# ---- design 1 ----
### Clock network drawn from the DEF, design 1

(6 px per um)
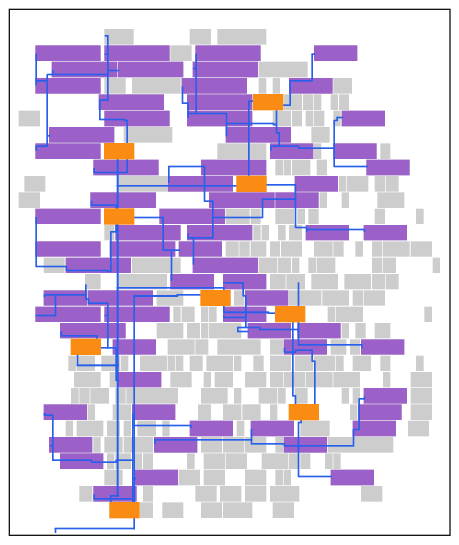

### src/rtl/uart_tx_periph.sv
// Memory-mapped 8N1 UART transmitter with a small TX FIFO.
// Status reads are registered to line up with data-memory load latency.
module uart_tx_periph #(
    parameter int unsigned CLKS_PER_BIT = 434,
    parameter int unsigned FIFO_DEPTH   = 4,
    parameter logic [9:0]  DATA_ADDR    = 10'h54,
    parameter logic [9:0]  STAT_ADDR    = 10'h58
) (
    input  logic       clk,
    input  logic       rst,
    input  logic [9:0] address,
    input  logic [7:0] data,
    input  logic       write,
    output logic [7:0] read_data,
    output logic       tx,
    output logic       busy
);
    localparam int unsigned CW = $clog2(CLKS_PER_BIT);
    localparam int unsigned PW = $clog2(FIFO_DEPTH);
    localparam int unsigned NW = $clog2(FIFO_DEPTH + 1);

    typedef enum logic [1:0] {IDLE, START, DATA, STOP} state_e;

    state_e        state_q, state_d;
    logic [CW-1:0] cnt_q, cnt_d;
    logic [2:0]    bit_q, bit_d;
    logic [7:0]    shift_q, shift_d;
    logic [7:0]    mem_q [FIFO_DEPTH];
    logic [PW-1:0] wptr_q, rptr_q;
    logic [NW-1:0] count_q;
    logic          ovf_q, ovf_d;
    logic [7:0]    rd_q;

    logic       full, empty, baud_end;
    logic       push_req, push, pop, clr_ovf;
    logic [7:0] status;

    assign full     = (count_q == NW'(FIFO_DEPTH));
    assign empty    = (count_q == '0);
    assign baud_end = (cnt_q == CW'(CLKS_PER_BIT - 1));
    assign push_req = write && (address == DATA_ADDR);
    // A pop on the same edge frees a slot, so a full FIFO still accepts.
    assign push     = push_req && (!full || pop);
    assign clr_ovf  = write && (address == STAT_ADDR) && data[3];
    assign status   = {4'h0, ovf_q, (state_q != IDLE), empty, full};

    assign busy      = !empty || (state_q != IDLE);
    assign read_data = rd_q;

    always_comb begin
        state_d = state_q;
        cnt_d   = cnt_q + CW'(1);
        bit_d   = bit_q;
        shift_d = shift_q;
        pop     = 1'b0;
        tx      = 1'b1;
        case (state_q)
            IDLE: begin
                cnt_d = '0;
                if (!empty) begin
                    pop     = 1'b1;
                    shift_d = mem_q[rptr_q];
                    state_d = START;
                end
            end
            START: begin
                tx = 1'b0;
                if (baud_end) begin
                    cnt_d   = '0;
                    bit_d   = '0;
                    state_d = DATA;
                end
            end
            DATA: begin
                tx = shift_q[0];
                if (baud_end) begin
                    cnt_d   = '0;
                    shift_d = shift_q >> 1;
                    if (bit_q == 3'd7) begin
                        state_d = STOP;
                    end else begin
                        bit_d = bit_q + 3'd1;
                    end
                end
            end
            STOP: begin
                if (baud_end) begin
                    cnt_d = '0;
                    // Chain straight into the next frame when data waits.
                    if (!empty) begin
                        pop     = 1'b1;
                        shift_d = mem_q[rptr_q];
                        state_d = START;
                    end else begin
                        state_d = IDLE;
                    end
                end
            end
            default: begin
                state_d = IDLE;
                cnt_d   = '0;
            end
        endcase
    end

    always_comb begin
        ovf_d = ovf_q;
        if (clr_ovf) begin
            ovf_d = 1'b0;
        end
        if (push_req && !push) begin
            ovf_d = 1'b1;
        end
    end

    always_ff @(posedge clk) begin
        if (rst) begin
            state_q <= IDLE;
            cnt_q   <= '0;
            bit_q   <= '0;
            shift_q <= '0;
            wptr_q  <= '0;
            rptr_q  <= '0;
            count_q <= '0;
            ovf_q   <= 1'b0;
            rd_q    <= 8'h00;
        end else begin
            state_q <= state_d;
            cnt_q   <= cnt_d;
            bit_q   <= bit_d;
            shift_q <= shift_d;
            if (push) begin
                wptr_q <= wptr_q + PW'(1);
            end
            if (pop) begin
                rptr_q <= rptr_q + PW'(1);
            end
            count_q <= count_q + NW'(push) - NW'(pop);
            ovf_q   <= ovf_d;
            rd_q    <= (address == STAT_ADDR) ? status : 8'h00;
        end
    end

    always_ff @(posedge clk) begin
        if (push) begin
            mem_q[wptr_q] <= data;
        end
    end
endmodule

### config.mk
export PLATFORM = sky130hd
export DESIGN_NAME = uart_tx_periph
export DESIGN_NICKNAME = d
export VERILOG_FILES = /design/src/rtl/uart_tx_periph.sv
export SDC_FILE = /design/constraint.sdc
export NUM_CORES = 1
export LEC_CHECK = 0
export CAP_MARGIN = 25
export CORE_ASPECT_RATIO = 1.2
export CORE_UTILIZATION = 50
export DETAILED_ROUTE_END_ITERATION = 8
export GPL_ROUTABILITY_DRIVEN = 0
export PLACE_DENSITY = 0.81
export SYNTH_ARGS = -nofsm -noshare
export SYNTH_HDL_FRONTEND = slang
export SYNTH_SLANG_ARGS = --single-unit
### constraint.sdc
create_clock -name clk -period 6.2 [get_ports clk]
set_input_delay 1.24 -clock clk [delete_from_list [all_inputs] [get_ports clk]]
set_output_delay 1.24 -clock clk [all_outputs]
set_load 0.03 [all_outputs]
# ---- design 2 ----
### src/rtl/vector_shifter_pkg.sv
// Shared types for the multi-lane vector shifter: shift modes and control states.
package shifter_pkg;

   typedef enum logic [1:0] {
      SLL = 2'b00,
      SRL = 2'b01,
      SRA = 2'b10,
      ROR = 2'b11
   } shift_mode_t;

   typedef enum logic [1:0] {
      IDLE = 2'b00,
      BUSY = 2'b01,
      DONE = 2'b10
   } shift_state_t;

endpackage

### src/rtl/vector_shifter_lane_step.sv
// One lane, one clock's worth of shifting: moves a WIDTH-bit value by 0..STEP positions.
module shift_lane_step
   import shifter_pkg::*;
#(
   parameter int WIDTH = 8,
   parameter int STEP  = 1
) (
   input  logic [WIDTH-1:0]             value,
   input  logic [1:0]                   mode,
   input  logic [$clog2(STEP+1)-1:0]    amt,
   output logic [WIDTH-1:0]             result
);

   logic signed [WIDTH-1:0] value_s;
   logic [2*WIDTH-1:0]      ror_ext;

   assign value_s = value;
   // Rotation falls out of shifting a doubled copy; the low half is the rotated lane.
   assign ror_ext = {value, value} >> amt;

   always_comb begin
      result = value;
      case (shift_mode_t'(mode))
         SLL:     result = value << amt;
         SRL:     result = value >> amt;
         SRA:     result = value_s >>> amt;
         ROR:     result = ror_ext[WIDTH-1:0];
         default: result = value;
      endcase
   end

endmodule

### src/rtl/vector_shifter.sv
// Multi-cycle lane-parallel shifter with valid/ready on both sides; moves at most STEP bits per clock.
module vector_shifter #(
   parameter int WIDTH = 8,
   parameter int LANES = 4,
   parameter int STEP  = 1
) (
   input  logic                       CLK,
   input  logic                       RST_N,
   input  logic                       IN_VALID,
   output logic                       IN_READY,
   input  logic [LANES*WIDTH-1:0]     DATA,
   input  logic [1:0]                 MODE,
   input  logic [$clog2(WIDTH)-1:0]   SHAMT,
   output logic                       OUT_VALID,
   input  logic                       OUT_READY,
   output logic [LANES*WIDTH-1:0]     SHIFTED,
   output logic                       BUSY
);
   import shifter_pkg::*;

   localparam int SW = $clog2(WIDTH);
   localparam int AW = $clog2(STEP+1);

   shifter_pkg::shift_state_t state;
   shift_mode_t               mode_q;
   logic [SW-1:0]             remaining;
   logic [SW-1:0]             step_k;
   logic [AW-1:0]             step_amt;
   logic [LANES*WIDTH-1:0]    work;
   logic [LANES*WIDTH-1:0]    next_work;

   // The final step may be shorter than STEP so the total lands exactly on SHAMT.
   assign step_k   = (remaining < SW'(STEP)) ? remaining : SW'(STEP);
   assign step_amt = AW'(step_k);

   for (genvar i = 0; i < LANES; i++) begin : g_lane
      shift_lane_step #(
         .WIDTH (WIDTH),
         .STEP  (STEP)
      ) u_step (
         .value  (work[i*WIDTH +: WIDTH]),
         .mode   (mode_q),
         .amt    (step_amt),
         .result (next_work[i*WIDTH +: WIDTH])
      );
   end

   always_ff @(posedge CLK) begin
      if (!RST_N) begin
         state     <= shifter_pkg::IDLE;
         mode_q    <= SLL;
         remaining <= '0;
         work      <= '0;
      end else begin
         case (state)
            shifter_pkg::IDLE: begin
               if (IN_VALID) begin
                  work      <= DATA;
                  mode_q    <= shift_mode_t'(MODE);
                  remaining <= SHAMT;
                  state     <= (SHAMT == '0) ? shifter_pkg::DONE : shifter_pkg::BUSY;
               end
            end
            shifter_pkg::BUSY: begin
               work      <= next_work;
               remaining <= remaining - step_k;
               if (remaining == step_k) state <= shifter_pkg::DONE;
            end
            shifter_pkg::DONE: begin
               if (OUT_READY) state <= shifter_pkg::IDLE;
            end
            default: state <= shifter_pkg::IDLE;
         endcase
      end
   end

   assign IN_READY  = (state == shifter_pkg::IDLE);
   assign BUSY      = (state == shifter_pkg::BUSY);
   assign OUT_VALID = (state == shifter_pkg::DONE);
   assign SHIFTED   = work;

endmodule

### config.mk
export PLATFORM = sky130hd
export DESIGN_NAME = vector_shifter
export DESIGN_NICKNAME = d
export VERILOG_FILES = /design/src/rtl/vector_shifter_pkg.sv /design/src/rtl/vector_shifter_lane_step.sv /design/src/rtl/vector_shifter.sv
export SDC_FILE = /design/constraint.sdc
export NUM_CORES = 1
export LEC_CHECK = 0
export CORE_MARGIN = 2
export CORE_UTILIZATION = 50
export DETAILED_ROUTE_END_ITERATION = 8
export GPL_TIMING_DRIVEN = 0
export PLACE_DENSITY = 0.93
export SYNTH_ARGS = -nofsm -noshare
export SYNTH_HDL_FRONTEND = slang
export SYNTH_HIERARCHICAL = 1
export SYNTH_SLANG_ARGS = --single-unit
### constraint.sdc
create_clock -name CLK -period 2.87 [get_ports CLK]
set_clock_uncertainty 0.1 [all_clocks]
set_input_delay 0.574 -clock CLK [delete_from_list [all_inputs] [get_ports CLK]]
set_output_delay 0.574 -clock CLK [all_outputs]
set_load 0.01 [all_outputs]
# ---- design 3 ----
<file path="src/rtl/iserdes_rdlvl_pkg.sv">
// Shared types and constants for the ISERDES read-leveling sequencer.
// Optional build macro ISERDES_RDLVL_INV_RETRY_EN is consumed by iserdes_rdlvl_seq.
package iserdes_rdlvl_pkg;

    localparam int         TAP_W           = 5;
    localparam logic [3:0] EXP_PATTERN_DEF = 4'b0101;

    typedef enum logic [2:0] {
        IDLE,
        SET,
        SETTLE,
        SAMPLE,
        EVAL,
        NEXT,
        CALC,
        APPLY
    } rdlvl_state_t;

endpackage

</file>
<file path="src/rtl/rdlvl_window_track.sv">
// Tracks the longest contiguous run of passing taps in a pass/fail stream.
// Ties keep the earliest run; a run ending at the last tap simply closes.
module rdlvl_window_track #(
    parameter int TAP_WIDTH = 5
) (
    input  logic                 clk,
    input  logic                 rst_n,
    input  logic                 clear,
    input  logic                 valid,
    input  logic                 pass,
    input  logic [TAP_WIDTH-1:0] tap,
    output logic [TAP_WIDTH-1:0] best_start,
    output logic [TAP_WIDTH:0]   best_len
);

    logic [TAP_WIDTH-1:0] cur_start_reg, cur_start_next;
    logic [TAP_WIDTH:0]   cur_len_reg, cur_len_next;
    logic [TAP_WIDTH-1:0] best_start_reg, best_start_next;
    logic [TAP_WIDTH:0]   best_len_reg, best_len_next;

    always_comb begin
        cur_start_next  = cur_start_reg;
        cur_len_next    = cur_len_reg;
        best_start_next = best_start_reg;
        best_len_next   = best_len_reg;
        if (valid) begin
            if (pass) begin
                cur_start_next = (cur_len_reg == '0) ? tap : cur_start_reg;
                cur_len_next   = cur_len_reg + (TAP_WIDTH+1)'(1);
                // Strictly greater, so an equal later run never displaces the earlier one.
                if (cur_len_next > best_len_reg) begin
                    best_start_next = cur_start_next;
                    best_len_next   = cur_len_next;
                end
            end else begin
                cur_len_next = '0;
            end
        end
    end

    always_ff @(posedge clk) begin
        if (!rst_n || clear) begin
            cur_start_reg  <= '0;
            cur_len_reg    <= '0;
            best_start_reg <= '0;
            best_len_reg   <= '0;
        end else begin
            cur_start_reg  <= cur_start_next;
            cur_len_reg    <= cur_len_next;
            best_start_reg <= best_start_next;
            best_len_reg   <= best_len_next;
        end
    end

    assign best_start = best_start_reg;
    assign best_len   = best_len_reg;

endmodule

</file>
<file path="src/rtl/iserdes_rdlvl_seq.sv">
// Read-leveling sequencer: sweeps IDELAY taps, finds the widest passing window, loads its centre.
// Define ISERDES_RDLVL_INV_RETRY_EN to retry a failed sweep with CLKDIV inverted.
module iserdes_rdlvl_seq
    import iserdes_rdlvl_pkg::*;
#(
    parameter int         TAP_WIDTH   = TAP_W,
    parameter int         SETTLE_CYC  = 8,
    parameter int         NUM_SAMPLES = 16,
    parameter logic [3:0] EXP_PATTERN = EXP_PATTERN_DEF
) (
    input  logic                 clk,
    input  logic                 rst_n,
    input  logic                 start,
    input  logic [3:0]           dout,
    output logic [TAP_WIDTH-1:0] dly_tap,
    output logic                 dly_ld,
    output logic                 inv_clk_div,
    output logic                 busy,
    output logic                 done,
    output logic                 fail,
    output logic [TAP_WIDTH-1:0] best_tap,
    output logic [TAP_WIDTH:0]   win_len
);

    localparam logic [7:0]           SETTLE_LAST = 8'(SETTLE_CYC - 1);
    localparam logic [7:0]           SAMPLE_LAST = 8'(NUM_SAMPLES - 1);
    localparam logic [TAP_WIDTH-1:0] TAP_MAX     = '1;

    rdlvl_state_t         state_reg;
    logic [TAP_WIDTH-1:0] tap_reg;
    logic [7:0]           cnt_reg;
    logic                 err_reg;

    logic                 trk_clear;
    logic [TAP_WIDTH-1:0] trk_best_start;
    logic [TAP_WIDTH:0]   trk_best_len;
    logic [TAP_WIDTH:0]   half_len;
    logic [TAP_WIDTH-1:0] centre_tap;
    logic                 retry_sweep;

`ifdef ISERDES_RDLVL_INV_RETRY_EN
    assign retry_sweep = ~inv_clk_div;
`else
    assign retry_sweep = 1'b0;
    assign inv_clk_div = 1'b0;
`endif

    // best_len <= 2^TAP_WIDTH, so half of (len-1) always fits in TAP_WIDTH bits.
    assign half_len   = (trk_best_len - (TAP_WIDTH+1)'(1)) >> 1;
    assign centre_tap = trk_best_start + half_len[TAP_WIDTH-1:0];

    assign trk_clear = ((state_reg == IDLE) && start) ||
                       ((state_reg == CALC) && (trk_best_len == '0) && retry_sweep);

    rdlvl_window_track #(
        .TAP_WIDTH (TAP_WIDTH)
    ) u_window_track (
        .clk        (clk),
        .rst_n      (rst_n),
        .clear      (trk_clear),
        .valid      (state_reg == EVAL),
        .pass       (~err_reg),
        .tap        (tap_reg),
        .best_start (trk_best_start),
        .best_len   (trk_best_len)
    );

    always_ff @(posedge clk) begin
        if (!rst_n) begin
            state_reg   <= IDLE;
            tap_reg     <= '0;
            cnt_reg     <= '0;
            err_reg     <= 1'b0;
            dly_tap     <= '0;
            dly_ld      <= 1'b0;
            busy        <= 1'b0;
            done        <= 1'b0;
            fail        <= 1'b0;
            best_tap    <= '0;
            win_len     <= '0;
`ifdef ISERDES_RDLVL_INV_RETRY_EN
            inv_clk_div <= 1'b0;
`endif
        end else begin
            dly_ld <= 1'b0;
            case (state_reg)
                IDLE: begin
                    if (start) begin
                        tap_reg     <= '0;
                        cnt_reg     <= '0;
                        err_reg     <= 1'b0;
                        done        <= 1'b0;
                        fail        <= 1'b0;
                        busy        <= 1'b1;
                        best_tap    <= '0;
                        win_len     <= '0;
`ifdef ISERDES_RDLVL_INV_RETRY_EN
                        inv_clk_div <= 1'b0;
`endif
                        state_reg   <= SET;
                    end
                end
                SET: begin
                    dly_tap   <= tap_reg;
                    dly_ld    <= 1'b1;
                    cnt_reg   <= '0;
                    state_reg <= SETTLE;
                end
                SETTLE: begin
                    if (cnt_reg == SETTLE_LAST) begin
                        cnt_reg   <= '0;
                        err_reg   <= 1'b0;
                        state_reg <= SAMPLE;
                    end else begin
                        cnt_reg <= cnt_reg + 8'd1;
                    end
                end
                SAMPLE: begin
                    if (dout != EXP_PATTERN) begin
                        err_reg <= 1'b1;
                    end
                    if (cnt_reg == SAMPLE_LAST) begin
                        cnt_reg   <= '0;
                        state_reg <= EVAL;
                    end else begin
                        cnt_reg <= cnt_reg + 8'd1;
                    end
                end
                EVAL: begin
                    state_reg <= NEXT;
                end
                NEXT: begin
                    if (tap_reg == TAP_MAX) begin
                        state_reg <= CALC;
                    end else begin
                        tap_reg   <= tap_reg + TAP_WIDTH'(1);
                        state_reg <= SET;
                    end
                end
                CALC: begin
                    if (trk_best_len == '0) begin
                        if (retry_sweep) begin
`ifdef ISERDES_RDLVL_INV_RETRY_EN
                            inv_clk_div <= 1'b1;
`endif
                            tap_reg   <= '0;
                            state_reg <= SET;
                        end else begin
                            fail      <= 1'b1;
                            busy      <= 1'b0;
                            dly_tap   <= '0;
                            dly_ld    <= 1'b1;
                            state_reg <= IDLE;
                        end
                    end else begin
                        best_tap  <= centre_tap;
                        win_len   <= trk_best_len;
                        state_reg <= APPLY;
                    end
                end
                APPLY: begin
                    dly_tap   <= best_tap;
                    dly_ld    <= 1'b1;
                    done      <= 1'b1;
                    busy      <= 1'b0;
                    state_reg <= IDLE;
                end
                default: begin
                    state_reg <= IDLE;
                end
            endcase
        end
    end

endmodule

</file>
<file path="config.mk">
export PLATFORM = sky130hd
export DESIGN_NAME = iserdes_rdlvl_seq
export DESIGN_NICKNAME = d
export VERILOG_FILES = /design/src/rtl/iserdes_rdlvl_pkg.sv /design/src/rtl/rdlvl_window_track.sv /design/src/rtl/iserdes_rdlvl_seq.sv
export SDC_FILE = /design/constraint.sdc
export NUM_CORES = 1
export LEC_CHECK = 0
export CAP_MARGIN = 30
export CORE_AREA = 2 2 67 132
export DETAILED_ROUTE_END_ITERATION = 7
export DIE_AREA = 0 0 69 134
export PLACE_DENSITY_LB_ADDON = 0.12
export SLEW_MARGIN = 30
export SYNTH_ARGS = -nofsm -noshare
export SYNTH_HDL_FRONTEND = slang
export SYNTH_SLANG_ARGS = --single-unit
</file>
<file path="constraint.sdc">
create_clock -name clk -period 2.65 [get_ports clk]
set_clock_uncertainty 0.1 [all_clocks]
set_input_delay 0.265 -clock clk [delete_from_list [all_inputs] [get_ports clk]]
set_output_delay 0.265 -clock clk [all_outputs]
set_load 0.01 [all_outputs]
</file>
# ---- design 4 ----
<file path="src/rtl/equalizer_serial_tx.sv">
// Serial audio transmitter: sample FIFO feeding a left-justified two-slot MSB-first frame.
// Optional macro EQ_SERIAL_TX_MONO_DUP_EN repeats the left-slot sample in the right slot.
module equalizer_serial_tx #(
    parameter int unsigned SAMPLE_BITS = 16,
    parameter int unsigned SLOT_BITS   = 32,
    parameter int unsigned FIFO_DEPTH  = 4
) (
    input  logic                            clk,
    input  logic                            rst,
    input  logic                            clk_enable,
    input  logic signed [SAMPLE_BITS-1:0]   sample_in,
    input  logic                            sample_valid,
    output logic                            sample_ready,
    output logic                            sdata,
    output logic                            ws,
    output logic                            frame_start,
    output logic                            underrun,
    output logic [$clog2(FIFO_DEPTH):0]     fifo_level
);

    localparam int unsigned FRAME_BITS = 2 * SLOT_BITS;
    localparam int unsigned PAD_BITS   = SLOT_BITS - SAMPLE_BITS;
    localparam int unsigned PTR_W      = $clog2(FIFO_DEPTH);
    localparam int unsigned LVL_W      = PTR_W + 1;
    localparam int unsigned CNT_W      = $clog2(FRAME_BITS);

    typedef enum logic [0:0] {
        IDLE = 1'b0,
        RUN  = 1'b1
    } state_t;

    state_t                  state_q, state_d;

    logic [SAMPLE_BITS-1:0]  mem_q [FIFO_DEPTH];
    logic [PTR_W-1:0]        wr_ptr_q, wr_ptr_d;
    logic [PTR_W-1:0]        rd_ptr_q, rd_ptr_d;
    logic [LVL_W-1:0]        level_q, level_d;

    logic [FRAME_BITS-1:0]   shreg_q, shreg_d;
    logic [CNT_W-1:0]        bit_cnt_q, bit_cnt_d;
    logic                    sdata_q, sdata_d;
    logic                    ws_q, ws_d;
    logic                    frame_start_q, frame_start_d;
    logic                    underrun_q, underrun_d;

    logic                    push_c;
    logic                    pop_c;
    logic                    fifo_empty_c;
    logic                    load_c;
    logic [FRAME_BITS-1:0]   load_frame_c;

    // Sample left-justified in its slot; right slot either duplicated or silent.
    function automatic logic [FRAME_BITS-1:0] build_frame(input logic [SAMPLE_BITS-1:0] s);
        logic [SLOT_BITS-1:0] slot;
        slot = SLOT_BITS'(s) << PAD_BITS;
`ifdef EQ_SERIAL_TX_MONO_DUP_EN
        return {slot, slot};
`else
        return {slot, SLOT_BITS'(0)};
`endif
    endfunction

    assign fifo_empty_c = (level_q == '0);
    assign sample_ready = (level_q != LVL_W'(FIFO_DEPTH));
    assign push_c       = sample_valid && sample_ready;

    // A frame starts on the first enabled edge with data in IDLE, or after the last bit in RUN.
    assign load_c = clk_enable &&
                    (((state_q == IDLE) && !fifo_empty_c) ||
                     ((state_q == RUN) && (bit_cnt_q == CNT_W'(FRAME_BITS - 1))));

    always_ff @(posedge clk) begin
        if (rst) begin
            state_q <= IDLE;
        end else begin
            state_q <= state_d;
        end
    end

    always_comb begin
        state_d = state_q;
        case (state_q)
            IDLE:    if (clk_enable && !fifo_empty_c) state_d = RUN;
            RUN:     state_d = RUN;
            default: state_d = IDLE;
        endcase
    end

    always_comb begin
        shreg_d       = shreg_q;
        sdata_d       = sdata_q;
        ws_d          = ws_q;
        bit_cnt_d     = bit_cnt_q;
        frame_start_d = 1'b0;
        underrun_d    = underrun_q;
        pop_c         = 1'b0;
        load_frame_c  = '0;
        if (load_c) begin
            // Empty at a load can only happen in RUN, so this is the underrun case.
            if (!fifo_empty_c) begin
                pop_c        = 1'b1;
                load_frame_c = build_frame(mem_q[rd_ptr_q]);
            end else begin
                underrun_d   = 1'b1;
            end
            sdata_d       = load_frame_c[FRAME_BITS-1];
            shreg_d       = load_frame_c << 1;
            bit_cnt_d     = '0;
            ws_d          = 1'b0;
            frame_start_d = 1'b1;
        end else if ((state_q == RUN) && clk_enable) begin
            sdata_d   = shreg_q[FRAME_BITS-1];
            shreg_d   = shreg_q << 1;
            bit_cnt_d = bit_cnt_q + CNT_W'(1);
            ws_d      = (bit_cnt_d >= CNT_W'(SLOT_BITS));
        end
    end

    always_comb begin
        wr_ptr_d = push_c ? (wr_ptr_q + PTR_W'(1)) : wr_ptr_q;
        rd_ptr_d = pop_c  ? (rd_ptr_q + PTR_W'(1)) : rd_ptr_q;
        level_d  = level_q + LVL_W'(push_c) - LVL_W'(pop_c);
    end

    always_ff @(posedge clk) begin
        if (push_c) begin
            mem_q[wr_ptr_q] <= sample_in;
        end
    end

    always_ff @(posedge clk) begin
        if (rst) begin
            wr_ptr_q      <= '0;
            rd_ptr_q      <= '0;
            level_q       <= '0;
            shreg_q       <= '0;
            bit_cnt_q     <= '0;
            sdata_q       <= 1'b0;
            ws_q          <= 1'b0;
            frame_start_q <= 1'b0;
            underrun_q    <= 1'b0;
        end else begin
            wr_ptr_q      <= wr_ptr_d;
            rd_ptr_q      <= rd_ptr_d;
            level_q       <= level_d;
            shreg_q       <= shreg_d;
            bit_cnt_q     <= bit_cnt_d;
            sdata_q       <= sdata_d;
            ws_q          <= ws_d;
            frame_start_q <= frame_start_d;
            underrun_q    <= underrun_d;
        end
    end

    assign sdata       = sdata_q;
    assign ws          = ws_q;
    assign frame_start = frame_start_q;
    assign underrun    = underrun_q;
    assign fifo_level  = level_q;

endmodule

</file>
<file path="config.mk">
export PLATFORM = sky130hd
export DESIGN_NAME = equalizer_serial_tx
export DESIGN_NICKNAME = d
export VERILOG_FILES = /design/src/rtl/equalizer_serial_tx.sv
export SDC_FILE = /design/constraint.sdc
export NUM_CORES = 1
export LEC_CHECK = 0
export ABC_AREA = 1
export CAP_MARGIN = 20
export CORE_AREA = 2 2 95 97
export CTS_CLUSTER_SIZE = 28
export DETAILED_ROUTE_END_ITERATION = 8
export DIE_AREA = 0 0 97 99
export GPL_TIMING_DRIVEN = 0
export HOLD_SLACK_MARGIN = 0.15
export MAX_ROUTING_LAYER = met4
export PLACE_DENSITY = 0.84
export SYNTH_ARGS = -nofsm -noshare
export SYNTH_HDL_FRONTEND = slang
export SYNTH_SLANG_ARGS = --single-unit
</file>
<file path="constraint.sdc">
create_clock -name clk -period 1.97 [get_ports clk]
set_input_delay 0.394 -clock clk [delete_from_list [all_inputs] [get_ports clk]]
set_output_delay 0.394 -clock clk [all_outputs]
set_load 0.02 [all_outputs]
</file>
# ---- design 5 ----
**config.mk**
```make
export PLATFORM = sky130hd
export DESIGN_NAME = branch_unit
export DESIGN_NICKNAME = d
export VERILOG_FILES = /design/src/rtl/branch_unit.sv
export SDC_FILE = /design/constraint.sdc
export NUM_CORES = 1
export LEC_CHECK = 0
export ABC_AREA = 1
export CAP_MARGIN = 20
export CELL_PAD_IN_SITES_DETAIL_PLACEMENT = 0
export CELL_PAD_IN_SITES_GLOBAL_PLACEMENT = 1
export CORE_ASPECT_RATIO = 0.6
export CORE_UTILIZATION = 39
export DETAILED_ROUTE_END_ITERATION = 7
export PLACE_DENSITY_LB_ADDON = 0.1
export REMOVE_ABC_BUFFERS = 1
export SYNTH_ARGS = -nofsm -noshare
export SYNTH_HDL_FRONTEND = slang
export SYNTH_SLANG_ARGS = --single-unit
```
**constraint.sdc**
```tcl
create_clock -name clk -period 7.8 [get_ports clk]
set_clock_uncertainty 0.1 [all_clocks]
set_input_delay 0.78 -clock clk [delete_from_list [all_inputs] [get_ports clk]]
set_output_delay 0.78 -clock clk [all_outputs]
set_load 0.02 [all_outputs]
```
**src/rtl/branch_unit.sv**
```systemverilog
// Branch resolution unit: resolves RV32I conditional branches in EX, registers the
// outcome, owns a 2-bit saturating-counter BHT for fetch prediction and keeps statistics.
module branch_unit #(
    parameter int XLEN        = 32,
    parameter int BHT_ENTRIES = 64,
    parameter int CNT_W       = 32
) (
    input  logic             clk,
    input  logic             reset,
    input  logic [XLEN-1:0]  pred_pc,
    output logic             pred_taken,
    input  logic             ex_valid,
    input  logic [6:0]       ID_opcode,
    input  logic [2:0]       funct,
    input  logic [XLEN-1:0]  op1,
    input  logic [XLEN-1:0]  op2,
    input  logic [XLEN-1:0]  ex_pc,
    input  logic             ex_pred_taken,
    output logic             res_valid,
    output logic             ExeBranch,
    output logic             mispredict,
    input  logic             stats_clear,
    output logic [CNT_W-1:0] branch_count,
    output logic [CNT_W-1:0] mispredict_count
);
    localparam int IDX = $clog2(BHT_ENTRIES);
    localparam logic [6:0] OPC_BRANCH = 7'b1100011;

    logic [1:0]     r_bht [BHT_ENTRIES];
    logic [IDX-1:0] w_pred_idx;
    logic [IDX-1:0] w_ex_idx;
    logic           w_funct_ok;
    logic           w_taken;
    logic           w_is_branch;
    logic           w_mispredict;
    logic [1:0]     w_cnt_cur;
    logic [1:0]     w_cnt_next;
    logic           w_unused;

    // Only the index bits of the PCs matter; the rest are deliberately ignored.
    assign w_unused   = ^{pred_pc[XLEN-1:IDX+2], pred_pc[1:0], ex_pc[XLEN-1:IDX+2], ex_pc[1:0]};
    assign w_pred_idx = pred_pc[IDX+1:2];
    assign w_ex_idx   = ex_pc[IDX+1:2];
    assign pred_taken = r_bht[w_pred_idx][1];

    // Branch decode, direction compare and saturating counter next value.
    always_comb begin
        w_funct_ok = 1'b0;
        w_taken    = 1'b0;
        case (funct)
            3'b000: begin w_funct_ok = 1'b1; w_taken = (op1 == op2); end
            3'b001: begin w_funct_ok = 1'b1; w_taken = (op1 != op2); end
            3'b100: begin w_funct_ok = 1'b1; w_taken = ($signed(op1) <  $signed(op2)); end
            3'b101: begin w_funct_ok = 1'b1; w_taken = ($signed(op1) >= $signed(op2)); end
            3'b110: begin w_funct_ok = 1'b1; w_taken = (op1 <  op2); end
            3'b111: begin w_funct_ok = 1'b1; w_taken = (op1 >= op2); end
            default: begin w_funct_ok = 1'b0; w_taken = 1'b0; end
        endcase
        w_is_branch  = ex_valid && (ID_opcode == OPC_BRANCH) && w_funct_ok;
        w_mispredict = w_taken != ex_pred_taken;
        w_cnt_cur    = r_bht[w_ex_idx];
        if (w_taken) begin
            w_cnt_next = (w_cnt_cur == 2'b11) ? 2'b11 : w_cnt_cur + 2'b01;
        end else begin
            w_cnt_next = (w_cnt_cur == 2'b00) ? 2'b00 : w_cnt_cur - 2'b01;
        end
    end

    // BHT storage; all entries start weakly not taken.
    always_ff @(posedge clk or posedge reset) begin
        if (reset) begin
            for (int i = 0; i < BHT_ENTRIES; i++) begin
                r_bht[i] <= 2'b01;
            end
        end else if (w_is_branch) begin
            r_bht[w_ex_idx] <= w_cnt_next;
        end
    end

    // Registered resolve outputs, forced low for non-branches.
    always_ff @(posedge clk or posedge reset) begin
        if (reset) begin
            res_valid  <= 1'b0;
            ExeBranch  <= 1'b0;
            mispredict <= 1'b0;
        end else begin
            res_valid  <= w_is_branch;
            ExeBranch  <= w_is_branch && w_taken;
            mispredict <= w_is_branch && w_mispredict;
        end
    end

    // Saturating statistics; clear wins over a same-cycle increment.
    always_ff @(posedge clk or posedge reset) begin
        if (reset) begin
            branch_count     <= {CNT_W{1'b0}};
            mispredict_count <= {CNT_W{1'b0}};
        end else if (stats_clear) begin
            branch_count     <= {CNT_W{1'b0}};
            mispredict_count <= {CNT_W{1'b0}};
        end else if (w_is_branch) begin
            if (branch_count != {CNT_W{1'b1}}) begin
                branch_count <= branch_count + {{(CNT_W-1){1'b0}}, 1'b1};
            end
            if (w_mispredict && (mispredict_count != {CNT_W{1'b1}})) begin
                mispredict_count <= mispredict_count + {{(CNT_W-1){1'b0}}, 1'b1};
            end
        end
    end
endmodule

```
### Metal layers overlaid, design 1

(3 px per um) Two of the layers only.
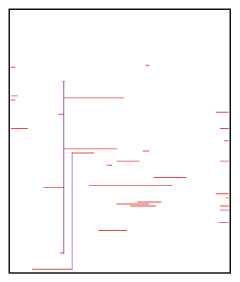
layer	color	wire length
met3	red	187 um
met4	purple	95.9 um
via count: 1947
Global Route Usage Sum: 18.83%

Notes on 'Clock network drawn from the DEF' of design 1 above:
[clock wires] blue | length: 752 um
[cells driving clock nets] orange | count: 9
[flip-flops] purple | count: 68
routed clock nets	10
flops lie	spread over the die
part of the power in the clock network: 25.9%
P_clk: 0.360 mW
Clock Skew: 8.983 ps
clk ins delay skew pair: 340 ps

==> results.py, design 1 <==
# Flow results
metrics = {
    "critical_path": {
        "worstReg2RegStart": "state_q[1]",
        "crit_end": "count_q[2]",
        "worstSetupPathDepth": 13,
        "reg2reg_to": "count_q[2]",
        "crit_path_max_fanout": 7,
        "crit_buf_inv": 4,
    },
    "grt": {
        "use_met3_pct": 4.167,
        "grt_pass1_wl_mm": 8.769,
        "first_global_vias": 1888,
        "antenna_found_initial": 0,
        "grt.overflow.total": 0,
        "busiest_layer": "met2",
    },
    "detailed_routing": {
        "final_antenna_net_count": 0,
        "wl_mm": 5.192,
    },
    "outcome": {
        "status": "completed",
    },
    "power": {
        "seq_power_mw": 0.569,
        "maxPowerGroup": "sequential cells",
        "ir_worst_vdd_mv": 0.1740,
        "combPwrFrac_pct": 33.2,
        "p_sw_mw": 0.4714,
    },
    "clocking": {
        "clk_pin_slew_ps": 70,
        "cts_sinks": 68,
        "cts_resized": 0,
        "cts_tree": "built",
        "cts_max_level": 3,
    },
    "final_layout": {
        "largest_register_ffs": 32,
        "num_antenna_cells": 0,
        "fillCellCount": 460,
        "drive_gt1_share_pct": 13.07,
        "final_util_pct": 61.87,
        "seq_share_pct": 47.32,
        "logic_area_um2": 1265,
        "clkbuf_count": 10,
    },
    "sta": {
        "period_used_pct": 62.88,
        "tns_ps": 0,
        "fmax_mhz": 256.5,
        "worstMarginPinSlew_ps": 867.7,
    },
    "die": {
        "ios": 31,
        "die_w_um": 73.20,
    },
    "flow_run": {
        "drv_cap": 0,
    },
    "logic_synthesis": {
        "netlist_top_cells_count": "dfxtp_1 (36), edfxtp_1 (32), nand2_1 (23), nor2_1 (20), a21oi_1 (17)",
        "async_flop_share_pct": 0,
        "ys_sh_adder_pct": 7.240,
        "largest_area_cell": "edfxtp_1",
        "yosys-mux-area-fraction_pct": 7.445,
    },
    "worst_hold_path": {
        "min_to": "read_data[3]",
    },
    "place": {
        "dpl-instance-area_um2": 3352,
        "pre_cts_ws_ps": 1949,
    },
}
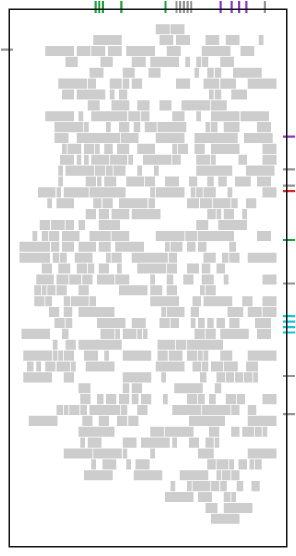
*Pin placement, design 3*
(4 px per um) Pins as bars across the die edge, other pins in gray.
port	color	pins	direction	edge
`dout`	cyan	4	input	right
`dly_tap`	purple	5	output	4 top, 1 right
`win_len`	green	6	output	5 top, 1 right
`rst_n`	red	1	input	right
all pins by edge	15 top, 12 right, 1 left

==> results.py, design 3 <==
# Flow results
metrics = {
    "clocking": {
        "clock_path_buffers": 2,
        "root_buffer": "clkbuf_16",
        "cts_max_level": 3,
        "clk_pin_slew_ps": 60,
    },
    "critical_path": {
        "end_kind": "flip-flop",
        "cp_slowest_stage_delay_ps": 370,
        "critPathArrivalTime_ps": 2640,
        "reg2reg_depth": 9,
        "crit_end": "u_window_track.best_len[4]",
        "cp_top_family": "AND-OR/OR-AND gates",
        "crit_path_max_fanout": 5,
        "reg2reg_slack_ps": 130,
        "worstSetupStartpoint": "u_window_track.cur_len_reg[0]",
        "crit_chain": "nand3_1, o21a_1, or2_2, ha_1, and4_1, a311o_1, buf_4, a311oi_1, a211oi_1",
    },
    "grt": {
        "first_global_vias": 2741,
        "use_met2_pct": 36.75,
        "use_met3_pct": 2.855,
        "grt_max_degree": 26,
        "grt.overflow.total": 0,
        "antenna_found_initial": 0,
    },
    "detailed_routing": {
        "topRoutingLayerUsed": "met4",
        "final_antenna_net_count": 0,
        "wire_per_inst_um": 16.51,
        "wl_mm": 8.206,
        "met3_length_um": 192,
        "vias": 2770,
        "drt-met1-wl_mm": 3.107,
    },
    "place": {
        "portBuffers": 26,
        "pre_cts_ws_ps": -28.84,
        "gp_congestion": 0.8332,
    },
    "logic_synthesis": {
        "ys_cells": 358,
        "ys_sh_adder_pct": 7.277,
        "edf_count": 0,
        "xor_area_share_pct": 3.834,
    },
    "final_layout": {
        "n_all_buffers": 47,
        "syn2layout_area_growth_pct": 25.47,
        "layout.cells.non_filler": 497,
        "buffer_area_share_pct": 10.41,
        "seq_share_pct": 29.50,
        "final_util_pct": 48.74,
        "design_area_um2": 4013,
        "clkbuf_count": 10,
        "num_antenna_cells": 0,
        "flops": 59,
        "largest_register_ffs": 8,
    },
    "worst_hold_path": {
        "hold_path_startpoint": "fail",
    },
    "sta": {
        "rsz0062_at_grt": "false",
        "period_needed_ps": 2525,
        "hold_viol": 0,
    },
    "die": {
        "num_rows": 47,
        "die_area_um2": 9246,
        "taps": 98,
    },
    "power": {
        "sw_frac_of_total_pct": 29.36,
        "finalPower_mw": 3.102,
        "p_int_mw": 2.191,
        "combPwrFrac_pct": 24.5,
        "p_per_area_nw_per_um2": 773.1,
        "p_sw_mw": 0.9107,
        "comb_power_mw": 0.760,
        "ir_worst_vdd_mv": 0.3166,
    },
    "outcome": {
        "status": "completed",
    },
    "flow_run": {
        "drv_cap": 0,
    },
}
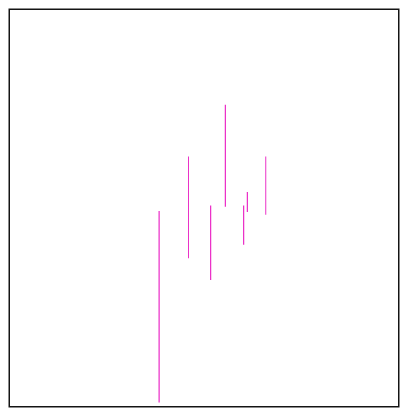
*Signal wires on met4, design 4*
(4 px per um)
nets with wire on the layer	6
main direction	vertical
wire length on this layer	145 um

==> results.py, design 4 <==
# Flow results
metrics = {
    "outcome": {
        "status": "completed",
    },
    "logic_synthesis": {
        "ys_cells": 482,
        "syn_area_um2": 4422,
        "largest_area_cell": "edfxtp_1",
        "ys_ff": 98,
    },
    "final_layout": {
        "layout.nets": 554,
        "flops": 98,
        "nonClockInverterCount": 101,
        "regMostFlops": "mem_q",
        "layout_top_cell": "nand2_1",
        "largestRegisters": "mem_q (64), shreg_q (15), bit_cnt_q (6)",
    },
    "critical_path": {
        "cp_common_cell": "ha_4",
        "critPathKind": "reg2reg",
    },
    "die": {
        "num_rows": 34,
    },
    "sta": {
        "period_needed_ps": 1961,
        "fmax_mhz": 509.9,
    },
    "place": {
        "pre_cts_ws_ps": -433.2,
        "placedCellCount": 616,
    },
    "flow_run": {
        "warning_count": 31,
    },
    "power": {
        "ir_worst_vdd_mv": 0.4621,
    },
    "detailed_routing": {
        "met3_length_um": 539,
    },
    "grt": {
        "grt.overflow.total": 0,
    },
}
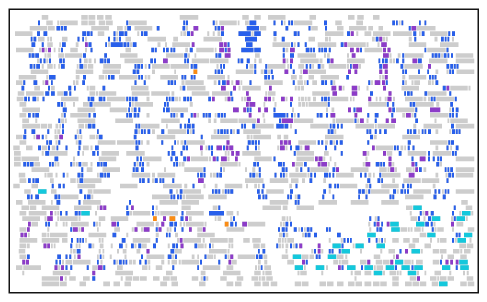
*Gate families picked out, design 5*
(2 px per um)
family	color	cells
NAND gates	blue	760
adder and majority cells	cyan	34
inverting AOI/OAI gates	purple	174
AND and OR gates	orange	4
fin cells: 2303
Comb area share: 42.03%
Commonest Layout Cell: nand2_1

==> results.py, design 5 <==
# Flow results
metrics = {
    "die": {
        "core_um2": 31410,
    },
    "sta": {
        "period_used_pct": 63.47,
        "setup-violations-final": 0,
        "post-route-worst-setup-slack_ps": 2849,
    },
    "power": {
        "p_leak_nw": 6.937,
        "p_int_mw": 1.527,
        "p_seq_share_pct": 47.0,
        "sw_frac_of_total_pct": 29.26,
    },
    "detailed_routing": {
        "wl_met2_mm": 17.43,
        "drc": 0,
        "vias": 12300,
    },
    "worst_hold_path": {
        "hold_path_startpoint": "r_bht[68]",
        "hold_path_class": "reg2reg",
    },
    "critical_path": {
        "reg2reg_to": "mispredict_count[13]",
        "cp_top_family": "buffers and inverters",
        "crit_end": "pred_taken",
    },
    "flow_run": {
        "warning_count": 79,
        "drv_cap": 0,
    },
    "outcome": {
        "status": "completed",
    },
    "clocking": {
        "cts_tree": "built",
        "clk_pin_slew_ps": 80,
    },
    "final_layout": {
        "regArea_um2": 4960,
        "buffer_area_share_pct": 11.32,
        "drive_gt1_share_pct": 7.737,
        "largest_register_ffs": 128,
    },
    "logic_synthesis": {
        "async_flop_share_pct": 100.0,
        "xor_area_share_pct": 2.091,
        "netlist_top_cells_count": "nand2_1 (492), inv_1 (235), nand3_1 (194), dfrtp_1 (131), nor2_1 (114)",
    },
    "grt": {
        "antenna_found_initial": 0,
        "busiest_layer": "met1",
        "first_global_vias": 11570,
    },
}
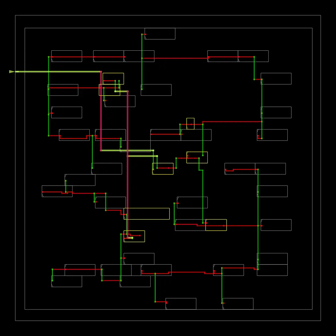
*Clock nets, design 2*
CTS Sinks: 39
clkbuf count: 6
CTS buffer count: 5
P_clk: 0.483 mW

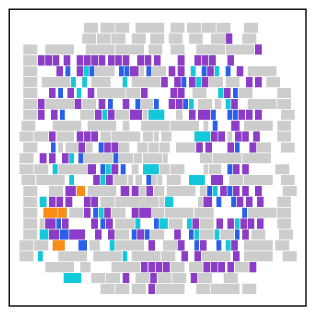
*Gate families picked out, design 2*
(4 px per um)
family	color	cells
inverting AOI/OAI gates	purple	143
NAND gates	blue	45
AND and OR gates	orange	4
NOR gates	cyan	37
fin cells: 484
Comb area share: 43.78%
Commonest Layout Cell: a21oi_1

==> results.py, design 2 <==
# Flow results
metrics = {
    "outcome": {
        "status": "completed",
    },
    "critical_path": {
        "worstSetupPathDepth": 6,
        "crit_path_max_fanout": 10,
        "critPathArrivalTime_ps": 1830,
        "cp_top_family": "buffers and inverters",
        "worstReg2RegStart": "remaining[2]",
        "reg2reg_depth": 6,
        "worstSetupStartpoint": "state[0]",
        "cp_common_cell": "buf_4",
        "slowest_stage": "clkdlybuf4s50_1",
        "cp_slowest_stage_delay_ps": 550,
        "end_kind": "output pin",
    },
    "die": {
        "num_rows": 25,
        "fp-utilization_pct": 51.58,
        "core_um2": 4723,
    },
    "final_layout": {
        "dominant-cell-class": "combinational gates",
        "buffer_area_share_pct": 25.85,
        "final_util_pct": 71.52,
    },
    "logic_synthesis": {
        "netlist_top_cells_count": "a21oi_1 (89), nand2_1 (43), dfxtp_1 (39), o21ai_0 (38), nor2_1 (28)",
        "edf_count": 0,
        "netlist_instances": 335,
        "yosysMostFrequentCell": "a21oi_1",
        "synth_area_per_cell_um2": 7.272,
        "synth_warnings": 6,
        "top_area_share_pct": 32.05,
    },
    "sta": {
        "setup-violations-final": 0,
        "period_needed_ps": 2504,
        "hold_viol": 0,
        "worstMarginPinSlew_ps": 849.8,
        "slew_violations": 0,
        "post-route-worst-setup-slack_ps": 366.4,
        "rsz0062_at_grt": "false",
    },
    "clocking": {
        "clk_pin_slew_ps": 70,
        "post_cts_buffers": 0,
    },
    "power": {
        "p_clk_share_pct": 24.8,
    },
    "detailed_routing": {
        "wl_met2_mm": 3.238,
        "final_antenna_net_count": 0,
    },
    "place": {
        "post-dp-hpwl_mm": 4.537,
        "gp_congestion": 0.8537,
    },
    "grt": {
        "grt_util_met1_pct": 33.67,
    },
}

# ---- design 6 ----
### Pin placement, design 6

(4 px per um) Pins as bars across the die edge, other pins in gray.
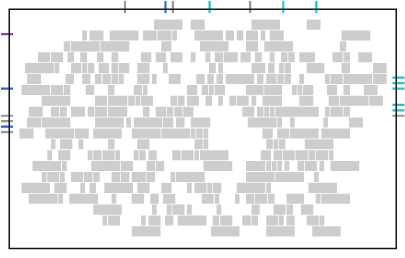

File: config.mk
export PLATFORM = sky130hd
export DESIGN_NAME = traffic_light_ctrl
export DESIGN_NICKNAME = d
export VERILOG_FILES = /design/src/rtl/traffic_light_ctrl.sv
export SDC_FILE = /design/constraint.sdc
export NUM_CORES = 1
export LEC_CHECK = 0
export ABC_CLOCK_PERIOD_IN_PS = 3300
export CORE_ASPECT_RATIO = 0.6
export CORE_MARGIN = 2
export CORE_UTILIZATION = 45
export DETAILED_ROUTE_END_ITERATION = 6
export PLACE_DENSITY = 0.61
export SYNTH_ARGS = -nofsm -noshare
export SYNTH_HDL_FRONTEND = slang
export SYNTH_SLANG_ARGS = --single-unit
export TNS_END_PERCENT = 30
File: constraint.sdc
create_clock -name clk50M -period 3.3 [get_ports clk50M]
set_clock_uncertainty 0.2 [all_clocks]
set_input_delay 0.495 -clock clk50M [delete_from_list [all_inputs] [get_ports clk50M]]
set_output_delay 0.495 -clock clk50M [all_outputs]
set_load 0.05 [all_outputs]
File: src/rtl/traffic_light_ctrl.sv
// traffic_light_ctrl: two-way intersection sequencer on the 50 MHz board clock.
// An internal prescaler produces a one-cycle 1 s tick enable. A six-phase FSM
// drives the NS/EW lamps, exports the seconds left in the current phase, and
// shortens an active green when a latched pedestrian request is pending.
// Optional night flashing mode: define TRAFFIC_NIGHT_FLASH_EN.
//
// Handshake note: ped_req is a plain level with no ready. Any clock that sees
// it high latches a pending request. ped_ack is a single-cycle pulse, issued
// only in the cycle where that request shortens a green.
module traffic_light_ctrl #(
  parameter int TICK_DIV    = 50000000,
  parameter int T_NS_GREEN  = 25,
  parameter int T_EW_GREEN  = 20,
  parameter int T_YELLOW    = 3,
  parameter int T_ALL_RED   = 2,
  parameter int T_PED_SHORT = 5
) (
  input  logic       clk50M,
  input  logic       Reset,
  input  logic       ped_req,
`ifdef TRAFFIC_NIGHT_FLASH_EN
  input  logic       night_mode,
`endif
  output logic [2:0] ns_light,
  output logic [2:0] ew_light,
  output logic [7:0] remain,
  output logic       tick,
  output logic       ped_ack
);

  localparam int CW = (TICK_DIV > 2) ? $clog2(TICK_DIV) : 1;
  localparam logic [CW-1:0] CNT_LAST = CW'(TICK_DIV - 1);

  localparam logic [7:0] L_NS_GREEN  = 8'(T_NS_GREEN);
  localparam logic [7:0] L_EW_GREEN  = 8'(T_EW_GREEN);
  localparam logic [7:0] L_YELLOW    = 8'(T_YELLOW);
  localparam logic [7:0] L_ALL_RED   = 8'(T_ALL_RED);
  localparam logic [7:0] L_PED_SHORT = 8'(T_PED_SHORT);

  localparam logic [2:0] LAMP_RED    = 3'b100;
  localparam logic [2:0] LAMP_YELLOW = 3'b010;
  localparam logic [2:0] LAMP_GREEN  = 3'b001;

  typedef enum logic [2:0] {
    ALL_RED_1 = 3'd0,
    NS_GREEN  = 3'd1,
    NS_YELLOW = 3'd2,
    ALL_RED_2 = 3'd3,
    EW_GREEN  = 3'd4,
    EW_YELLOW = 3'd5
`ifdef TRAFFIC_NIGHT_FLASH_EN
    ,
    FLASH     = 3'd6
`endif
  } state_t;

  state_t        state;
  state_t        state_next;
  logic [CW-1:0] count;
  logic          tick_cond;
  logic          ped_pending;
  logic          pend_next;
  logic [7:0]    remain_next;
  logic          ack_next;
  logic          flash_on;
  logic          flash_on_next;
  logic [2:0]    ns_next;
  logic [2:0]    ew_next;

  // The tick fires on the prescaler terminal count. The FSM advances on the
  // same edge that raises the registered tick output.
  assign tick_cond = (count == CNT_LAST);

  // Duration that is loaded when a phase is entered.
  function automatic logic [7:0] load_of(state_t s);
    case (s)
      NS_GREEN:  load_of = L_NS_GREEN;
      NS_YELLOW: load_of = L_YELLOW;
      EW_GREEN:  load_of = L_EW_GREEN;
      EW_YELLOW: load_of = L_YELLOW;
      default:   load_of = L_ALL_RED;
    endcase
  endfunction

  // Phase successor in the fixed six-phase ring.
  function automatic state_t succ_of(state_t s);
    case (s)
      ALL_RED_1: succ_of = NS_GREEN;
      NS_GREEN:  succ_of = NS_YELLOW;
      NS_YELLOW: succ_of = ALL_RED_2;
      ALL_RED_2: succ_of = EW_GREEN;
      EW_GREEN:  succ_of = EW_YELLOW;
      default:   succ_of = ALL_RED_1;
    endcase
  endfunction

  // Next-state logic: phase timing, pedestrian shortening and lamp decode.
  always_comb begin
    state_next    = state;
    remain_next   = remain;
    ack_next      = 1'b0;
    pend_next     = ped_pending | ped_req;
    flash_on_next = flash_on;
    ns_next       = LAMP_RED;
    ew_next       = LAMP_RED;

    if (tick_cond) begin
      if (remain == 8'd1) begin
        // When the phase ends on the same tick as a pending request,
        // the phase transition wins.
        state_next  = succ_of(state);
        remain_next = load_of(succ_of(state));
      end else if ((state == NS_GREEN || state == EW_GREEN) && ped_pending &&
                   (remain > L_PED_SHORT)) begin
        remain_next = L_PED_SHORT;
        ack_next    = 1'b1;
      end else begin
        remain_next = remain - 8'd1;
      end
    end

`ifdef TRAFFIC_NIGHT_FLASH_EN
    // In night mode, a tick overrides the normal sequence from any phase.
    if (tick_cond) begin
      if (night_mode) begin
        state_next    = FLASH;
        remain_next   = 8'd0;
        ack_next      = 1'b0;
        flash_on_next = (state == FLASH) ? ~flash_on : 1'b1;
      end else if (state == FLASH) begin
        state_next  = ALL_RED_1;
        remain_next = L_ALL_RED;
        ack_next    = 1'b0;
      end
    end
`endif

    // Entering an all-red phase drops the request unless the button is held.
    if (tick_cond && (state_next != state) &&
        (state_next == ALL_RED_1 || state_next == ALL_RED_2) && !ped_req) begin
      pend_next = 1'b0;
    end

    case (state_next)
      NS_GREEN:  ns_next = LAMP_GREEN;
      NS_YELLOW: ns_next = LAMP_YELLOW;
      EW_GREEN:  ew_next = LAMP_GREEN;
      EW_YELLOW: ew_next = LAMP_YELLOW;
`ifdef TRAFFIC_NIGHT_FLASH_EN
      FLASH: begin
        ns_next = flash_on_next ? LAMP_YELLOW : 3'b000;
        ew_next = flash_on_next ? LAMP_YELLOW : 3'b000;
      end
`endif
      default: begin
        ns_next = LAMP_RED;
        ew_next = LAMP_RED;
      end
    endcase

`ifdef TRAFFIC_NIGHT_FLASH_EN
    // Requests are ignored while flashing.
    if (state_next == FLASH) begin
      pend_next = 1'b0;
    end
`endif
  end

  // State, prescaler and registered outputs. Reset restores every value,
  // including the prescaler phase.
  always_ff @(posedge clk50M) begin
    if (Reset) begin
      count       <= '0;
      tick        <= 1'b0;
      state       <= ALL_RED_1;
      remain      <= L_ALL_RED;
      ns_light    <= LAMP_RED;
      ew_light    <= LAMP_RED;
      ped_ack     <= 1'b0;
      ped_pending <= 1'b0;
      flash_on    <= 1'b0;
    end else begin
      count       <= tick_cond ? '0 : count + 1'b1;
      tick        <= tick_cond;
      state       <= state_next;
      remain      <= remain_next;
      ns_light    <= ns_next;
      ew_light    <= ew_next;
      ped_ack     <= ack_next;
      ped_pending <= pend_next;
      flash_on    <= flash_on_next;
    end
  end

endmodule
# ---- design 7 ----
$ cat config.mk
export PLATFORM = sky130hd
export DESIGN_NAME = ram_bist_ctrl_flat
export DESIGN_NICKNAME = d
export VERILOG_FILES = /design/src/rtl/ram_bist_if.sv /design/src/rtl/ram_bist_ctrl.sv /design/src/flat_wrapper.sv
export SDC_FILE = /design/constraint.sdc
export NUM_CORES = 1
export LEC_CHECK = 0
export CAP_MARGIN = 0
export CORE_UTILIZATION = 50
export DETAILED_ROUTE_END_ITERATION = 8
export PLACE_DENSITY = 0.91
export RECOVER_POWER = 50
export SLEW_MARGIN = 15
export SYNTH_ARGS = -nofsm -noshare
export SYNTH_HDL_FRONTEND = slang
export SYNTH_SLANG_ARGS = --single-unit
$ cat constraint.sdc
create_clock -name clk -period 6.05 [get_ports clk]
set_clock_uncertainty 0.15 [all_clocks]
set_input_delay 1.21 -clock clk [delete_from_list [all_inputs] [get_ports clk]]
set_output_delay 1.21 -clock clk [all_outputs]
set_load 0.05 [all_outputs]
$ cat src/rtl/ram_bist_if.sv
// RAM port bundle between the BIST initiator and a dual-port RAM.
// The master drives the write port and the read address. The slave (the RAM)
// returns registered read data one cycle after address_read.
interface ram_bist_if #(
    parameter int D_WIDTH = 16,
    parameter int A_WIDTH = 5
);
    logic [A_WIDTH-1:0] address_write;
    logic [D_WIDTH-1:0] data_write;
    logic               write_enable;
    logic [A_WIDTH-1:0] address_read;
    logic [D_WIDTH-1:0] data_read;

    modport master (
        output address_write,
        output data_write,
        output write_enable,
        output address_read,
        input  data_read
    );

    modport slave (
        input  address_write,
        input  data_write,
        input  write_enable,
        input  address_read,
        output data_read
    );
endinterface

$ cat src/rtl/ram_bist_ctrl.sv
// ram_bist_ctrl: 4-phase march test initiator for a dual-port RAM.
// Phases: write pat(a), read/check pat(a), write ~pat(a), read/check ~pat(a),
// where pat(a) = PATTERN ^ zero-extended a.
// Optional build macro RAM_BIST_STOP_ON_FAIL_EN: the first mismatch ends the
// test at the next edge (err_count=1, pass=0) with no further RAM accesses.
module ram_bist_ctrl #(
    parameter int                 D_WIDTH = 16,
    parameter int                 A_WIDTH = 5,
    parameter logic [D_WIDTH-1:0] PATTERN = 16'hA5A5
) (
    input  logic               clk,
    input  logic               rst_n,
    input  logic               start,
    output logic               busy,
    output logic               done,
    output logic               pass,
    output logic [A_WIDTH+1:0] err_count,
    output logic [A_WIDTH-1:0] fail_addr,
    output logic [D_WIDTH-1:0] fail_data,
    ram_bist_if.master         ram
);

    localparam logic [A_WIDTH-1:0] ADDR_LAST = {A_WIDTH{1'b1}};
    localparam logic [A_WIDTH+1:0] ERR_MAX   = {(A_WIDTH+2){1'b1}};

    typedef enum logic [2:0] {
        S_IDLE = 3'd0,
        S_WR0  = 3'd1,
        S_RD0  = 3'd2,
        S_WR1  = 3'd3,
        S_RD1  = 3'd4,
        S_DONE = 3'd5
    } state_t;

    // Test pattern for address a; inv selects the inverse (second half) pass.
    function automatic logic [D_WIDTH-1:0] f_pat(input logic [A_WIDTH-1:0] a, input logic inv);
        logic [D_WIDTH-1:0] p;
        p = PATTERN ^ D_WIDTH'(a);
        return inv ? ~p : p;
    endfunction

    state_t             r_state;
    logic [A_WIDTH-1:0] r_addr;       // address currently presented to the RAM
    logic               r_tail;       // read phase is in its extra check cycle
    logic               r_vld;        // data_read holds the word for r_chk_addr
    logic [A_WIDTH-1:0] r_chk_addr;
    logic               r_busy;
    logic               r_done;
    logic               r_pass;
    logic [A_WIDTH+1:0] r_err;
    logic [A_WIDTH-1:0] r_fail_addr;
    logic [D_WIDTH-1:0] r_fail_data;
    logic [A_WIDTH-1:0] r_aw;
    logic [D_WIDTH-1:0] r_dw;
    logic               r_we;
    logic [A_WIDTH-1:0] r_ar;

    logic [D_WIDTH-1:0] w_exp;
    logic               w_mis;
    logic               w_stop;
    logic [A_WIDTH+1:0] w_err_nxt;

    // Compare returning read data with the expected pattern and form the next error count.
    always_comb begin
        w_exp = f_pat(r_chk_addr, (r_state == S_RD1));
        if (r_vld && ((r_state == S_RD0) || (r_state == S_RD1))) begin
            w_mis = (ram.data_read != w_exp);
        end else begin
            w_mis = 1'b0;
        end
        if (w_mis && (r_err != ERR_MAX)) begin
            w_err_nxt = r_err + (A_WIDTH+2)'(1);
        end else begin
            w_err_nxt = r_err;
        end
`ifdef RAM_BIST_STOP_ON_FAIL_EN
        w_stop = w_mis;
`else
        w_stop = 1'b0;
`endif
    end

    // March sequencer with registered RAM controls and result registers.
    always_ff @(posedge clk or negedge rst_n) begin
        if (!rst_n) begin
            r_state     <= S_IDLE;
            r_addr      <= '0;
            r_tail      <= 1'b0;
            r_vld       <= 1'b0;
            r_chk_addr  <= '0;
            r_busy      <= 1'b0;
            r_done      <= 1'b0;
            r_pass      <= 1'b0;
            r_err       <= '0;
            r_fail_addr <= '0;
            r_fail_data <= '0;
            r_aw        <= '0;
            r_dw        <= '0;
            r_we        <= 1'b0;
            r_ar        <= '0;
        end else begin
            // Error accounting; err_count==0 identifies the first mismatch since start.
            if (w_mis) begin
                r_err <= w_err_nxt;
                if (r_err == '0) begin
                    r_fail_addr <= r_chk_addr;
                    r_fail_data <= ram.data_read;
                end
            end

            case (r_state)
                S_IDLE, S_DONE: begin
                    if (start) begin
                        r_state     <= S_WR0;
                        r_busy      <= 1'b1;
                        r_done      <= 1'b0;
                        r_pass      <= 1'b0;
                        r_err       <= '0;
                        r_fail_addr <= '0;
                        r_fail_data <= '0;
                        r_addr      <= '0;
                        r_tail      <= 1'b0;
                        r_vld       <= 1'b0;
                        r_we        <= 1'b1;
                        r_aw        <= '0;
                        r_dw        <= f_pat('0, 1'b0);
                    end else begin
                        r_state <= r_state;
                    end
                end

                S_WR0, S_WR1: begin
                    if (r_addr == ADDR_LAST) begin
                        // Last write commits at this edge; reads start at address 0 with no bubble.
                        r_state <= (r_state == S_WR0) ? S_RD0 : S_RD1;
                        r_we    <= 1'b0;
                        r_addr  <= '0;
                        r_ar    <= '0;
                        r_tail  <= 1'b0;
                        r_vld   <= 1'b0;
                    end else begin
                        r_addr <= r_addr + A_WIDTH'(1);
                        r_aw   <= r_addr + A_WIDTH'(1);
                        r_dw   <= f_pat(r_addr + A_WIDTH'(1), (r_state == S_WR1));
                    end
                end

                S_RD0, S_RD1: begin
                    if (w_stop) begin
                        r_state <= S_DONE;
                        r_busy  <= 1'b0;
                        r_done  <= 1'b1;
                        r_pass  <= 1'b0;
                        r_vld   <= 1'b0;
                    end else if (!r_tail) begin
                        r_vld      <= 1'b1;
                        r_chk_addr <= r_addr;
                        if (r_addr == ADDR_LAST) begin
                            r_tail <= 1'b1;
                        end else begin
                            r_addr <= r_addr + A_WIDTH'(1);
                            r_ar   <= r_addr + A_WIDTH'(1);
                        end
                    end else begin
                        // Extra cycle has checked the last address; move on.
                        r_vld  <= 1'b0;
                        r_tail <= 1'b0;
                        r_addr <= '0;
                        if (r_state == S_RD0) begin
                            r_state <= S_WR1;
                            r_we    <= 1'b1;
                            r_aw    <= '0;
                            r_dw    <= f_pat('0, 1'b1);
                        end else begin
                            r_state <= S_DONE;
                            r_busy  <= 1'b0;
                            r_done  <= 1'b1;
                            r_pass  <= (w_err_nxt == '0);
                        end
                    end
                end

                default: begin
                    r_state <= S_IDLE;
                    r_busy  <= 1'b0;
                    r_we    <= 1'b0;
                end
            endcase
        end
    end

    assign busy              = r_busy;
    assign done              = r_done;
    assign pass              = r_pass;
    assign err_count         = r_err;
    assign fail_addr         = r_fail_addr;
    assign fail_data         = r_fail_data;
    assign ram.address_write = r_aw;
    assign ram.data_write    = r_dw;
    assign ram.write_enable  = r_we;
    assign ram.address_read  = r_ar;

endmodule

$ cat src/flat_wrapper.sv
// flat-port wrapper written by rule: the top's interface ports become plain ports
module ram_bist_ctrl_flat 
#(
    parameter int                 D_WIDTH = 16,
    parameter int                 A_WIDTH = 5,
    parameter logic [D_WIDTH-1:0] PATTERN = 16'hA5A5
)
  (clk, rst_n, start, busy, done, pass, err_count, fail_addr, fail_data, ram_address_write, ram_data_write, ram_write_enable, ram_address_read, ram_data_read);
  ram_bist_if #(.D_WIDTH(D_WIDTH), .A_WIDTH(A_WIDTH)) ram_i ();
  input  logic clk;
  input  logic rst_n;
  input  logic start;
  output logic busy;
  output logic done;
  output logic pass;
  output logic [A_WIDTH+1:0] err_count;
  output logic [A_WIDTH-1:0] fail_addr;
  output logic [D_WIDTH-1:0] fail_data;
  output wire logic [$bits(ram_i.address_write)-1:0] ram_address_write;
  output wire logic [$bits(ram_i.data_write)-1:0] ram_data_write;
  output wire logic [$bits(ram_i.write_enable)-1:0] ram_write_enable;
  output wire logic [$bits(ram_i.address_read)-1:0] ram_address_read;
  input wire logic [$bits(ram_i.data_read)-1:0] ram_data_read;
  assign ram_address_write = ram_i.address_write;
  assign ram_data_write = ram_i.data_write;
  assign ram_write_enable = ram_i.write_enable;
  assign ram_address_read = ram_i.address_read;
  assign ram_i.data_read = ram_data_read;
  ram_bist_ctrl #(.D_WIDTH(D_WIDTH), .A_WIDTH(A_WIDTH), .PATTERN(PATTERN)) u_core (.clk(clk), .rst_n(rst_n), .start(start), .busy(busy), .done(done), .pass(pass), .err_count(err_count), .fail_addr(fail_addr), .fail_data(fail_data), .ram(ram_i));
endmodule
### Pin placement, design 7

(4 px per um) Pins as bars across the die edge, other pins in gray.
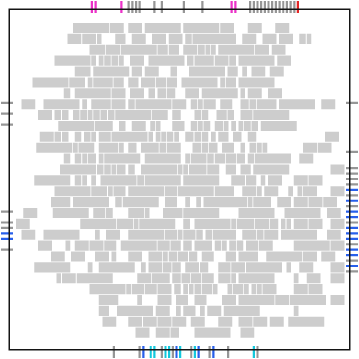
port	color	pins	direction	edge
`rst_n`	red	1	input	top
`ram_address_write`	magenta	5	output	top
`ram_data_read`	blue	16	input	10 right, 4 bottom, 2 left
`err_count`	cyan	7	output	bottom
Die W: 84.75 um
Port-buffer cells: 76

==> results.py, design 7 <==
# Flow results
metrics = {
    "logic_synthesis": {
        "netlist_instances": 346,
        "yosys-mux-area-fraction_pct": 10.82,
        "compound_area_share_pct": 13.49,
        "simple_gate_share_pct": 16.48,
        "ys_types": 55,
        "xor_area_share_pct": 4.094,
        "yosysMostFrequentCell": "dfrtp_1",
    },
    "final_layout": {
        "regArea_um2": 1602,
        "flops": 64,
        "comb_share_pct": 36.78,
        "clkbuf_count": 11,
        "logic_area_um2": 1592,
        "seq_share_pct": 37.02,
        "layout_top_cell": "dfrtp_1",
        "logic_gate_count": 240,
        "buffer_area_share_pct": 17.90,
        "layout.nets": 428,
        "syn2layout_area_growth_pct": 26.39,
        "largest_register_ffs": 16,
    },
    "detailed_routing": {
        "wire_per_inst_um": 16.41,
        "first_iter_violations": 322,
        "drc": 6,
        "wl_met2_mm": 3.991,
        "final_antenna_net_count": 0,
        "topRoutingLayerUsed": "met4",
    },
    "power": {
        "p_per_area_nw_per_um2": 463.7,
        "sw_frac_of_total_pct": 44.16,
        "maxPowerGroup": "combinational cells",
        "finalPower_mw": 2.006,
        "seq_power_mw": 0.671,
        "p_leak_nw": 1.897,
        "p_clk_share_pct": 20.3,
        "ir_worst_vdd_mv": 0.2947,
    },
    "flow_run": {
        "drv_cap": 1,
        "warning_count": 27,
    },
    "critical_path": {
        "reg2reg_slack_ps": 2490,
        "critPathArrivalTime_ps": 3710,
        "reg2reg_to": "u_core.fail_data[5]",
        "cp_top_family": "buffers and inverters",
        "start_kind": "input port",
        "worstReg2RegStart": "u_core.r_state[1]",
        "slowest_stage": "clkbuf_1",
        "worstSetupPathDepth": 2,
        "crit_buf_inv": 2,
        "crit_end": "u_core.fail_data[6]",
        "end_kind": "async pin",
    },
    "sta": {
        "period_used_pct": 69.02,
        "max_slew_margin_pct": -126.5,
        "slew_violations": 65,
        "post-route-worst-setup-slack_ps": 1874,
    },
    "grt": {
        "grt.overflow.total": 0,
        "antenna_found_initial": 0,
        "grt_max_degree": 65,
    },
    "worst_hold_path": {
        "hold_path_startpoint": "u_core.r_vld",
        "min_path_cells": 2,
        "hold_path_class": "reg2reg",
    },
    "clocking": {
        "cts_sinks": 64,
        "cts_buffers": 9,
        "cts_max_level": 3,
        "post_cts_buffers": 0,
        "cts_tree": "built",
        "clk_pin_slew_ps": 70,
    },
    "outcome": {
        "status": "complete, but fails checks",
        "violations": "design-rule violations, max-capacitance violations, max-slew violations",
    },
    "die": {
        "die_area_um2": 7182,
        "fp-utilization_pct": 52.71,
        "ios": 77,
    },
    "place": {
        "post-dp-hpwl_mm": 5.496,
    },
}
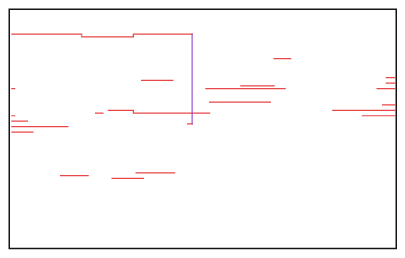
*Metal layers overlaid, design 6*
(4 px per um) Two of the layers only.
layer	color	wire length
met3	red	215 um
met4	purple	22.4 um
DR WL/cell: 14.14 um
total routed wirelength: 5.092 mm
via count: 1963

Notes on 'Pin placement' of design 6 above:
port	color	pins	direction	edge
`ew_light`	blue	3	output	2 left, 1 top
`clk50M`	purple	1	input	left
`remain`	cyan	8	output	5 right, 3 top
all pins by edge	7 top, 6 left, 6 right
Die W: 96.37 um
Die Ht: 59.42 um

==> results.py, design 6 <==
# Flow results
metrics = {
    "outcome": {
        "status": "completed",
    },
    "detailed_routing": {
        "topRoutingLayerUsed": "met4",
    },
    "logic_synthesis": {
        "edf_count": 0,
        "netlist_top_cells_count": "dfxtp_1 (46), nor2_1 (40), nand2_1 (22), xor2_1 (20)",
        "ys_seq_share_pct": 39.98,
        "synth_area_per_cell_um2": 8.346,
        "largest_area_cell": "dfxtp_1",
        "async_flop_share_pct": 0,
        "ys_ff": 46,
        "ys_types": 50,
        "syn_nets": 282,
    },
    "sta": {
        "tns_ps": 0,
        "slew_violations": 0,
        "max_slew_margin_pct": 41.12,
        "worstMarginPinSlew_ps": 875.1,
        "fmax_mhz": 372.4,
        "setup-violations-final": 0,
    },
    "power": {
        "combPwrFrac_pct": 7.0,
        "finalPower_mw": 1.062,
        "sw_frac_of_total_pct": 23.23,
        "ir_worst_vdd_mv": 0.2004,
        "p_per_area_nw_per_um2": 401.2,
        "p_seq_share_pct": 54.0,
        "p_int_mw": 0.8151,
        "p_clk_share_pct": 39.0,
    },
    "final_layout": {
        "regMostFlops": "count",
        "logic_gate_count": 211,
        "layout.nets": 299,
        "syn2layout_area_growth_pct": 14.88,
    },
    "grt": {
        "use_met2_pct": 24.60,
        "grt_util_met1_pct": 32.42,
        "grtUsageTotal_pct": 19.64,
        "grt_pass1_wl_mm": 8.604,
        "grt.overflow.total": 0,
        "use_met3_pct": 4.835,
    },
    "critical_path": {
        "worstReg2RegStart": "count[0]",
        "reg2reg_to": "state[2]",
        "worstSetupStartpoint": "count[0]",
        "critPathArrivalTime_ps": 2700,
        "crit_end": "state[2]",
        "worstSetupPathDepth": 6,
        "crit_path_max_fanout": 15,
        "cp_slowest_stage_delay_ps": 640,
    },
    "place": {
        "placedCellCount": 352,
    },
    "die": {
        "ios": 19,
    },
    "clocking": {
        "root_buffer": "clkbuf_8",
        "clk_pin_slew_ps": 90,
    },
}

# ---- design 8 ----
[config.mk]
export PLATFORM = sky130hd
export DESIGN_NAME = mips_cycle_fsm
export DESIGN_NICKNAME = d
export VERILOG_FILES = /design/src/rtl/mips_pkg.sv /design/src/rtl/mips_cycle_fsm.sv
export SDC_FILE = /design/constraint.sdc
export NUM_CORES = 1
export LEC_CHECK = 0
export CAP_MARGIN = 20
export CELL_PAD_IN_SITES_DETAIL_PLACEMENT = 0
export CELL_PAD_IN_SITES_GLOBAL_PLACEMENT = 2
export CORE_AREA = 5 5 42 44
export CTS_CLUSTER_SIZE = 20
export DETAILED_ROUTE_END_ITERATION = 8
export DIE_AREA = 0 0 47 49
export GPL_TIMING_DRIVEN = 0
export PLACE_DENSITY = 0.4
export SYNTH_ARGS = -nofsm -noshare
export SYNTH_HDL_FRONTEND = slang
export SYNTH_SLANG_ARGS = --single-unit
[constraint.sdc]
create_clock -name clk -period 0.98 [get_ports clk]
set_input_delay 0.196 -clock clk [delete_from_list [all_inputs] [get_ports clk]]
set_output_delay 0.196 -clock clk [all_outputs]
set_load 0.02 [all_outputs]
[src/rtl/mips_pkg.sv]
// Shared types and constants for the multicycle MIPS control path.
package mips_pkg;

  typedef enum logic [2:0] {
    FETCH  = 3'd1,
    DECODE = 3'd2,
    EXEC   = 3'd3,
    ADDR   = 3'd4,
    MEM    = 3'd5
  } fsm_state_t;

  localparam fsm_state_t FSM_RESET_STATE = FETCH;

endpackage

[src/rtl/mips_cycle_fsm.sv]
// Multicycle phase sequencer: FETCH -> DECODE -> EXEC -> ADDR -> MEM, stalling in MEM on
// WaitRequest. State is a pure register output with no combinational path from the inputs.
module mips_cycle_fsm
  import mips_pkg::*;
(
  input  logic       clk,
  input  logic       reset,
  input  logic       WaitRequest,
  output logic [2:0] State
);

  fsm_state_t r_state;
  fsm_state_t w_next;

  always_ff @(posedge clk) begin
    if (reset) begin
      r_state <= FSM_RESET_STATE;
    end else begin
      r_state <= w_next;
    end
  end

  // Codes 0, 6 and 7 are reachable only through upsets; the default arm recovers to FETCH.
  always_comb begin
    w_next = FETCH;
    case (r_state)
      FETCH:   w_next = DECODE;
      DECODE:  w_next = EXEC;
      EXEC:    w_next = ADDR;
      ADDR:    w_next = MEM;
      MEM:     w_next = WaitRequest ? MEM : FETCH;
      default: w_next = FETCH;
    endcase
  end

  assign State = 3'(r_state);

endmodule

# ---- design 9 ----
### src/rtl/dmux_pkg.sv
// Shared constants and helpers for the dmux_stream demultiplexer.
package dmux_pkg;

  localparam int DROP_CNT_W = 16;
  localparam logic [DROP_CNT_W-1:0] DROP_CNT_MAX = {DROP_CNT_W{1'b1}};

  // A two-way demux still needs a one-bit select.
  function automatic int sel_width(input int m);
    return ($clog2(m) < 1) ? 1 : $clog2(m);
  endfunction

endpackage

### src/rtl/dmux_slot.sv
// One-entry output register with a valid/ready handshake toward one consumer lane.
module dmux_slot #(
  parameter int N = 98
) (
  input  logic         clk,
  input  logic         rst,
  input  logic         load,
  input  logic [N-1:0] data,
  input  logic         ready,
  output logic         valid,
  output logic [N-1:0] q,
  output logic         free
);

  // Free also when the current word leaves this cycle, so a lane sustains one word per clock.
  assign free = !valid || ready;

  always_ff @(posedge clk or posedge rst) begin
    if (rst) begin
      valid <= 1'b0;
      q     <= '0;
    end else if (load) begin
      valid <= 1'b1;
      q     <= data;
    end else if (valid && ready) begin
      valid <= 1'b0;
    end
  end

endmodule

### src/rtl/dmux_stream.sv
// Registered 1-to-M streaming demultiplexer with unicast/broadcast routing and
// a saturating counter of words dropped for an out-of-range select.
module dmux_stream
  import dmux_pkg::*;
#(
  parameter  int N  = 98,
  parameter  int M  = 4,
  localparam int SW = sel_width(M)
) (
  input  logic                  CLK,
  input  logic                  RST,
  input  logic [N-1:0]          IN,
  input  logic                  IN_VALID,
  output logic                  IN_READY,
  input  logic [SW-1:0]         SEL,
  input  logic                  BCAST,
  output logic [M*N-1:0]        OUT,
  output logic [M-1:0]          OUT_VALID,
  input  logic [M-1:0]          OUT_READY,
  output logic [DROP_CNT_W-1:0] DROP_CNT
);

  logic [M-1:0]          free;
  logic [M-1:0]          sel_hit;
  logic [M-1:0]          load;
  logic                  in_range;
  logic                  accept;
  logic                  drop;
  logic [DROP_CNT_W-1:0] drop_cnt_q;

  always_comb begin
    sel_hit = '0;
    for (int k = 0; k < M; k++) begin
      if (SEL == SW'(k)) sel_hit[k] = 1'b1;
    end
  end

  // An empty sel_hit means SEL names no channel; such words are always taken and discarded.
  assign in_range = |sel_hit;
  assign IN_READY = BCAST ? &free : (in_range ? |(sel_hit & free) : 1'b1);
  assign accept   = IN_VALID && IN_READY;
  assign load     = accept ? (BCAST ? {M{1'b1}} : sel_hit) : {M{1'b0}};
  assign drop     = accept && !BCAST && !in_range;

  for (genvar k = 0; k < M; k++) begin : g_slot
    dmux_slot #(.N(N)) u_slot (
      .clk   (CLK),
      .rst   (RST),
      .load  (load[k]),
      .data  (IN),
      .ready (OUT_READY[k]),
      .valid (OUT_VALID[k]),
      .q     (OUT[k*N +: N]),
      .free  (free[k])
    );
  end

  always_ff @(posedge CLK or posedge RST) begin
    if (RST) begin
      drop_cnt_q <= '0;
    end else if (drop && (drop_cnt_q != DROP_CNT_MAX)) begin
      drop_cnt_q <= drop_cnt_q + 1'b1;
    end
  end

  assign DROP_CNT = drop_cnt_q;

endmodule

### config.mk
export PLATFORM = sky130hd
export DESIGN_NAME = dmux_stream
export DESIGN_NICKNAME = d
export VERILOG_FILES = /design/src/rtl/dmux_pkg.sv /design/src/rtl/dmux_slot.sv /design/src/rtl/dmux_stream.sv
export SDC_FILE = /design/constraint.sdc
export NUM_CORES = 1
export LEC_CHECK = 0
export CAP_MARGIN = 20
export CORE_AREA = 3 3 203 205
export DETAILED_ROUTE_END_ITERATION = 12
export DIE_AREA = 0 0 206 208
export PLACE_DENSITY = 0.71
export SYNTH_ARGS = -nofsm -noshare
export SYNTH_HDL_FRONTEND = slang
export SYNTH_SLANG_ARGS = --single-unit
### constraint.sdc
create_clock -name CLK -period 17.55 [get_ports CLK]
set_clock_uncertainty 0.05 [all_clocks]
set_input_delay 2.6325 -clock CLK [delete_from_list [all_inputs] [get_ports CLK]]
set_output_delay 2.6325 -clock CLK [all_outputs]
set_load 0.005 [all_outputs]
### Metal layers overlaid, design 9

(1.5 px per um) Two of the layers only.
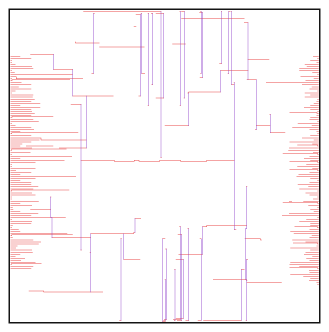
layer	color	wire length
met3	red	3250 um
met4	purple	1850 um

==> results.py, design 9 <==
# Flow results
metrics = {
    "outcome": {
        "status": "completed",
    },
    "critical_path": {
        "worstReg2RegStart": "g_slot[1].u_slot.valid",
        "critPathArrivalTime_ps": 4510,
        "worstSetupPathDepth": 6,
    },
    "detailed_routing": {
        "first_iter_violations": 318,
        "drc": 0,
        "vias": 9461,
    },
    "clocking": {
        "cts_hold_buf": 0,
    },
    "grt": {
        "busiest_layer": "met2",
        "antenna_found_initial": 0,
        "first_global_vias": 10390,
    },
    "power": {
        "ir_worst_vdd_mv": 0.09447,
        "p_sw_mw": 0.8803,
    },
    "place": {
        "portBuffers": 520,
        "gp_congestion": 0.8370,
    },
    "sta": {
        "max_slew_margin_pct": 30.84,
        "worstMarginPinSlew_ps": 1037,
        "whs_ps": 324.9,
    },
    "final_layout": {
        "num_antenna_cells": 0,
    },
}
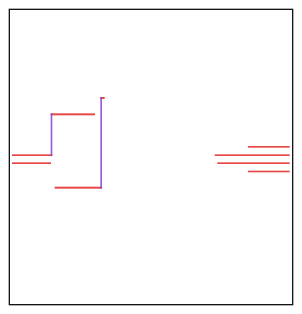
*Metal layers overlaid, design 8*
(6 px per um) Two of the layers only.
layer	color	wire length
met3	red	64.9 um
met4	purple	21.8 um
total routed wirelength: 290 um
via count: 110
Global Route Usage Sum: 3.519%
DR WL/cell: 7.838 um

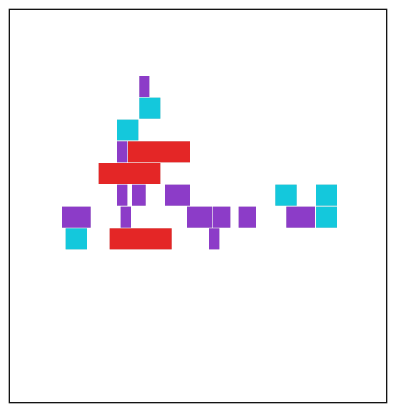
*Drive-strength map, design 8*
(8 px per um)
size	color	cells	share
drive 3 to 4	cyan	6	29%
drive 2	red	3	14%
drive 1 or less	purple	12	57%
Area Growth Syn to Fin: 84.09%
post-route worst setup slack: 38.73 ps
Non-clk bufs: 5

==> results.py, design 8 <==
# Flow results
metrics = {
    "final_layout": {
        "seq_share_pct": 31.48,
        "flops": 3,
        "dominant-cell-class": "flip-flops and latches",
        "nonClockInverterCount": 1,
    },
    "power": {
        "ir_worst_vdd_mv": 0.4827,
        "p_leak_nw": 0.08634,
        "p_clk_share_pct": 40.9,
        "maxPowerGroup": "clock",
    },
    "sta": {
        "period_needed_ps": 941.3,
    },
    "critical_path": {
        "start_kind": "flip-flop",
        "required_ps": 780,
    },
    "place": {
        "dpl-instance-area_um2": 180.2,
    },
    "logic_synthesis": {
        "yosysMostFrequentCell": "dfxtp_1",
        "netlist_top_cells_count": "dfxtp_1 (3), nor2_1 (2)",
        "simple_gate_share_pct": 28.41,
    },
    "outcome": {
        "status": "completed",
    },
    "grt": {
        "grt_util_met1_pct": 3.070,
        "busiest_layer": "met4",
    },
}

==> gallery <==
Pin placement.
panel A
(2 px per um) Pins as bars across the die edge, other pins in gray.
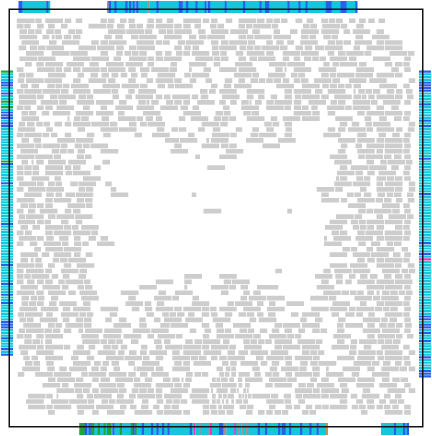
panel B
(8 px per um) Pins as bars across the die edge, other pins in gray.
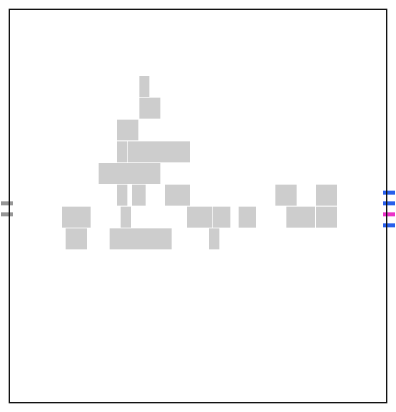
Panel B comes from design 8.
Panel A comes from design 9.

Key to panel A:
port	color	pins	direction	edge
`OUT`	cyan	392	output	120 top, 102 bottom, 90 right, 80 left
`DROP_CNT`	green	16	output	12 bottom, 4 left
`IN`	blue	98	input	31 top, 24 bottom, 22 right, 21 left
`OUT_VALID`	magenta	4	output	3 bottom, 1 right
`BCAST`	orange	1	input	bottom
all pins by edge	153 top, 150 bottom, 113 right, 105 left


# ---- design 10 ----
### Gate families picked out, design 10

(3 px per um)
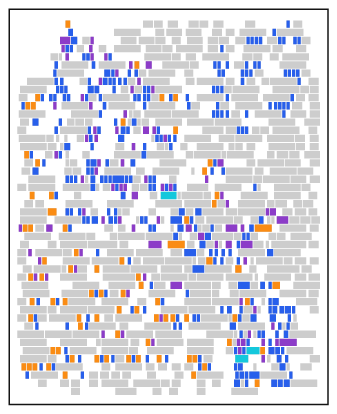

`src/rtl/vram_pkg.sv`:
```
// Shared types and defaults for the VRAM transfer sequencer.
//   VRAM_ADDR_W / VRAM_DATA_W : default address and data widths
//   xfer_state_t              : sequencer state encoding
package vram_pkg;

    localparam int unsigned VRAM_ADDR_W = 16;
    localparam int unsigned VRAM_DATA_W = 16;

    typedef enum logic [2:0] {
        IDLE,
        W_FETCH,
        W_REQ,
        W_ACK,
        R_REQ,
        R_WAIT
    } xfer_state_t;

endpackage

```
`src/rtl/vs_edge_det.sv`:
```
// Rising-edge detector for the vertical sync level.
//   clk     : system clock
//   reset_n : asynchronous active-low reset
//   vs      : vertical sync level
//   vs_rise : combinational pulse in the cycle vs first reads high after being low
module vs_edge_det (
    input  logic clk,
    input  logic reset_n,
    input  logic vs,
    output logic vs_rise
);

    logic vs_q;
    logic armed_q;

    // armed_q stays low until vs has been seen low once after reset, so a
    // vs that is already high when reset releases does not look like an edge.
    always_ff @(posedge clk or negedge reset_n) begin
        if (!reset_n) begin
            vs_q    <= 1'b0;
            armed_q <= 1'b0;
        end else begin
            vs_q    <= vs;
            armed_q <= armed_q | ~vs;
        end
    end

    assign vs_rise = vs & ~vs_q & armed_q;

endmodule

```
`src/rtl/vram_xfer_seq.sv`:
```
// VRAM transfer sequencer: on each vs rising edge writes WR_WORDS source words
// to VRAM starting at WR_BASE; on each rd_start pulse reads RD_WORDS words from
// RD_BASE and hands them to a sink.
//   clk, reset_n          : clock, asynchronous active-low reset
//   vs, rd_start          : write-burst trigger (level), read-burst request (pulse)
//   wr_full, rd_empty     : VRAM FIFO status
//   readdata              : VRAM read data
//   src_idx / src_data    : source word index out, source word in
//   write/writeaddr/writedata, read/readaddr : VRAM request outputs
//   sink_we/sink_idx/sink_data : captured read words
//   busy, wr_done, rd_done, rd_err : status
module vram_xfer_seq #(
    parameter int unsigned ADDR_W   = vram_pkg::VRAM_ADDR_W,
    parameter int unsigned DATA_W   = vram_pkg::VRAM_DATA_W,
    parameter int unsigned WR_WORDS = 4,
    parameter int unsigned RD_WORDS = 4,
    parameter int unsigned WR_BASE  = 0,
    parameter int unsigned RD_BASE  = 0,
    parameter int unsigned TIMEOUT  = 1023
) (
    input  logic              clk,
    input  logic              reset_n,
    input  logic              vs,
    input  logic              rd_start,
    input  logic              wr_full,
    input  logic              rd_empty,
    input  logic [DATA_W-1:0] readdata,
    input  logic [DATA_W-1:0] src_data,
    output logic [ADDR_W-1:0] src_idx,
    output logic              write,
    output logic              read,
    output logic [ADDR_W-1:0] writeaddr,
    output logic [ADDR_W-1:0] readaddr,
    output logic [DATA_W-1:0] writedata,
    output logic              sink_we,
    output logic [ADDR_W-1:0] sink_idx,
    output logic [DATA_W-1:0] sink_data,
    output logic              busy,
    output logic              wr_done,
    output logic              rd_done,
    output logic              rd_err
);

    import vram_pkg::*;

    localparam int unsigned TMR_W = (TIMEOUT < 2) ? 1 : $clog2(TIMEOUT + 1);
    localparam logic [ADDR_W-1:0] WR_LAST  = ADDR_W'(WR_WORDS - 1);
    localparam logic [ADDR_W-1:0] RD_LAST  = ADDR_W'(RD_WORDS - 1);
    localparam logic [ADDR_W-1:0] WR_START = ADDR_W'(WR_BASE);
    localparam logic [ADDR_W-1:0] RD_START = ADDR_W'(RD_BASE);
    localparam logic [TMR_W-1:0]  TMR_LAST = TMR_W'(TIMEOUT - 1);

    xfer_state_t       state_q, state_d;
    logic [ADDR_W-1:0] cnt_q, cnt_d;
    logic [TMR_W-1:0]  tmr_q, tmr_d;
    logic              wr_pend_q, wr_pend_d;
    logic              rd_pend_q, rd_pend_d;
    logic              vs_rise;

    logic [ADDR_W-1:0] src_idx_d, writeaddr_d, readaddr_d, sink_idx_d;
    logic [DATA_W-1:0] writedata_d, sink_data_d;
    logic              write_d, read_d, sink_we_d, wr_done_d, rd_done_d, rd_err_d;

    vs_edge_det u_vs_edge (
        .clk     (clk),
        .reset_n (reset_n),
        .vs      (vs),
        .vs_rise (vs_rise)
    );

    assign busy = (state_q != IDLE);

    always_ff @(posedge clk or negedge reset_n) begin
        if (!reset_n) begin
            state_q   <= IDLE;
            cnt_q     <= '0;
            tmr_q     <= '0;
            wr_pend_q <= 1'b0;
            rd_pend_q <= 1'b0;
            src_idx   <= '0;
            write     <= 1'b0;
            writeaddr <= '0;
            writedata <= '0;
            read      <= 1'b0;
            readaddr  <= '0;
            sink_we   <= 1'b0;
            sink_idx  <= '0;
            sink_data <= '0;
            wr_done   <= 1'b0;
            rd_done   <= 1'b0;
            rd_err    <= 1'b0;
        end else begin
            state_q   <= state_d;
            cnt_q     <= cnt_d;
            tmr_q     <= tmr_d;
            wr_pend_q <= wr_pend_d;
            rd_pend_q <= rd_pend_d;
            src_idx   <= src_idx_d;
            write     <= write_d;
            writeaddr <= writeaddr_d;
            writedata <= writedata_d;
            read      <= read_d;
            readaddr  <= readaddr_d;
            sink_we   <= sink_we_d;
            sink_idx  <= sink_idx_d;
            sink_data <= sink_data_d;
            wr_done   <= wr_done_d;
            rd_done   <= rd_done_d;
            rd_err    <= rd_err_d;
        end
    end

    always_comb begin
        state_d     = state_q;
        cnt_d       = cnt_q;
        tmr_d       = tmr_q;
        wr_pend_d   = wr_pend_q;
        rd_pend_d   = rd_pend_q | rd_start;
        src_idx_d   = src_idx;
        write_d     = 1'b0;
        writeaddr_d = writeaddr;
        writedata_d = writedata;
        read_d      = 1'b0;
        readaddr_d  = readaddr;
        sink_we_d   = 1'b0;
        sink_idx_d  = sink_idx;
        sink_data_d = sink_data;
        wr_done_d   = 1'b0;
        rd_done_d   = 1'b0;
        rd_err_d    = rd_err;

        // A vs edge during a write burst is dropped; during a read burst it
        // is remembered and serviced once the read finishes.
        if (vs_rise && (state_q == R_REQ || state_q == R_WAIT)) begin
            wr_pend_d = 1'b1;
        end

        case (state_q)
            IDLE: begin
                // Writes win; a simultaneous rd_start stays in rd_pend_d.
                if (wr_pend_q || vs_rise) begin
                    state_d   = W_FETCH;
                    cnt_d     = '0;
                    wr_pend_d = 1'b0;
                end else if (rd_pend_q || rd_start) begin
                    state_d   = R_REQ;
                    cnt_d     = '0;
                    rd_pend_d = 1'b0;
                end
            end
            W_FETCH: begin
                src_idx_d = cnt_q;
                state_d   = W_REQ;
            end
            W_REQ: begin
                if (!wr_full) begin
                    write_d     = 1'b1;
                    writeaddr_d = WR_START + cnt_q;
                    writedata_d = src_data;
                    state_d     = W_ACK;
                end
            end
            W_ACK: begin
                if (cnt_q == WR_LAST) begin
                    wr_done_d = 1'b1;
                    state_d   = IDLE;
                end else begin
                    cnt_d   = cnt_q + ADDR_W'(1);
                    state_d = W_FETCH;
                end
            end
            R_REQ: begin
                read_d     = 1'b1;
                readaddr_d = RD_START + cnt_q;
                tmr_d      = '0;
                state_d    = R_WAIT;
            end
            R_WAIT: begin
                if (!rd_empty) begin
                    sink_we_d   = 1'b1;
                    sink_data_d = readdata;
                    sink_idx_d  = cnt_q;
                    if (cnt_q == RD_LAST) begin
                        rd_done_d = 1'b1;
                        state_d   = IDLE;
                    end else begin
                        cnt_d   = cnt_q + ADDR_W'(1);
                        state_d = R_REQ;
                    end
                end else if (tmr_q == TMR_LAST) begin
                    rd_err_d = 1'b1;
                    state_d  = IDLE;
                end else begin
                    tmr_d = tmr_q + TMR_W'(1);
                end
            end
            default: state_d = IDLE;
        endcase
    end

endmodule

```
`config.mk`:
```
export PLATFORM = sky130hd
export DESIGN_NAME = vram_xfer_seq
export DESIGN_NICKNAME = d
export VERILOG_FILES = /design/src/rtl/vram_pkg.sv /design/src/rtl/vs_edge_det.sv /design/src/rtl/vram_xfer_seq.sv
export SDC_FILE = /design/constraint.sdc
export NUM_CORES = 1
export LEC_CHECK = 0
export ABC_AREA = 1
export CORE_ASPECT_RATIO = 1.25
export CORE_MARGIN = 2
export CORE_UTILIZATION = 45
export CTS_CLUSTER_DIAMETER = 150
export DETAILED_ROUTE_END_ITERATION = 6
export PLACE_DENSITY_LB_ADDON = 0.12
export SYNTH_ARGS = -nofsm -noshare
export SYNTH_HDL_FRONTEND = slang
export SYNTH_SLANG_ARGS = --single-unit
```
`constraint.sdc`:
```
create_clock -name clk -period 1.45 [get_ports clk]
set_input_delay 0.2175 -clock clk [delete_from_list [all_inputs] [get_ports clk]]
set_output_delay 0.2175 -clock clk [all_outputs]
set_load 0.01 [all_outputs]
```
# ---- design 11 ----
==> config.mk <==
export PLATFORM = sky130hd
export DESIGN_NAME = axi_lite_cmd_master_flat
export DESIGN_NICKNAME = d
export VERILOG_FILES = /design/src/rtl/axi_lite_cmd_master_if.sv /design/src/rtl/axi_lite_cmd_master.sv /design/src/flat_wrapper.sv
export SDC_FILE = /design/constraint.sdc
export NUM_CORES = 1
export LEC_CHECK = 0
export ABC_AREA = 1
export CORE_UTILIZATION = 30
export DETAILED_ROUTE_END_ITERATION = 10
export PLACE_DENSITY = 0.67
export SYNTH_ARGS = -nofsm -noshare
export SYNTH_HDL_FRONTEND = slang
export SYNTH_SLANG_ARGS = --single-unit
export TNS_END_PERCENT = 30
==> constraint.sdc <==
create_clock -name M_AXI_ACLK -period 1.88 [get_ports M_AXI_ACLK]
set_clock_uncertainty 0.15 [all_clocks]
set_input_delay 0.282 -clock M_AXI_ACLK [delete_from_list [all_inputs] [get_ports M_AXI_ACLK]]
set_output_delay 0.282 -clock M_AXI_ACLK [all_outputs]
set_load 0.02 [all_outputs]
==> src/rtl/axi_lite_cmd_master_if.sv <==
// AXI4-Lite bus bundle between the command master and a single slave.
interface axi_lite_cmd_master_if #(
  parameter int unsigned ADDR_W = 4,
  parameter int unsigned DATA_W = 32
);
  logic [ADDR_W-1:0]   awaddr;
  logic [2:0]          awprot;
  logic                awvalid;
  logic                awready;
  logic [DATA_W-1:0]   wdata;
  logic [DATA_W/8-1:0] wstrb;
  logic                wvalid;
  logic                wready;
  logic [1:0]          bresp;
  logic                bvalid;
  logic                bready;
  logic [ADDR_W-1:0]   araddr;
  logic [2:0]          arprot;
  logic                arvalid;
  logic                arready;
  logic [DATA_W-1:0]   rdata;
  logic [1:0]          rresp;
  logic                rvalid;
  logic                rready;

  modport master (
    output awaddr, awprot, awvalid, wdata, wstrb, wvalid, bready,
           araddr, arprot, arvalid, rready,
    input  awready, wready, bresp, bvalid, arready, rdata, rresp, rvalid
  );

  modport slave (
    input  awaddr, awprot, awvalid, wdata, wstrb, wvalid, bready,
           araddr, arprot, arvalid, rready,
    output awready, wready, bresp, bvalid, arready, rdata, rresp, rvalid
  );
endinterface

==> src/rtl/axi_lite_cmd_master.sv <==
// AXI4-Lite master: turns single-beat local commands into AXI4-Lite transactions,
// one outstanding at a time, with a saturating error count and a sticky stall timeout.
module axi_lite_cmd_master #(
  parameter int unsigned C_M_AXI_DATA_WIDTH = 32,
  parameter int unsigned C_M_AXI_ADDR_WIDTH = 4,
  parameter int unsigned C_TIMEOUT_CYCLES   = 256
) (
  input  logic                              M_AXI_ACLK,
  input  logic                              M_AXI_ARESET,
  input  logic                              cmd_valid,
  output logic                              cmd_ready,
  input  logic                              cmd_write,
  input  logic [C_M_AXI_ADDR_WIDTH-1:0]     cmd_addr,
  input  logic [C_M_AXI_DATA_WIDTH-1:0]     cmd_wdata,
  input  logic [C_M_AXI_DATA_WIDTH/8-1:0]   cmd_wstrb,
  output logic                              rsp_valid,
  input  logic                              rsp_ready,
  output logic                              rsp_write,
  output logic [C_M_AXI_DATA_WIDTH-1:0]     rsp_rdata,
  output logic [1:0]                        rsp_resp,
  output logic [7:0]                        err_count,
  output logic                              timeout,
  input  logic                              timeout_clr,
  axi_lite_cmd_master_if.master             m_axi
);

  localparam int unsigned DATA_W  = C_M_AXI_DATA_WIDTH;
  localparam int unsigned STALL_W = 16;
  localparam int unsigned ERR_W   = 8;
  localparam logic [STALL_W-1:0] STALL_LIMIT = STALL_W'(C_TIMEOUT_CYCLES - 1);
  localparam logic [STALL_W-1:0] STALL_MAX   = '1;
  localparam logic [ERR_W-1:0]   ERR_MAX     = '1;

  typedef enum logic [2:0] {
    IDLE    = 3'd0,
    WR_REQ  = 3'd1,
    WR_RESP = 3'd2,
    RD_REQ  = 3'd3,
    RD_RESP = 3'd4,
    RSP     = 3'd5
  } state_t;

  state_t             state;
  logic [STALL_W-1:0] stall;

  logic aw_hs, w_hs, b_hs, ar_hs, r_hs, any_hs, busy, stall_hit;

  assign aw_hs     = m_axi.awvalid && m_axi.awready;
  assign w_hs      = m_axi.wvalid  && m_axi.wready;
  assign b_hs      = m_axi.bvalid  && m_axi.bready;
  assign ar_hs     = m_axi.arvalid && m_axi.arready;
  assign r_hs      = m_axi.rvalid  && m_axi.rready;
  assign any_hs    = aw_hs || w_hs || b_hs || ar_hs || r_hs;
  assign busy      = (state == WR_REQ) || (state == WR_RESP) ||
                     (state == RD_REQ) || (state == RD_RESP);
  assign stall_hit = busy && (stall == STALL_LIMIT);

  assign m_axi.awprot = 3'b000;
  assign m_axi.arprot = 3'b000;

  always_ff @(posedge M_AXI_ACLK) begin
    if (M_AXI_ARESET) begin
      state         <= IDLE;
      stall         <= '0;
      cmd_ready     <= 1'b0;
      rsp_valid     <= 1'b0;
      rsp_write     <= 1'b0;
      rsp_rdata     <= '0;
      rsp_resp      <= 2'b00;
      err_count     <= '0;
      timeout       <= 1'b0;
      m_axi.awaddr  <= '0;
      m_axi.awvalid <= 1'b0;
      m_axi.wdata   <= '0;
      m_axi.wstrb   <= '0;
      m_axi.wvalid  <= 1'b0;
      m_axi.bready  <= 1'b0;
      m_axi.araddr  <= '0;
      m_axi.arvalid <= 1'b0;
      m_axi.rready  <= 1'b0;
    end else begin
      // Stall counter restarts on every handshake; state entries below also clear it.
      if (busy) begin
        if (any_hs) begin
          stall <= '0;
        end else if (stall != STALL_MAX) begin
          stall <= stall + STALL_W'(1);
        end
      end

      // Set has priority over a coincident clear.
      if (stall_hit) begin
        timeout <= 1'b1;
      end else if (timeout_clr) begin
        timeout <= 1'b0;
      end

      case (state)
        IDLE: begin
          if (cmd_valid && cmd_ready) begin
            cmd_ready <= 1'b0;
            stall     <= '0;
            if (cmd_write) begin
              m_axi.awaddr  <= cmd_addr;
              m_axi.wdata   <= cmd_wdata;
              m_axi.wstrb   <= cmd_wstrb;
              m_axi.awvalid <= 1'b1;
              m_axi.wvalid  <= 1'b1;
              state         <= WR_REQ;
            end else begin
              m_axi.araddr  <= cmd_addr;
              m_axi.arvalid <= 1'b1;
              state         <= RD_REQ;
            end
          end else begin
            cmd_ready <= 1'b1;
          end
        end

        WR_REQ: begin
          if (aw_hs) m_axi.awvalid <= 1'b0;
          if (w_hs)  m_axi.wvalid  <= 1'b0;
          if ((aw_hs || !m_axi.awvalid) && (w_hs || !m_axi.wvalid)) begin
            m_axi.bready <= 1'b1;
            stall        <= '0;
            state        <= WR_RESP;
          end
        end

        WR_RESP: begin
          if (b_hs) begin
            m_axi.bready <= 1'b0;
            rsp_valid    <= 1'b1;
            rsp_write    <= 1'b1;
            rsp_rdata    <= '0;
            rsp_resp     <= m_axi.bresp;
            if ((m_axi.bresp != 2'b00) && (err_count != ERR_MAX)) begin
              err_count <= err_count + ERR_W'(1);
            end
            state <= RSP;
          end
        end

        RD_REQ: begin
          if (ar_hs) begin
            m_axi.arvalid <= 1'b0;
            m_axi.rready  <= 1'b1;
            stall         <= '0;
            state         <= RD_RESP;
          end
        end

        RD_RESP: begin
          if (r_hs) begin
            m_axi.rready <= 1'b0;
            rsp_valid    <= 1'b1;
            rsp_write    <= 1'b0;
            rsp_rdata    <= DATA_W'(m_axi.rdata);
            rsp_resp     <= m_axi.rresp;
            if ((m_axi.rresp != 2'b00) && (err_count != ERR_MAX)) begin
              err_count <= err_count + ERR_W'(1);
            end
            state <= RSP;
          end
        end

        RSP: begin
          if (rsp_ready) begin
            rsp_valid <= 1'b0;
            cmd_ready <= 1'b1;
            state     <= IDLE;
          end
        end

        default: state <= IDLE;
      endcase
    end
  end

endmodule
==> src/flat_wrapper.sv <==
// flat-port wrapper written by rule: the top's interface ports become plain ports
module axi_lite_cmd_master_flat 
#(
  parameter int unsigned C_M_AXI_DATA_WIDTH = 32,
  parameter int unsigned C_M_AXI_ADDR_WIDTH = 4,
  parameter int unsigned C_TIMEOUT_CYCLES   = 256
)
  (M_AXI_ACLK, M_AXI_ARESET, cmd_valid, cmd_ready, cmd_write, cmd_addr, cmd_wdata, cmd_wstrb, rsp_valid, rsp_ready, rsp_write, rsp_rdata, rsp_resp, err_count, timeout, timeout_clr, m_axi_awaddr, m_axi_awprot, m_axi_awvalid, m_axi_wdata, m_axi_wstrb, m_axi_wvalid, m_axi_bready, m_axi_araddr, m_axi_arprot, m_axi_arvalid, m_axi_rready, m_axi_awready, m_axi_wready, m_axi_bresp, m_axi_bvalid, m_axi_arready, m_axi_rdata, m_axi_rresp, m_axi_rvalid);
  axi_lite_cmd_master_if m_axi_i ();
  input  logic M_AXI_ACLK;
  input  logic M_AXI_ARESET;
  input  logic cmd_valid;
  output logic cmd_ready;
  input  logic cmd_write;
  input  logic [C_M_AXI_ADDR_WIDTH-1:0] cmd_addr;
  input  logic [C_M_AXI_DATA_WIDTH-1:0] cmd_wdata;
  input  logic [C_M_AXI_DATA_WIDTH/8-1:0] cmd_wstrb;
  output logic rsp_valid;
  input  logic rsp_ready;
  output logic rsp_write;
  output logic [C_M_AXI_DATA_WIDTH-1:0] rsp_rdata;
  output logic [1:0] rsp_resp;
  output logic [7:0] err_count;
  output logic timeout;
  input  logic timeout_clr;
  output wire logic [$bits(m_axi_i.awaddr)-1:0] m_axi_awaddr;
  output wire logic [$bits(m_axi_i.awprot)-1:0] m_axi_awprot;
  output wire logic [$bits(m_axi_i.awvalid)-1:0] m_axi_awvalid;
  output wire logic [$bits(m_axi_i.wdata)-1:0] m_axi_wdata;
  output wire logic [$bits(m_axi_i.wstrb)-1:0] m_axi_wstrb;
  output wire logic [$bits(m_axi_i.wvalid)-1:0] m_axi_wvalid;
  output wire logic [$bits(m_axi_i.bready)-1:0] m_axi_bready;
  output wire logic [$bits(m_axi_i.araddr)-1:0] m_axi_araddr;
  output wire logic [$bits(m_axi_i.arprot)-1:0] m_axi_arprot;
  output wire logic [$bits(m_axi_i.arvalid)-1:0] m_axi_arvalid;
  output wire logic [$bits(m_axi_i.rready)-1:0] m_axi_rready;
  input wire logic [$bits(m_axi_i.awready)-1:0] m_axi_awready;
  input wire logic [$bits(m_axi_i.wready)-1:0] m_axi_wready;
  input wire logic [$bits(m_axi_i.bresp)-1:0] m_axi_bresp;
  input wire logic [$bits(m_axi_i.bvalid)-1:0] m_axi_bvalid;
  input wire logic [$bits(m_axi_i.arready)-1:0] m_axi_arready;
  input wire logic [$bits(m_axi_i.rdata)-1:0] m_axi_rdata;
  input wire logic [$bits(m_axi_i.rresp)-1:0] m_axi_rresp;
  input wire logic [$bits(m_axi_i.rvalid)-1:0] m_axi_rvalid;
  assign m_axi_awaddr = m_axi_i.awaddr;
  assign m_axi_awprot = m_axi_i.awprot;
  assign m_axi_awvalid = m_axi_i.awvalid;
  assign m_axi_wdata = m_axi_i.wdata;
  assign m_axi_wstrb = m_axi_i.wstrb;
  assign m_axi_wvalid = m_axi_i.wvalid;
  assign m_axi_bready = m_axi_i.bready;
  assign m_axi_araddr = m_axi_i.araddr;
  assign m_axi_arprot = m_axi_i.arprot;
  assign m_axi_arvalid = m_axi_i.arvalid;
  assign m_axi_rready = m_axi_i.rready;
  assign m_axi_i.awready = m_axi_awready;
  assign m_axi_i.wready = m_axi_wready;
  assign m_axi_i.bresp = m_axi_bresp;
  assign m_axi_i.bvalid = m_axi_bvalid;
  assign m_axi_i.arready = m_axi_arready;
  assign m_axi_i.rdata = m_axi_rdata;
  assign m_axi_i.rresp = m_axi_rresp;
  assign m_axi_i.rvalid = m_axi_rvalid;
  axi_lite_cmd_master #(.C_M_AXI_DATA_WIDTH(C_M_AXI_DATA_WIDTH), .C_M_AXI_ADDR_WIDTH(C_M_AXI_ADDR_WIDTH), .C_TIMEOUT_CYCLES(C_TIMEOUT_CYCLES)) u_core (.M_AXI_ACLK(M_AXI_ACLK), .M_AXI_ARESET(M_AXI_ARESET), .cmd_valid(cmd_valid), .cmd_ready(cmd_ready), .cmd_write(cmd_write), .cmd_addr(cmd_addr), .cmd_wdata(cmd_wdata), .cmd_wstrb(cmd_wstrb), .rsp_valid(rsp_valid), .rsp_ready(rsp_ready), .rsp_write(rsp_write), .rsp_rdata(rsp_rdata), .rsp_resp(rsp_resp), .err_count(err_count), .timeout(timeout), .timeout_clr(timeout_clr), .m_axi(m_axi_i));
endmodule
# ---- design 12 ----
File: config.mk
export PLATFORM = sky130hd
export DESIGN_NAME = alu_arbiter
export DESIGN_NICKNAME = d
export VERILOG_FILES = /design/src/rtl/alu_arbiter.sv
export SDC_FILE = /design/constraint.sdc
export NUM_CORES = 1
export LEC_CHECK = 0
export ABC_AREA = 0
export CAP_MARGIN = 20
export CORE_ASPECT_RATIO = 0.6
export CORE_UTILIZATION = 35
export DETAILED_ROUTE_END_ITERATION = 8
export GPL_ROUTABILITY_DRIVEN = 1
export GPL_TIMING_DRIVEN = 0
export PLACE_DENSITY = 0.8
export SYNTH_ARGS = -nofsm -noshare
export SYNTH_HDL_FRONTEND = slang
export SYNTH_SLANG_ARGS = --single-unit
File: constraint.sdc
create_clock -name clk -period 2.1 [get_ports clk]
set_clock_uncertainty 0.05 [all_clocks]
set_input_delay 0.42 -clock clk [delete_from_list [all_inputs] [get_ports clk]]
set_output_delay 0.42 -clock clk [all_outputs]
set_load 0.1 [all_outputs]
File: src/rtl/alu_arbiter.sv
// Two-requester round-robin arbiter in front of one shared combinational ALU, with a one-entry
// result buffer per requester. Defining ALU_ARB_STATS_EN adds saturating per-requester grant counters.

`ifndef ALU_NOP
`define ALU_NOP 4'hF
`endif

module alu_arbiter #(
  parameter int DATA_W = 32
) (
  input  logic              clk,
  input  logic              rst,

  input  logic              req0_valid,
  output logic              req0_ready,
  input  logic [3:0]        req0_aluop,
  input  logic [DATA_W-1:0] req0_data1,
  input  logic [DATA_W-1:0] req0_data2,

  input  logic              req1_valid,
  output logic              req1_ready,
  input  logic [3:0]        req1_aluop,
  input  logic [DATA_W-1:0] req1_data1,
  input  logic [DATA_W-1:0] req1_data2,

  output logic              rsp0_valid,
  input  logic              rsp0_ready,
  output logic [DATA_W-1:0] rsp0_result,
  output logic              rsp0_zero,

  output logic              rsp1_valid,
  input  logic              rsp1_ready,
  output logic [DATA_W-1:0] rsp1_result,
  output logic              rsp1_zero,

  output logic [3:0]        alu_op,
  output logic [DATA_W-1:0] alu_data1,
  output logic [DATA_W-1:0] alu_data2,
  input  logic [DATA_W-1:0] alu_output,
  input  logic              alu_zero
`ifdef ALU_ARB_STATS_EN
  ,
  output logic [15:0]       grant_cnt0,
  output logic [15:0]       grant_cnt1
`endif
);

  logic last_grant;
  logic elig0, elig1;
  logic grant0, grant1;

  always_comb begin
    // NOTE: every signal driven here gets a default first, so no path through the block infers a latch.
    grant0 = 1'b0;
    grant1 = 1'b0;
    // A full buffer can still accept when it is drained in the same cycle.
    elig0  = req0_valid && (!rsp0_valid || rsp0_ready);
    elig1  = req1_valid && (!rsp1_valid || rsp1_ready);
    if (!rst) begin
      if (elig0 && elig1) begin
        grant0 = last_grant;
        grant1 = ~last_grant;
      end else begin
        grant0 = elig0;
        grant1 = elig1;
      end
    end
  end

  assign req0_ready = grant0;
  assign req1_ready = grant1;

  always_comb begin
    alu_op    = `ALU_NOP;
    alu_data1 = '0;
    alu_data2 = '0;
    if (grant0) begin
      alu_op    = req0_aluop;
      alu_data1 = req0_data1;
      alu_data2 = req0_data2;
    end else if (grant1) begin
      alu_op    = req1_aluop;
      alu_data1 = req1_data1;
      alu_data2 = req1_data2;
    end
  end

  always_ff @(posedge clk) begin
    // NOTE: sequential state uses non-blocking assignments so every register samples pre-edge values.
    if (rst) begin
      // NOTE: the result payload is cleared as well as the valid bits, so outputs are defined after reset.
      last_grant  <= 1'b1;
      rsp0_valid  <= 1'b0;
      rsp0_result <= '0;
      rsp0_zero   <= 1'b0;
      rsp1_valid  <= 1'b0;
      rsp1_result <= '0;
      rsp1_zero   <= 1'b0;
    end else begin
      if (grant0)      last_grant <= 1'b0;
      else if (grant1) last_grant <= 1'b1;

      if (grant0) begin
        rsp0_valid  <= 1'b1;
        rsp0_result <= alu_output;
        rsp0_zero   <= alu_zero;
      end else if (rsp0_ready) begin
        rsp0_valid  <= 1'b0;
      end

      if (grant1) begin
        rsp1_valid  <= 1'b1;
        rsp1_result <= alu_output;
        rsp1_zero   <= alu_zero;
      end else if (rsp1_ready) begin
        rsp1_valid  <= 1'b0;
      end
    end
  end

`ifdef ALU_ARB_STATS_EN
  always_ff @(posedge clk) begin
    if (rst) begin
      grant_cnt0 <= '0;
      grant_cnt1 <= '0;
    end else begin
      if (grant0 && grant_cnt0 != 16'hFFFF) grant_cnt0 <= grant_cnt0 + 16'd1;
      if (grant1 && grant_cnt1 != 16'hFFFF) grant_cnt1 <= grant_cnt1 + 16'd1;
    end
  end
`endif

endmodule

### Signal wires on met4, design 10

(3 px per um)
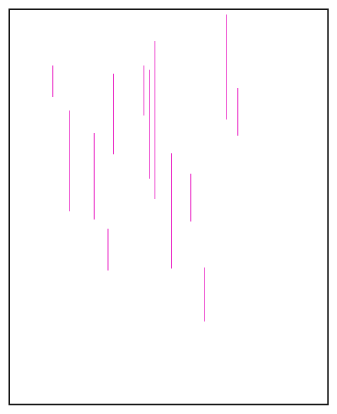
nets with wire on the layer	9
share of all routed wire	2.0%
main direction	vertical
wire length on this layer	339 um
longest straight run	52.4 um

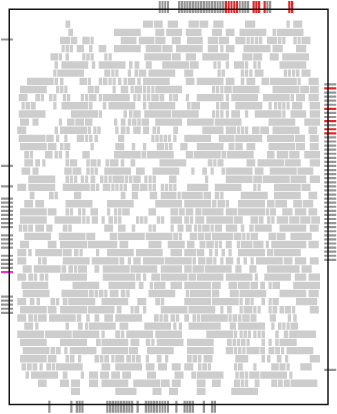
*Pin placement, design 10*
(3 px per um) Pins as bars across the die edge, other pins in gray.
port	color	pins	direction	edge
`sink_data`	red	16	output	11 top, 5 right
`write`	magenta	1	output	left
all pins by edge	45 right, 38 top, 33 bottom, 25 left

## Picture notes: 'Gate families picked out' of design 10
family	color	cells
NOR gates	purple	85
inverting AOI/OAI gates	orange	77
adder and majority cells	cyan	3
NAND gates	blue	275

==> results.py, design 10 <==
# Flow results
metrics = {
    "detailed_routing": {
        "met3_length_um": 920,
        "wl_met2_mm": 9.154,
        "via_per_inst": 4.949,
    },
    "clocking": {
        "post_cts_buffers": 8,
        "cts_tree": "built",
    },
    "final_layout": {
        "layout.cells.non_filler": 1067,
        "dominant-cell-class": "flip-flops and latches",
        "logic_area_um2": 2312,
        "layout.nets": 927,
    },
    "logic_synthesis": {
        "yosysMostFrequentCell": "nand2_1",
        "async_flop_share_pct": 100.0,
        "synth_area_per_cell_um2": 8.773,
        "ys_sh_adder_pct": 0.6443,
    },
    "place": {
        "dpl-instance-area_um2": 7954,
    },
    "sta": {
        "setup-violations-final": 74,
        "post-route-worst-setup-slack_ps": -86.86,
    },
    "power": {
        "p_clk_share_pct": 28.2,
        "p_leak_nw": 4.458,
        "sw_frac_of_total_pct": 34.46,
    },
    "grt": {
        "grt_pass1_wl_mm": 27.19,
    },
    "critical_path": {
        "start_kind": "flip-flop",
    },
    "flow_run": {
        "warning_count": 29,
    },
    "outcome": {
        "status": "complete, but fails checks",
        "violations": "negative setup slack",
    },
    "die": {
        "core_um2": 12660,
    },
}
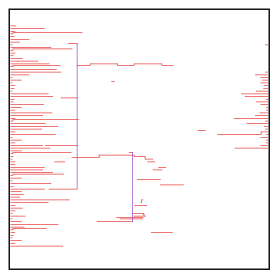
*Metal layers overlaid, design 11*
(2 px per um) Two of the layers only.
layer	color	wire length
met3	red	1280 um
met4	purple	107 um
via count: 4937
Global Route Usage Sum: 16.60%
DR WL/cell: 12.19 um
total routed wirelength: 13.64 mm

==> results.py, design 11 <==
# Flow results
metrics = {
    "grt": {
        "first_global_vias": 4518,
        "grt_pass1_wl_mm": 21.56,
        "use_met2_pct": 27.70,
        "grt.overflow.total": 0,
    },
    "final_layout": {
        "fillCellCount": 1544,
        "syn2layout_area_growth_pct": 59.79,
        "layout_top_cells": "clkdlybuf4s50_1 (168), nand2_1 (165), nor2_1 (137)",
        "num_antenna_cells": 0,
        "layout.nets": 979,
        "buffer_area_share_pct": 27.72,
        "nonClockInverterCount": 47,
    },
    "sta": {
        "rsz0062_at_grt": "true",
        "period_needed_ps": 1821,
        "max_slew_margin_pct": 64.01,
        "hold_viol": 0,
    },
    "clocking": {
        "cts_sinks": 114,
        "cts_resized": 6,
        "post_cts_buffers": 0,
        "cts_buffers": 17,
        "clk_pin_slew_ps": 50,
        "root_buffer": "clkbuf_16",
        "cts_tree": "built",
    },
    "critical_path": {
        "crit_end": "err_count[5]",
        "worstSetupStartpoint": "u_core.err_count[5]",
        "start_kind": "flip-flop",
        "end_kind": "output pin",
        "worstReg2RegStart": "u_core.stall[1]",
        "crit_chain": "clkdlybuf4s50_1",
    },
    "die": {
        "die_w_um": 129.3,
        "core_um2": 15830,
        "die_y_um": 129.3,
        "die_area_um2": 16720,
        "fp-utilization_pct": 30.71,
        "ios": 188,
        "taps": 216,
    },
    "power": {
        "sw_frac_of_total_pct": 32.49,
        "comb_power_mw": 3.33,
    },
    "logic_synthesis": {
        "ys_cells": 681,
        "xor_area_share_pct": 1.261,
        "synthTopCellsByArea": "dfxtp_1 (47%), nand2_1 (13%), nor2_1 (11%)",
        "ys_area_um2": 4861,
        "edf_count": 0,
        "synth_area_per_cell_um2": 7.138,
        "ys_sh_adder_pct": 0.5148,
        "ys_ff": 114,
        "simple_gate_share_pct": 31.66,
    },
    "worst_hold_path": {
        "hold_path_startpoint": "M_AXI_ARESET",
        "hold_path_class": "in2reg",
        "min_path_cells": 6,
    },
    "flow_run": {
        "warning_count": 27,
    },
    "place": {
        "post-dp-hpwl_mm": 9.665,
    },
    "outcome": {
        "status": "completed",
    },
}
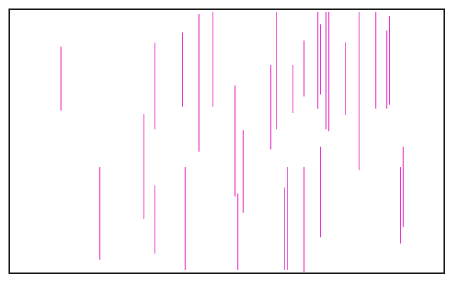
*Signal wires on met4, design 12*
(3 px per um)
share of all routed wire	4.2%
main direction	vertical
via count: 5165
total routed wirelength: 22.19 mm

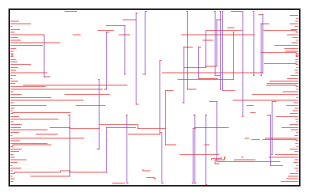
*Metal layers overlaid, design 12*
(2 px per um) Two of the layers only.
layer	color	wire length
met4	purple	936 um
met3	red	1540 um

==> results.py, design 12 <==
# Flow results
metrics = {
    "outcome": {
        "status": "complete, but fails checks",
        "violations": "negative setup slack",
    },
    "clocking": {
        "cts_sinks": 69,
        "post_cts_buffers": 6,
        "root_buffer": "clkbuf_16",
        "clk_pin_slew_ps": 50,
    },
    "critical_path": {
        "worstReg2RegStart": "rsp1_valid",
        "crit_chain": "clkdlybuf4s15_1, nor2b_4, o211ai_4, buf_12, clkbuf_16, o32ai_4, buf_12",
        "critPathArrivalTime_ps": 1880,
        "cp_top_family": "buffers and inverters",
        "required_ps": 1630,
        "reg2reg_to": "rsp1_result[20]",
        "cp_slowest_stage_delay_ps": 330,
    },
    "final_layout": {
        "logic_area_um2": 3709,
        "logic_gate_count": 322,
        "layout.nets": 1014,
        "seq_share_pct": 13.49,
        "final_util_pct": 88.87,
    },
    "logic_synthesis": {
        "async_flop_share_pct": 0,
        "ys_sh_adder_pct": 0,
        "synth_warnings": 0,
        "yosysMostFrequentCell": "nand2b_1",
        "synthTopCellsByArea": "dfxtp_1 (32%), nand2b_1 (24%), mux2i_1 (15%)",
        "edf_count": 0,
    },
    "power": {
        "p_leak_nw": 4.265,
        "finalPower_mw": 6.509,
    },
    "sta": {
        "setup-violations-final": 70,
        "hold_viol": 0,
        "post-route-worst-setup-slack_ps": -252.0,
    },
    "die": {
        "die_w_um": 144.5,
        "core_um2": 11600,
        "taps": 160,
    },
    "worst_hold_path": {
        "min_path_cells": 2,
        "hold_path_class": "reg2reg",
        "hold_path_startpoint": "rsp0_result[10]",
    },
    "place": {
        "pre_cts_ws_ps": -1718,
        "gp_congestion": 0.8421,
    },
    "grt": {
        "grtUsageTotal_pct": 34.46,
        "grt_util_met1_pct": 36.40,
    },
    "detailed_routing": {
        "final_antenna_net_count": 0,
        "firstDrtPassIters": 4,
    },
}

==> layout pictures side by side <==
Clock nets.
Plate I
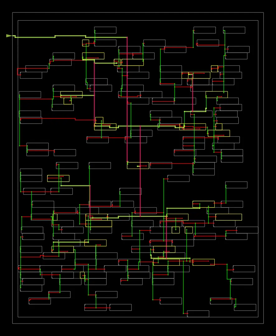
Plate II
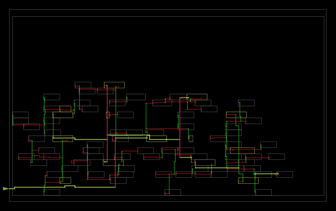
Plate III
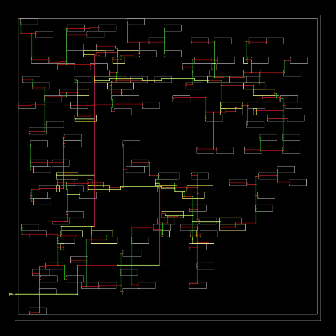
- design 12 = Plate II
- design 11 = Plate III
- design 10 = Plate I
The one with the most clock buffers is Plate III.
The one with the fewest clock buffers is Plate II.



==> gallery <==
Gate families picked out.
picture 1
(2 px per um)
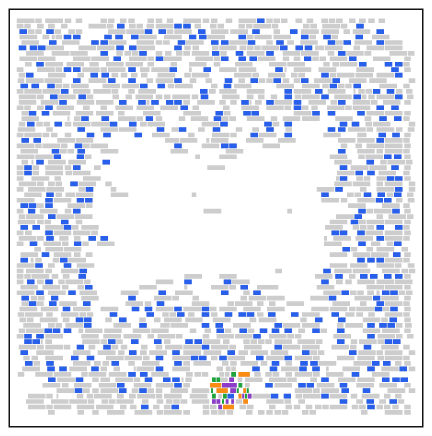
picture 2
(4 px per um)
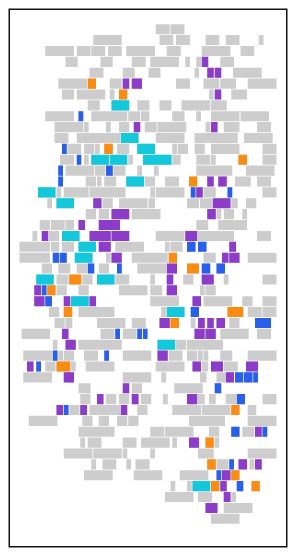
picture 3
(4 px per um)
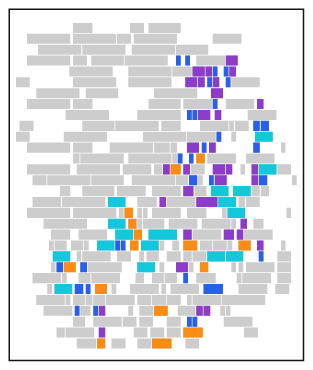
picture 4
(4 px per um)
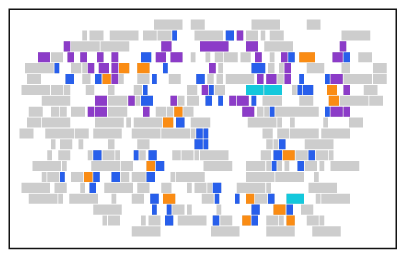
picture 5
(4 px per um)
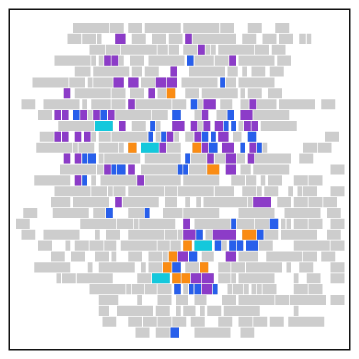
picture 6
(4 px per um)
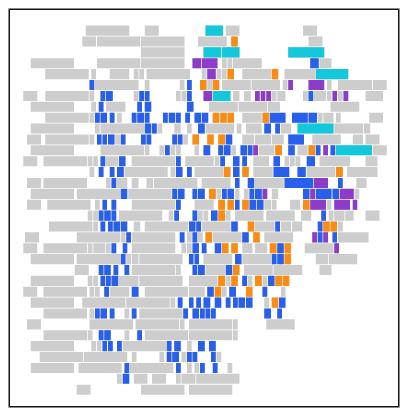
- picture 6 = design 4
- picture 3 = design 1
- picture 5 = design 7
- picture 4 = design 6
- picture 1 = design 9
- picture 2 = design 3
The one with the most cells is picture 1.
The one with the largest die is picture 1.


==> layout pictures side by side <==
Metal layers overlaid.
shot_01.png
(3 px per um) Two of the layers only.
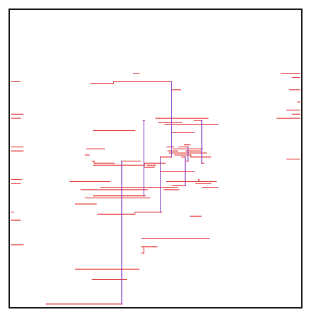
shot_02.png
(3 px per um) Two of the layers only.
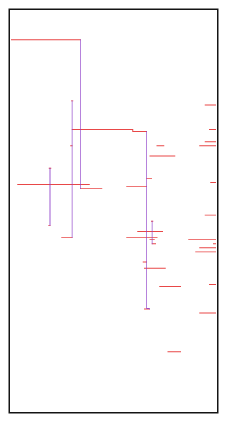
shot_03.png
(2 px per um) Two of the layers only.
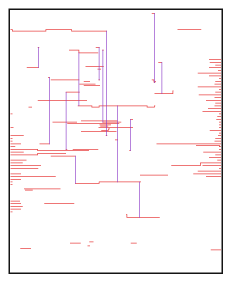
shot_04.png
(1.5 px per um) Two of the layers only.
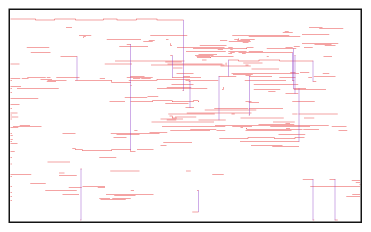
shot_05.png
(3 px per um) Two of the layers only.
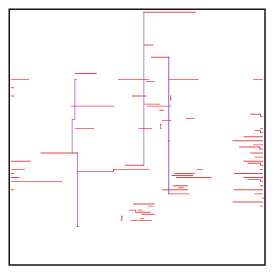
shot_06.png
(4 px per um) Two of the layers only.
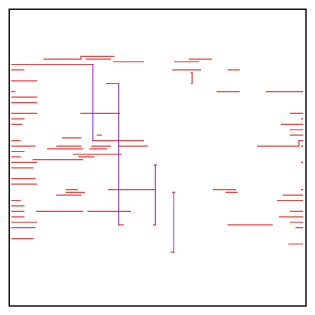
The one with the most wire is shot_04.png.
The one with the smallest die is shot_06.png.
shot_02.png is design 3.
shot_06.png is design 2.
shot_04.png is design 5.
shot_03.png is design 10.
shot_05.png is design 7.
shot_01.png is design 4.

No activity file was given, so power comes from the tool's default toggle rates.
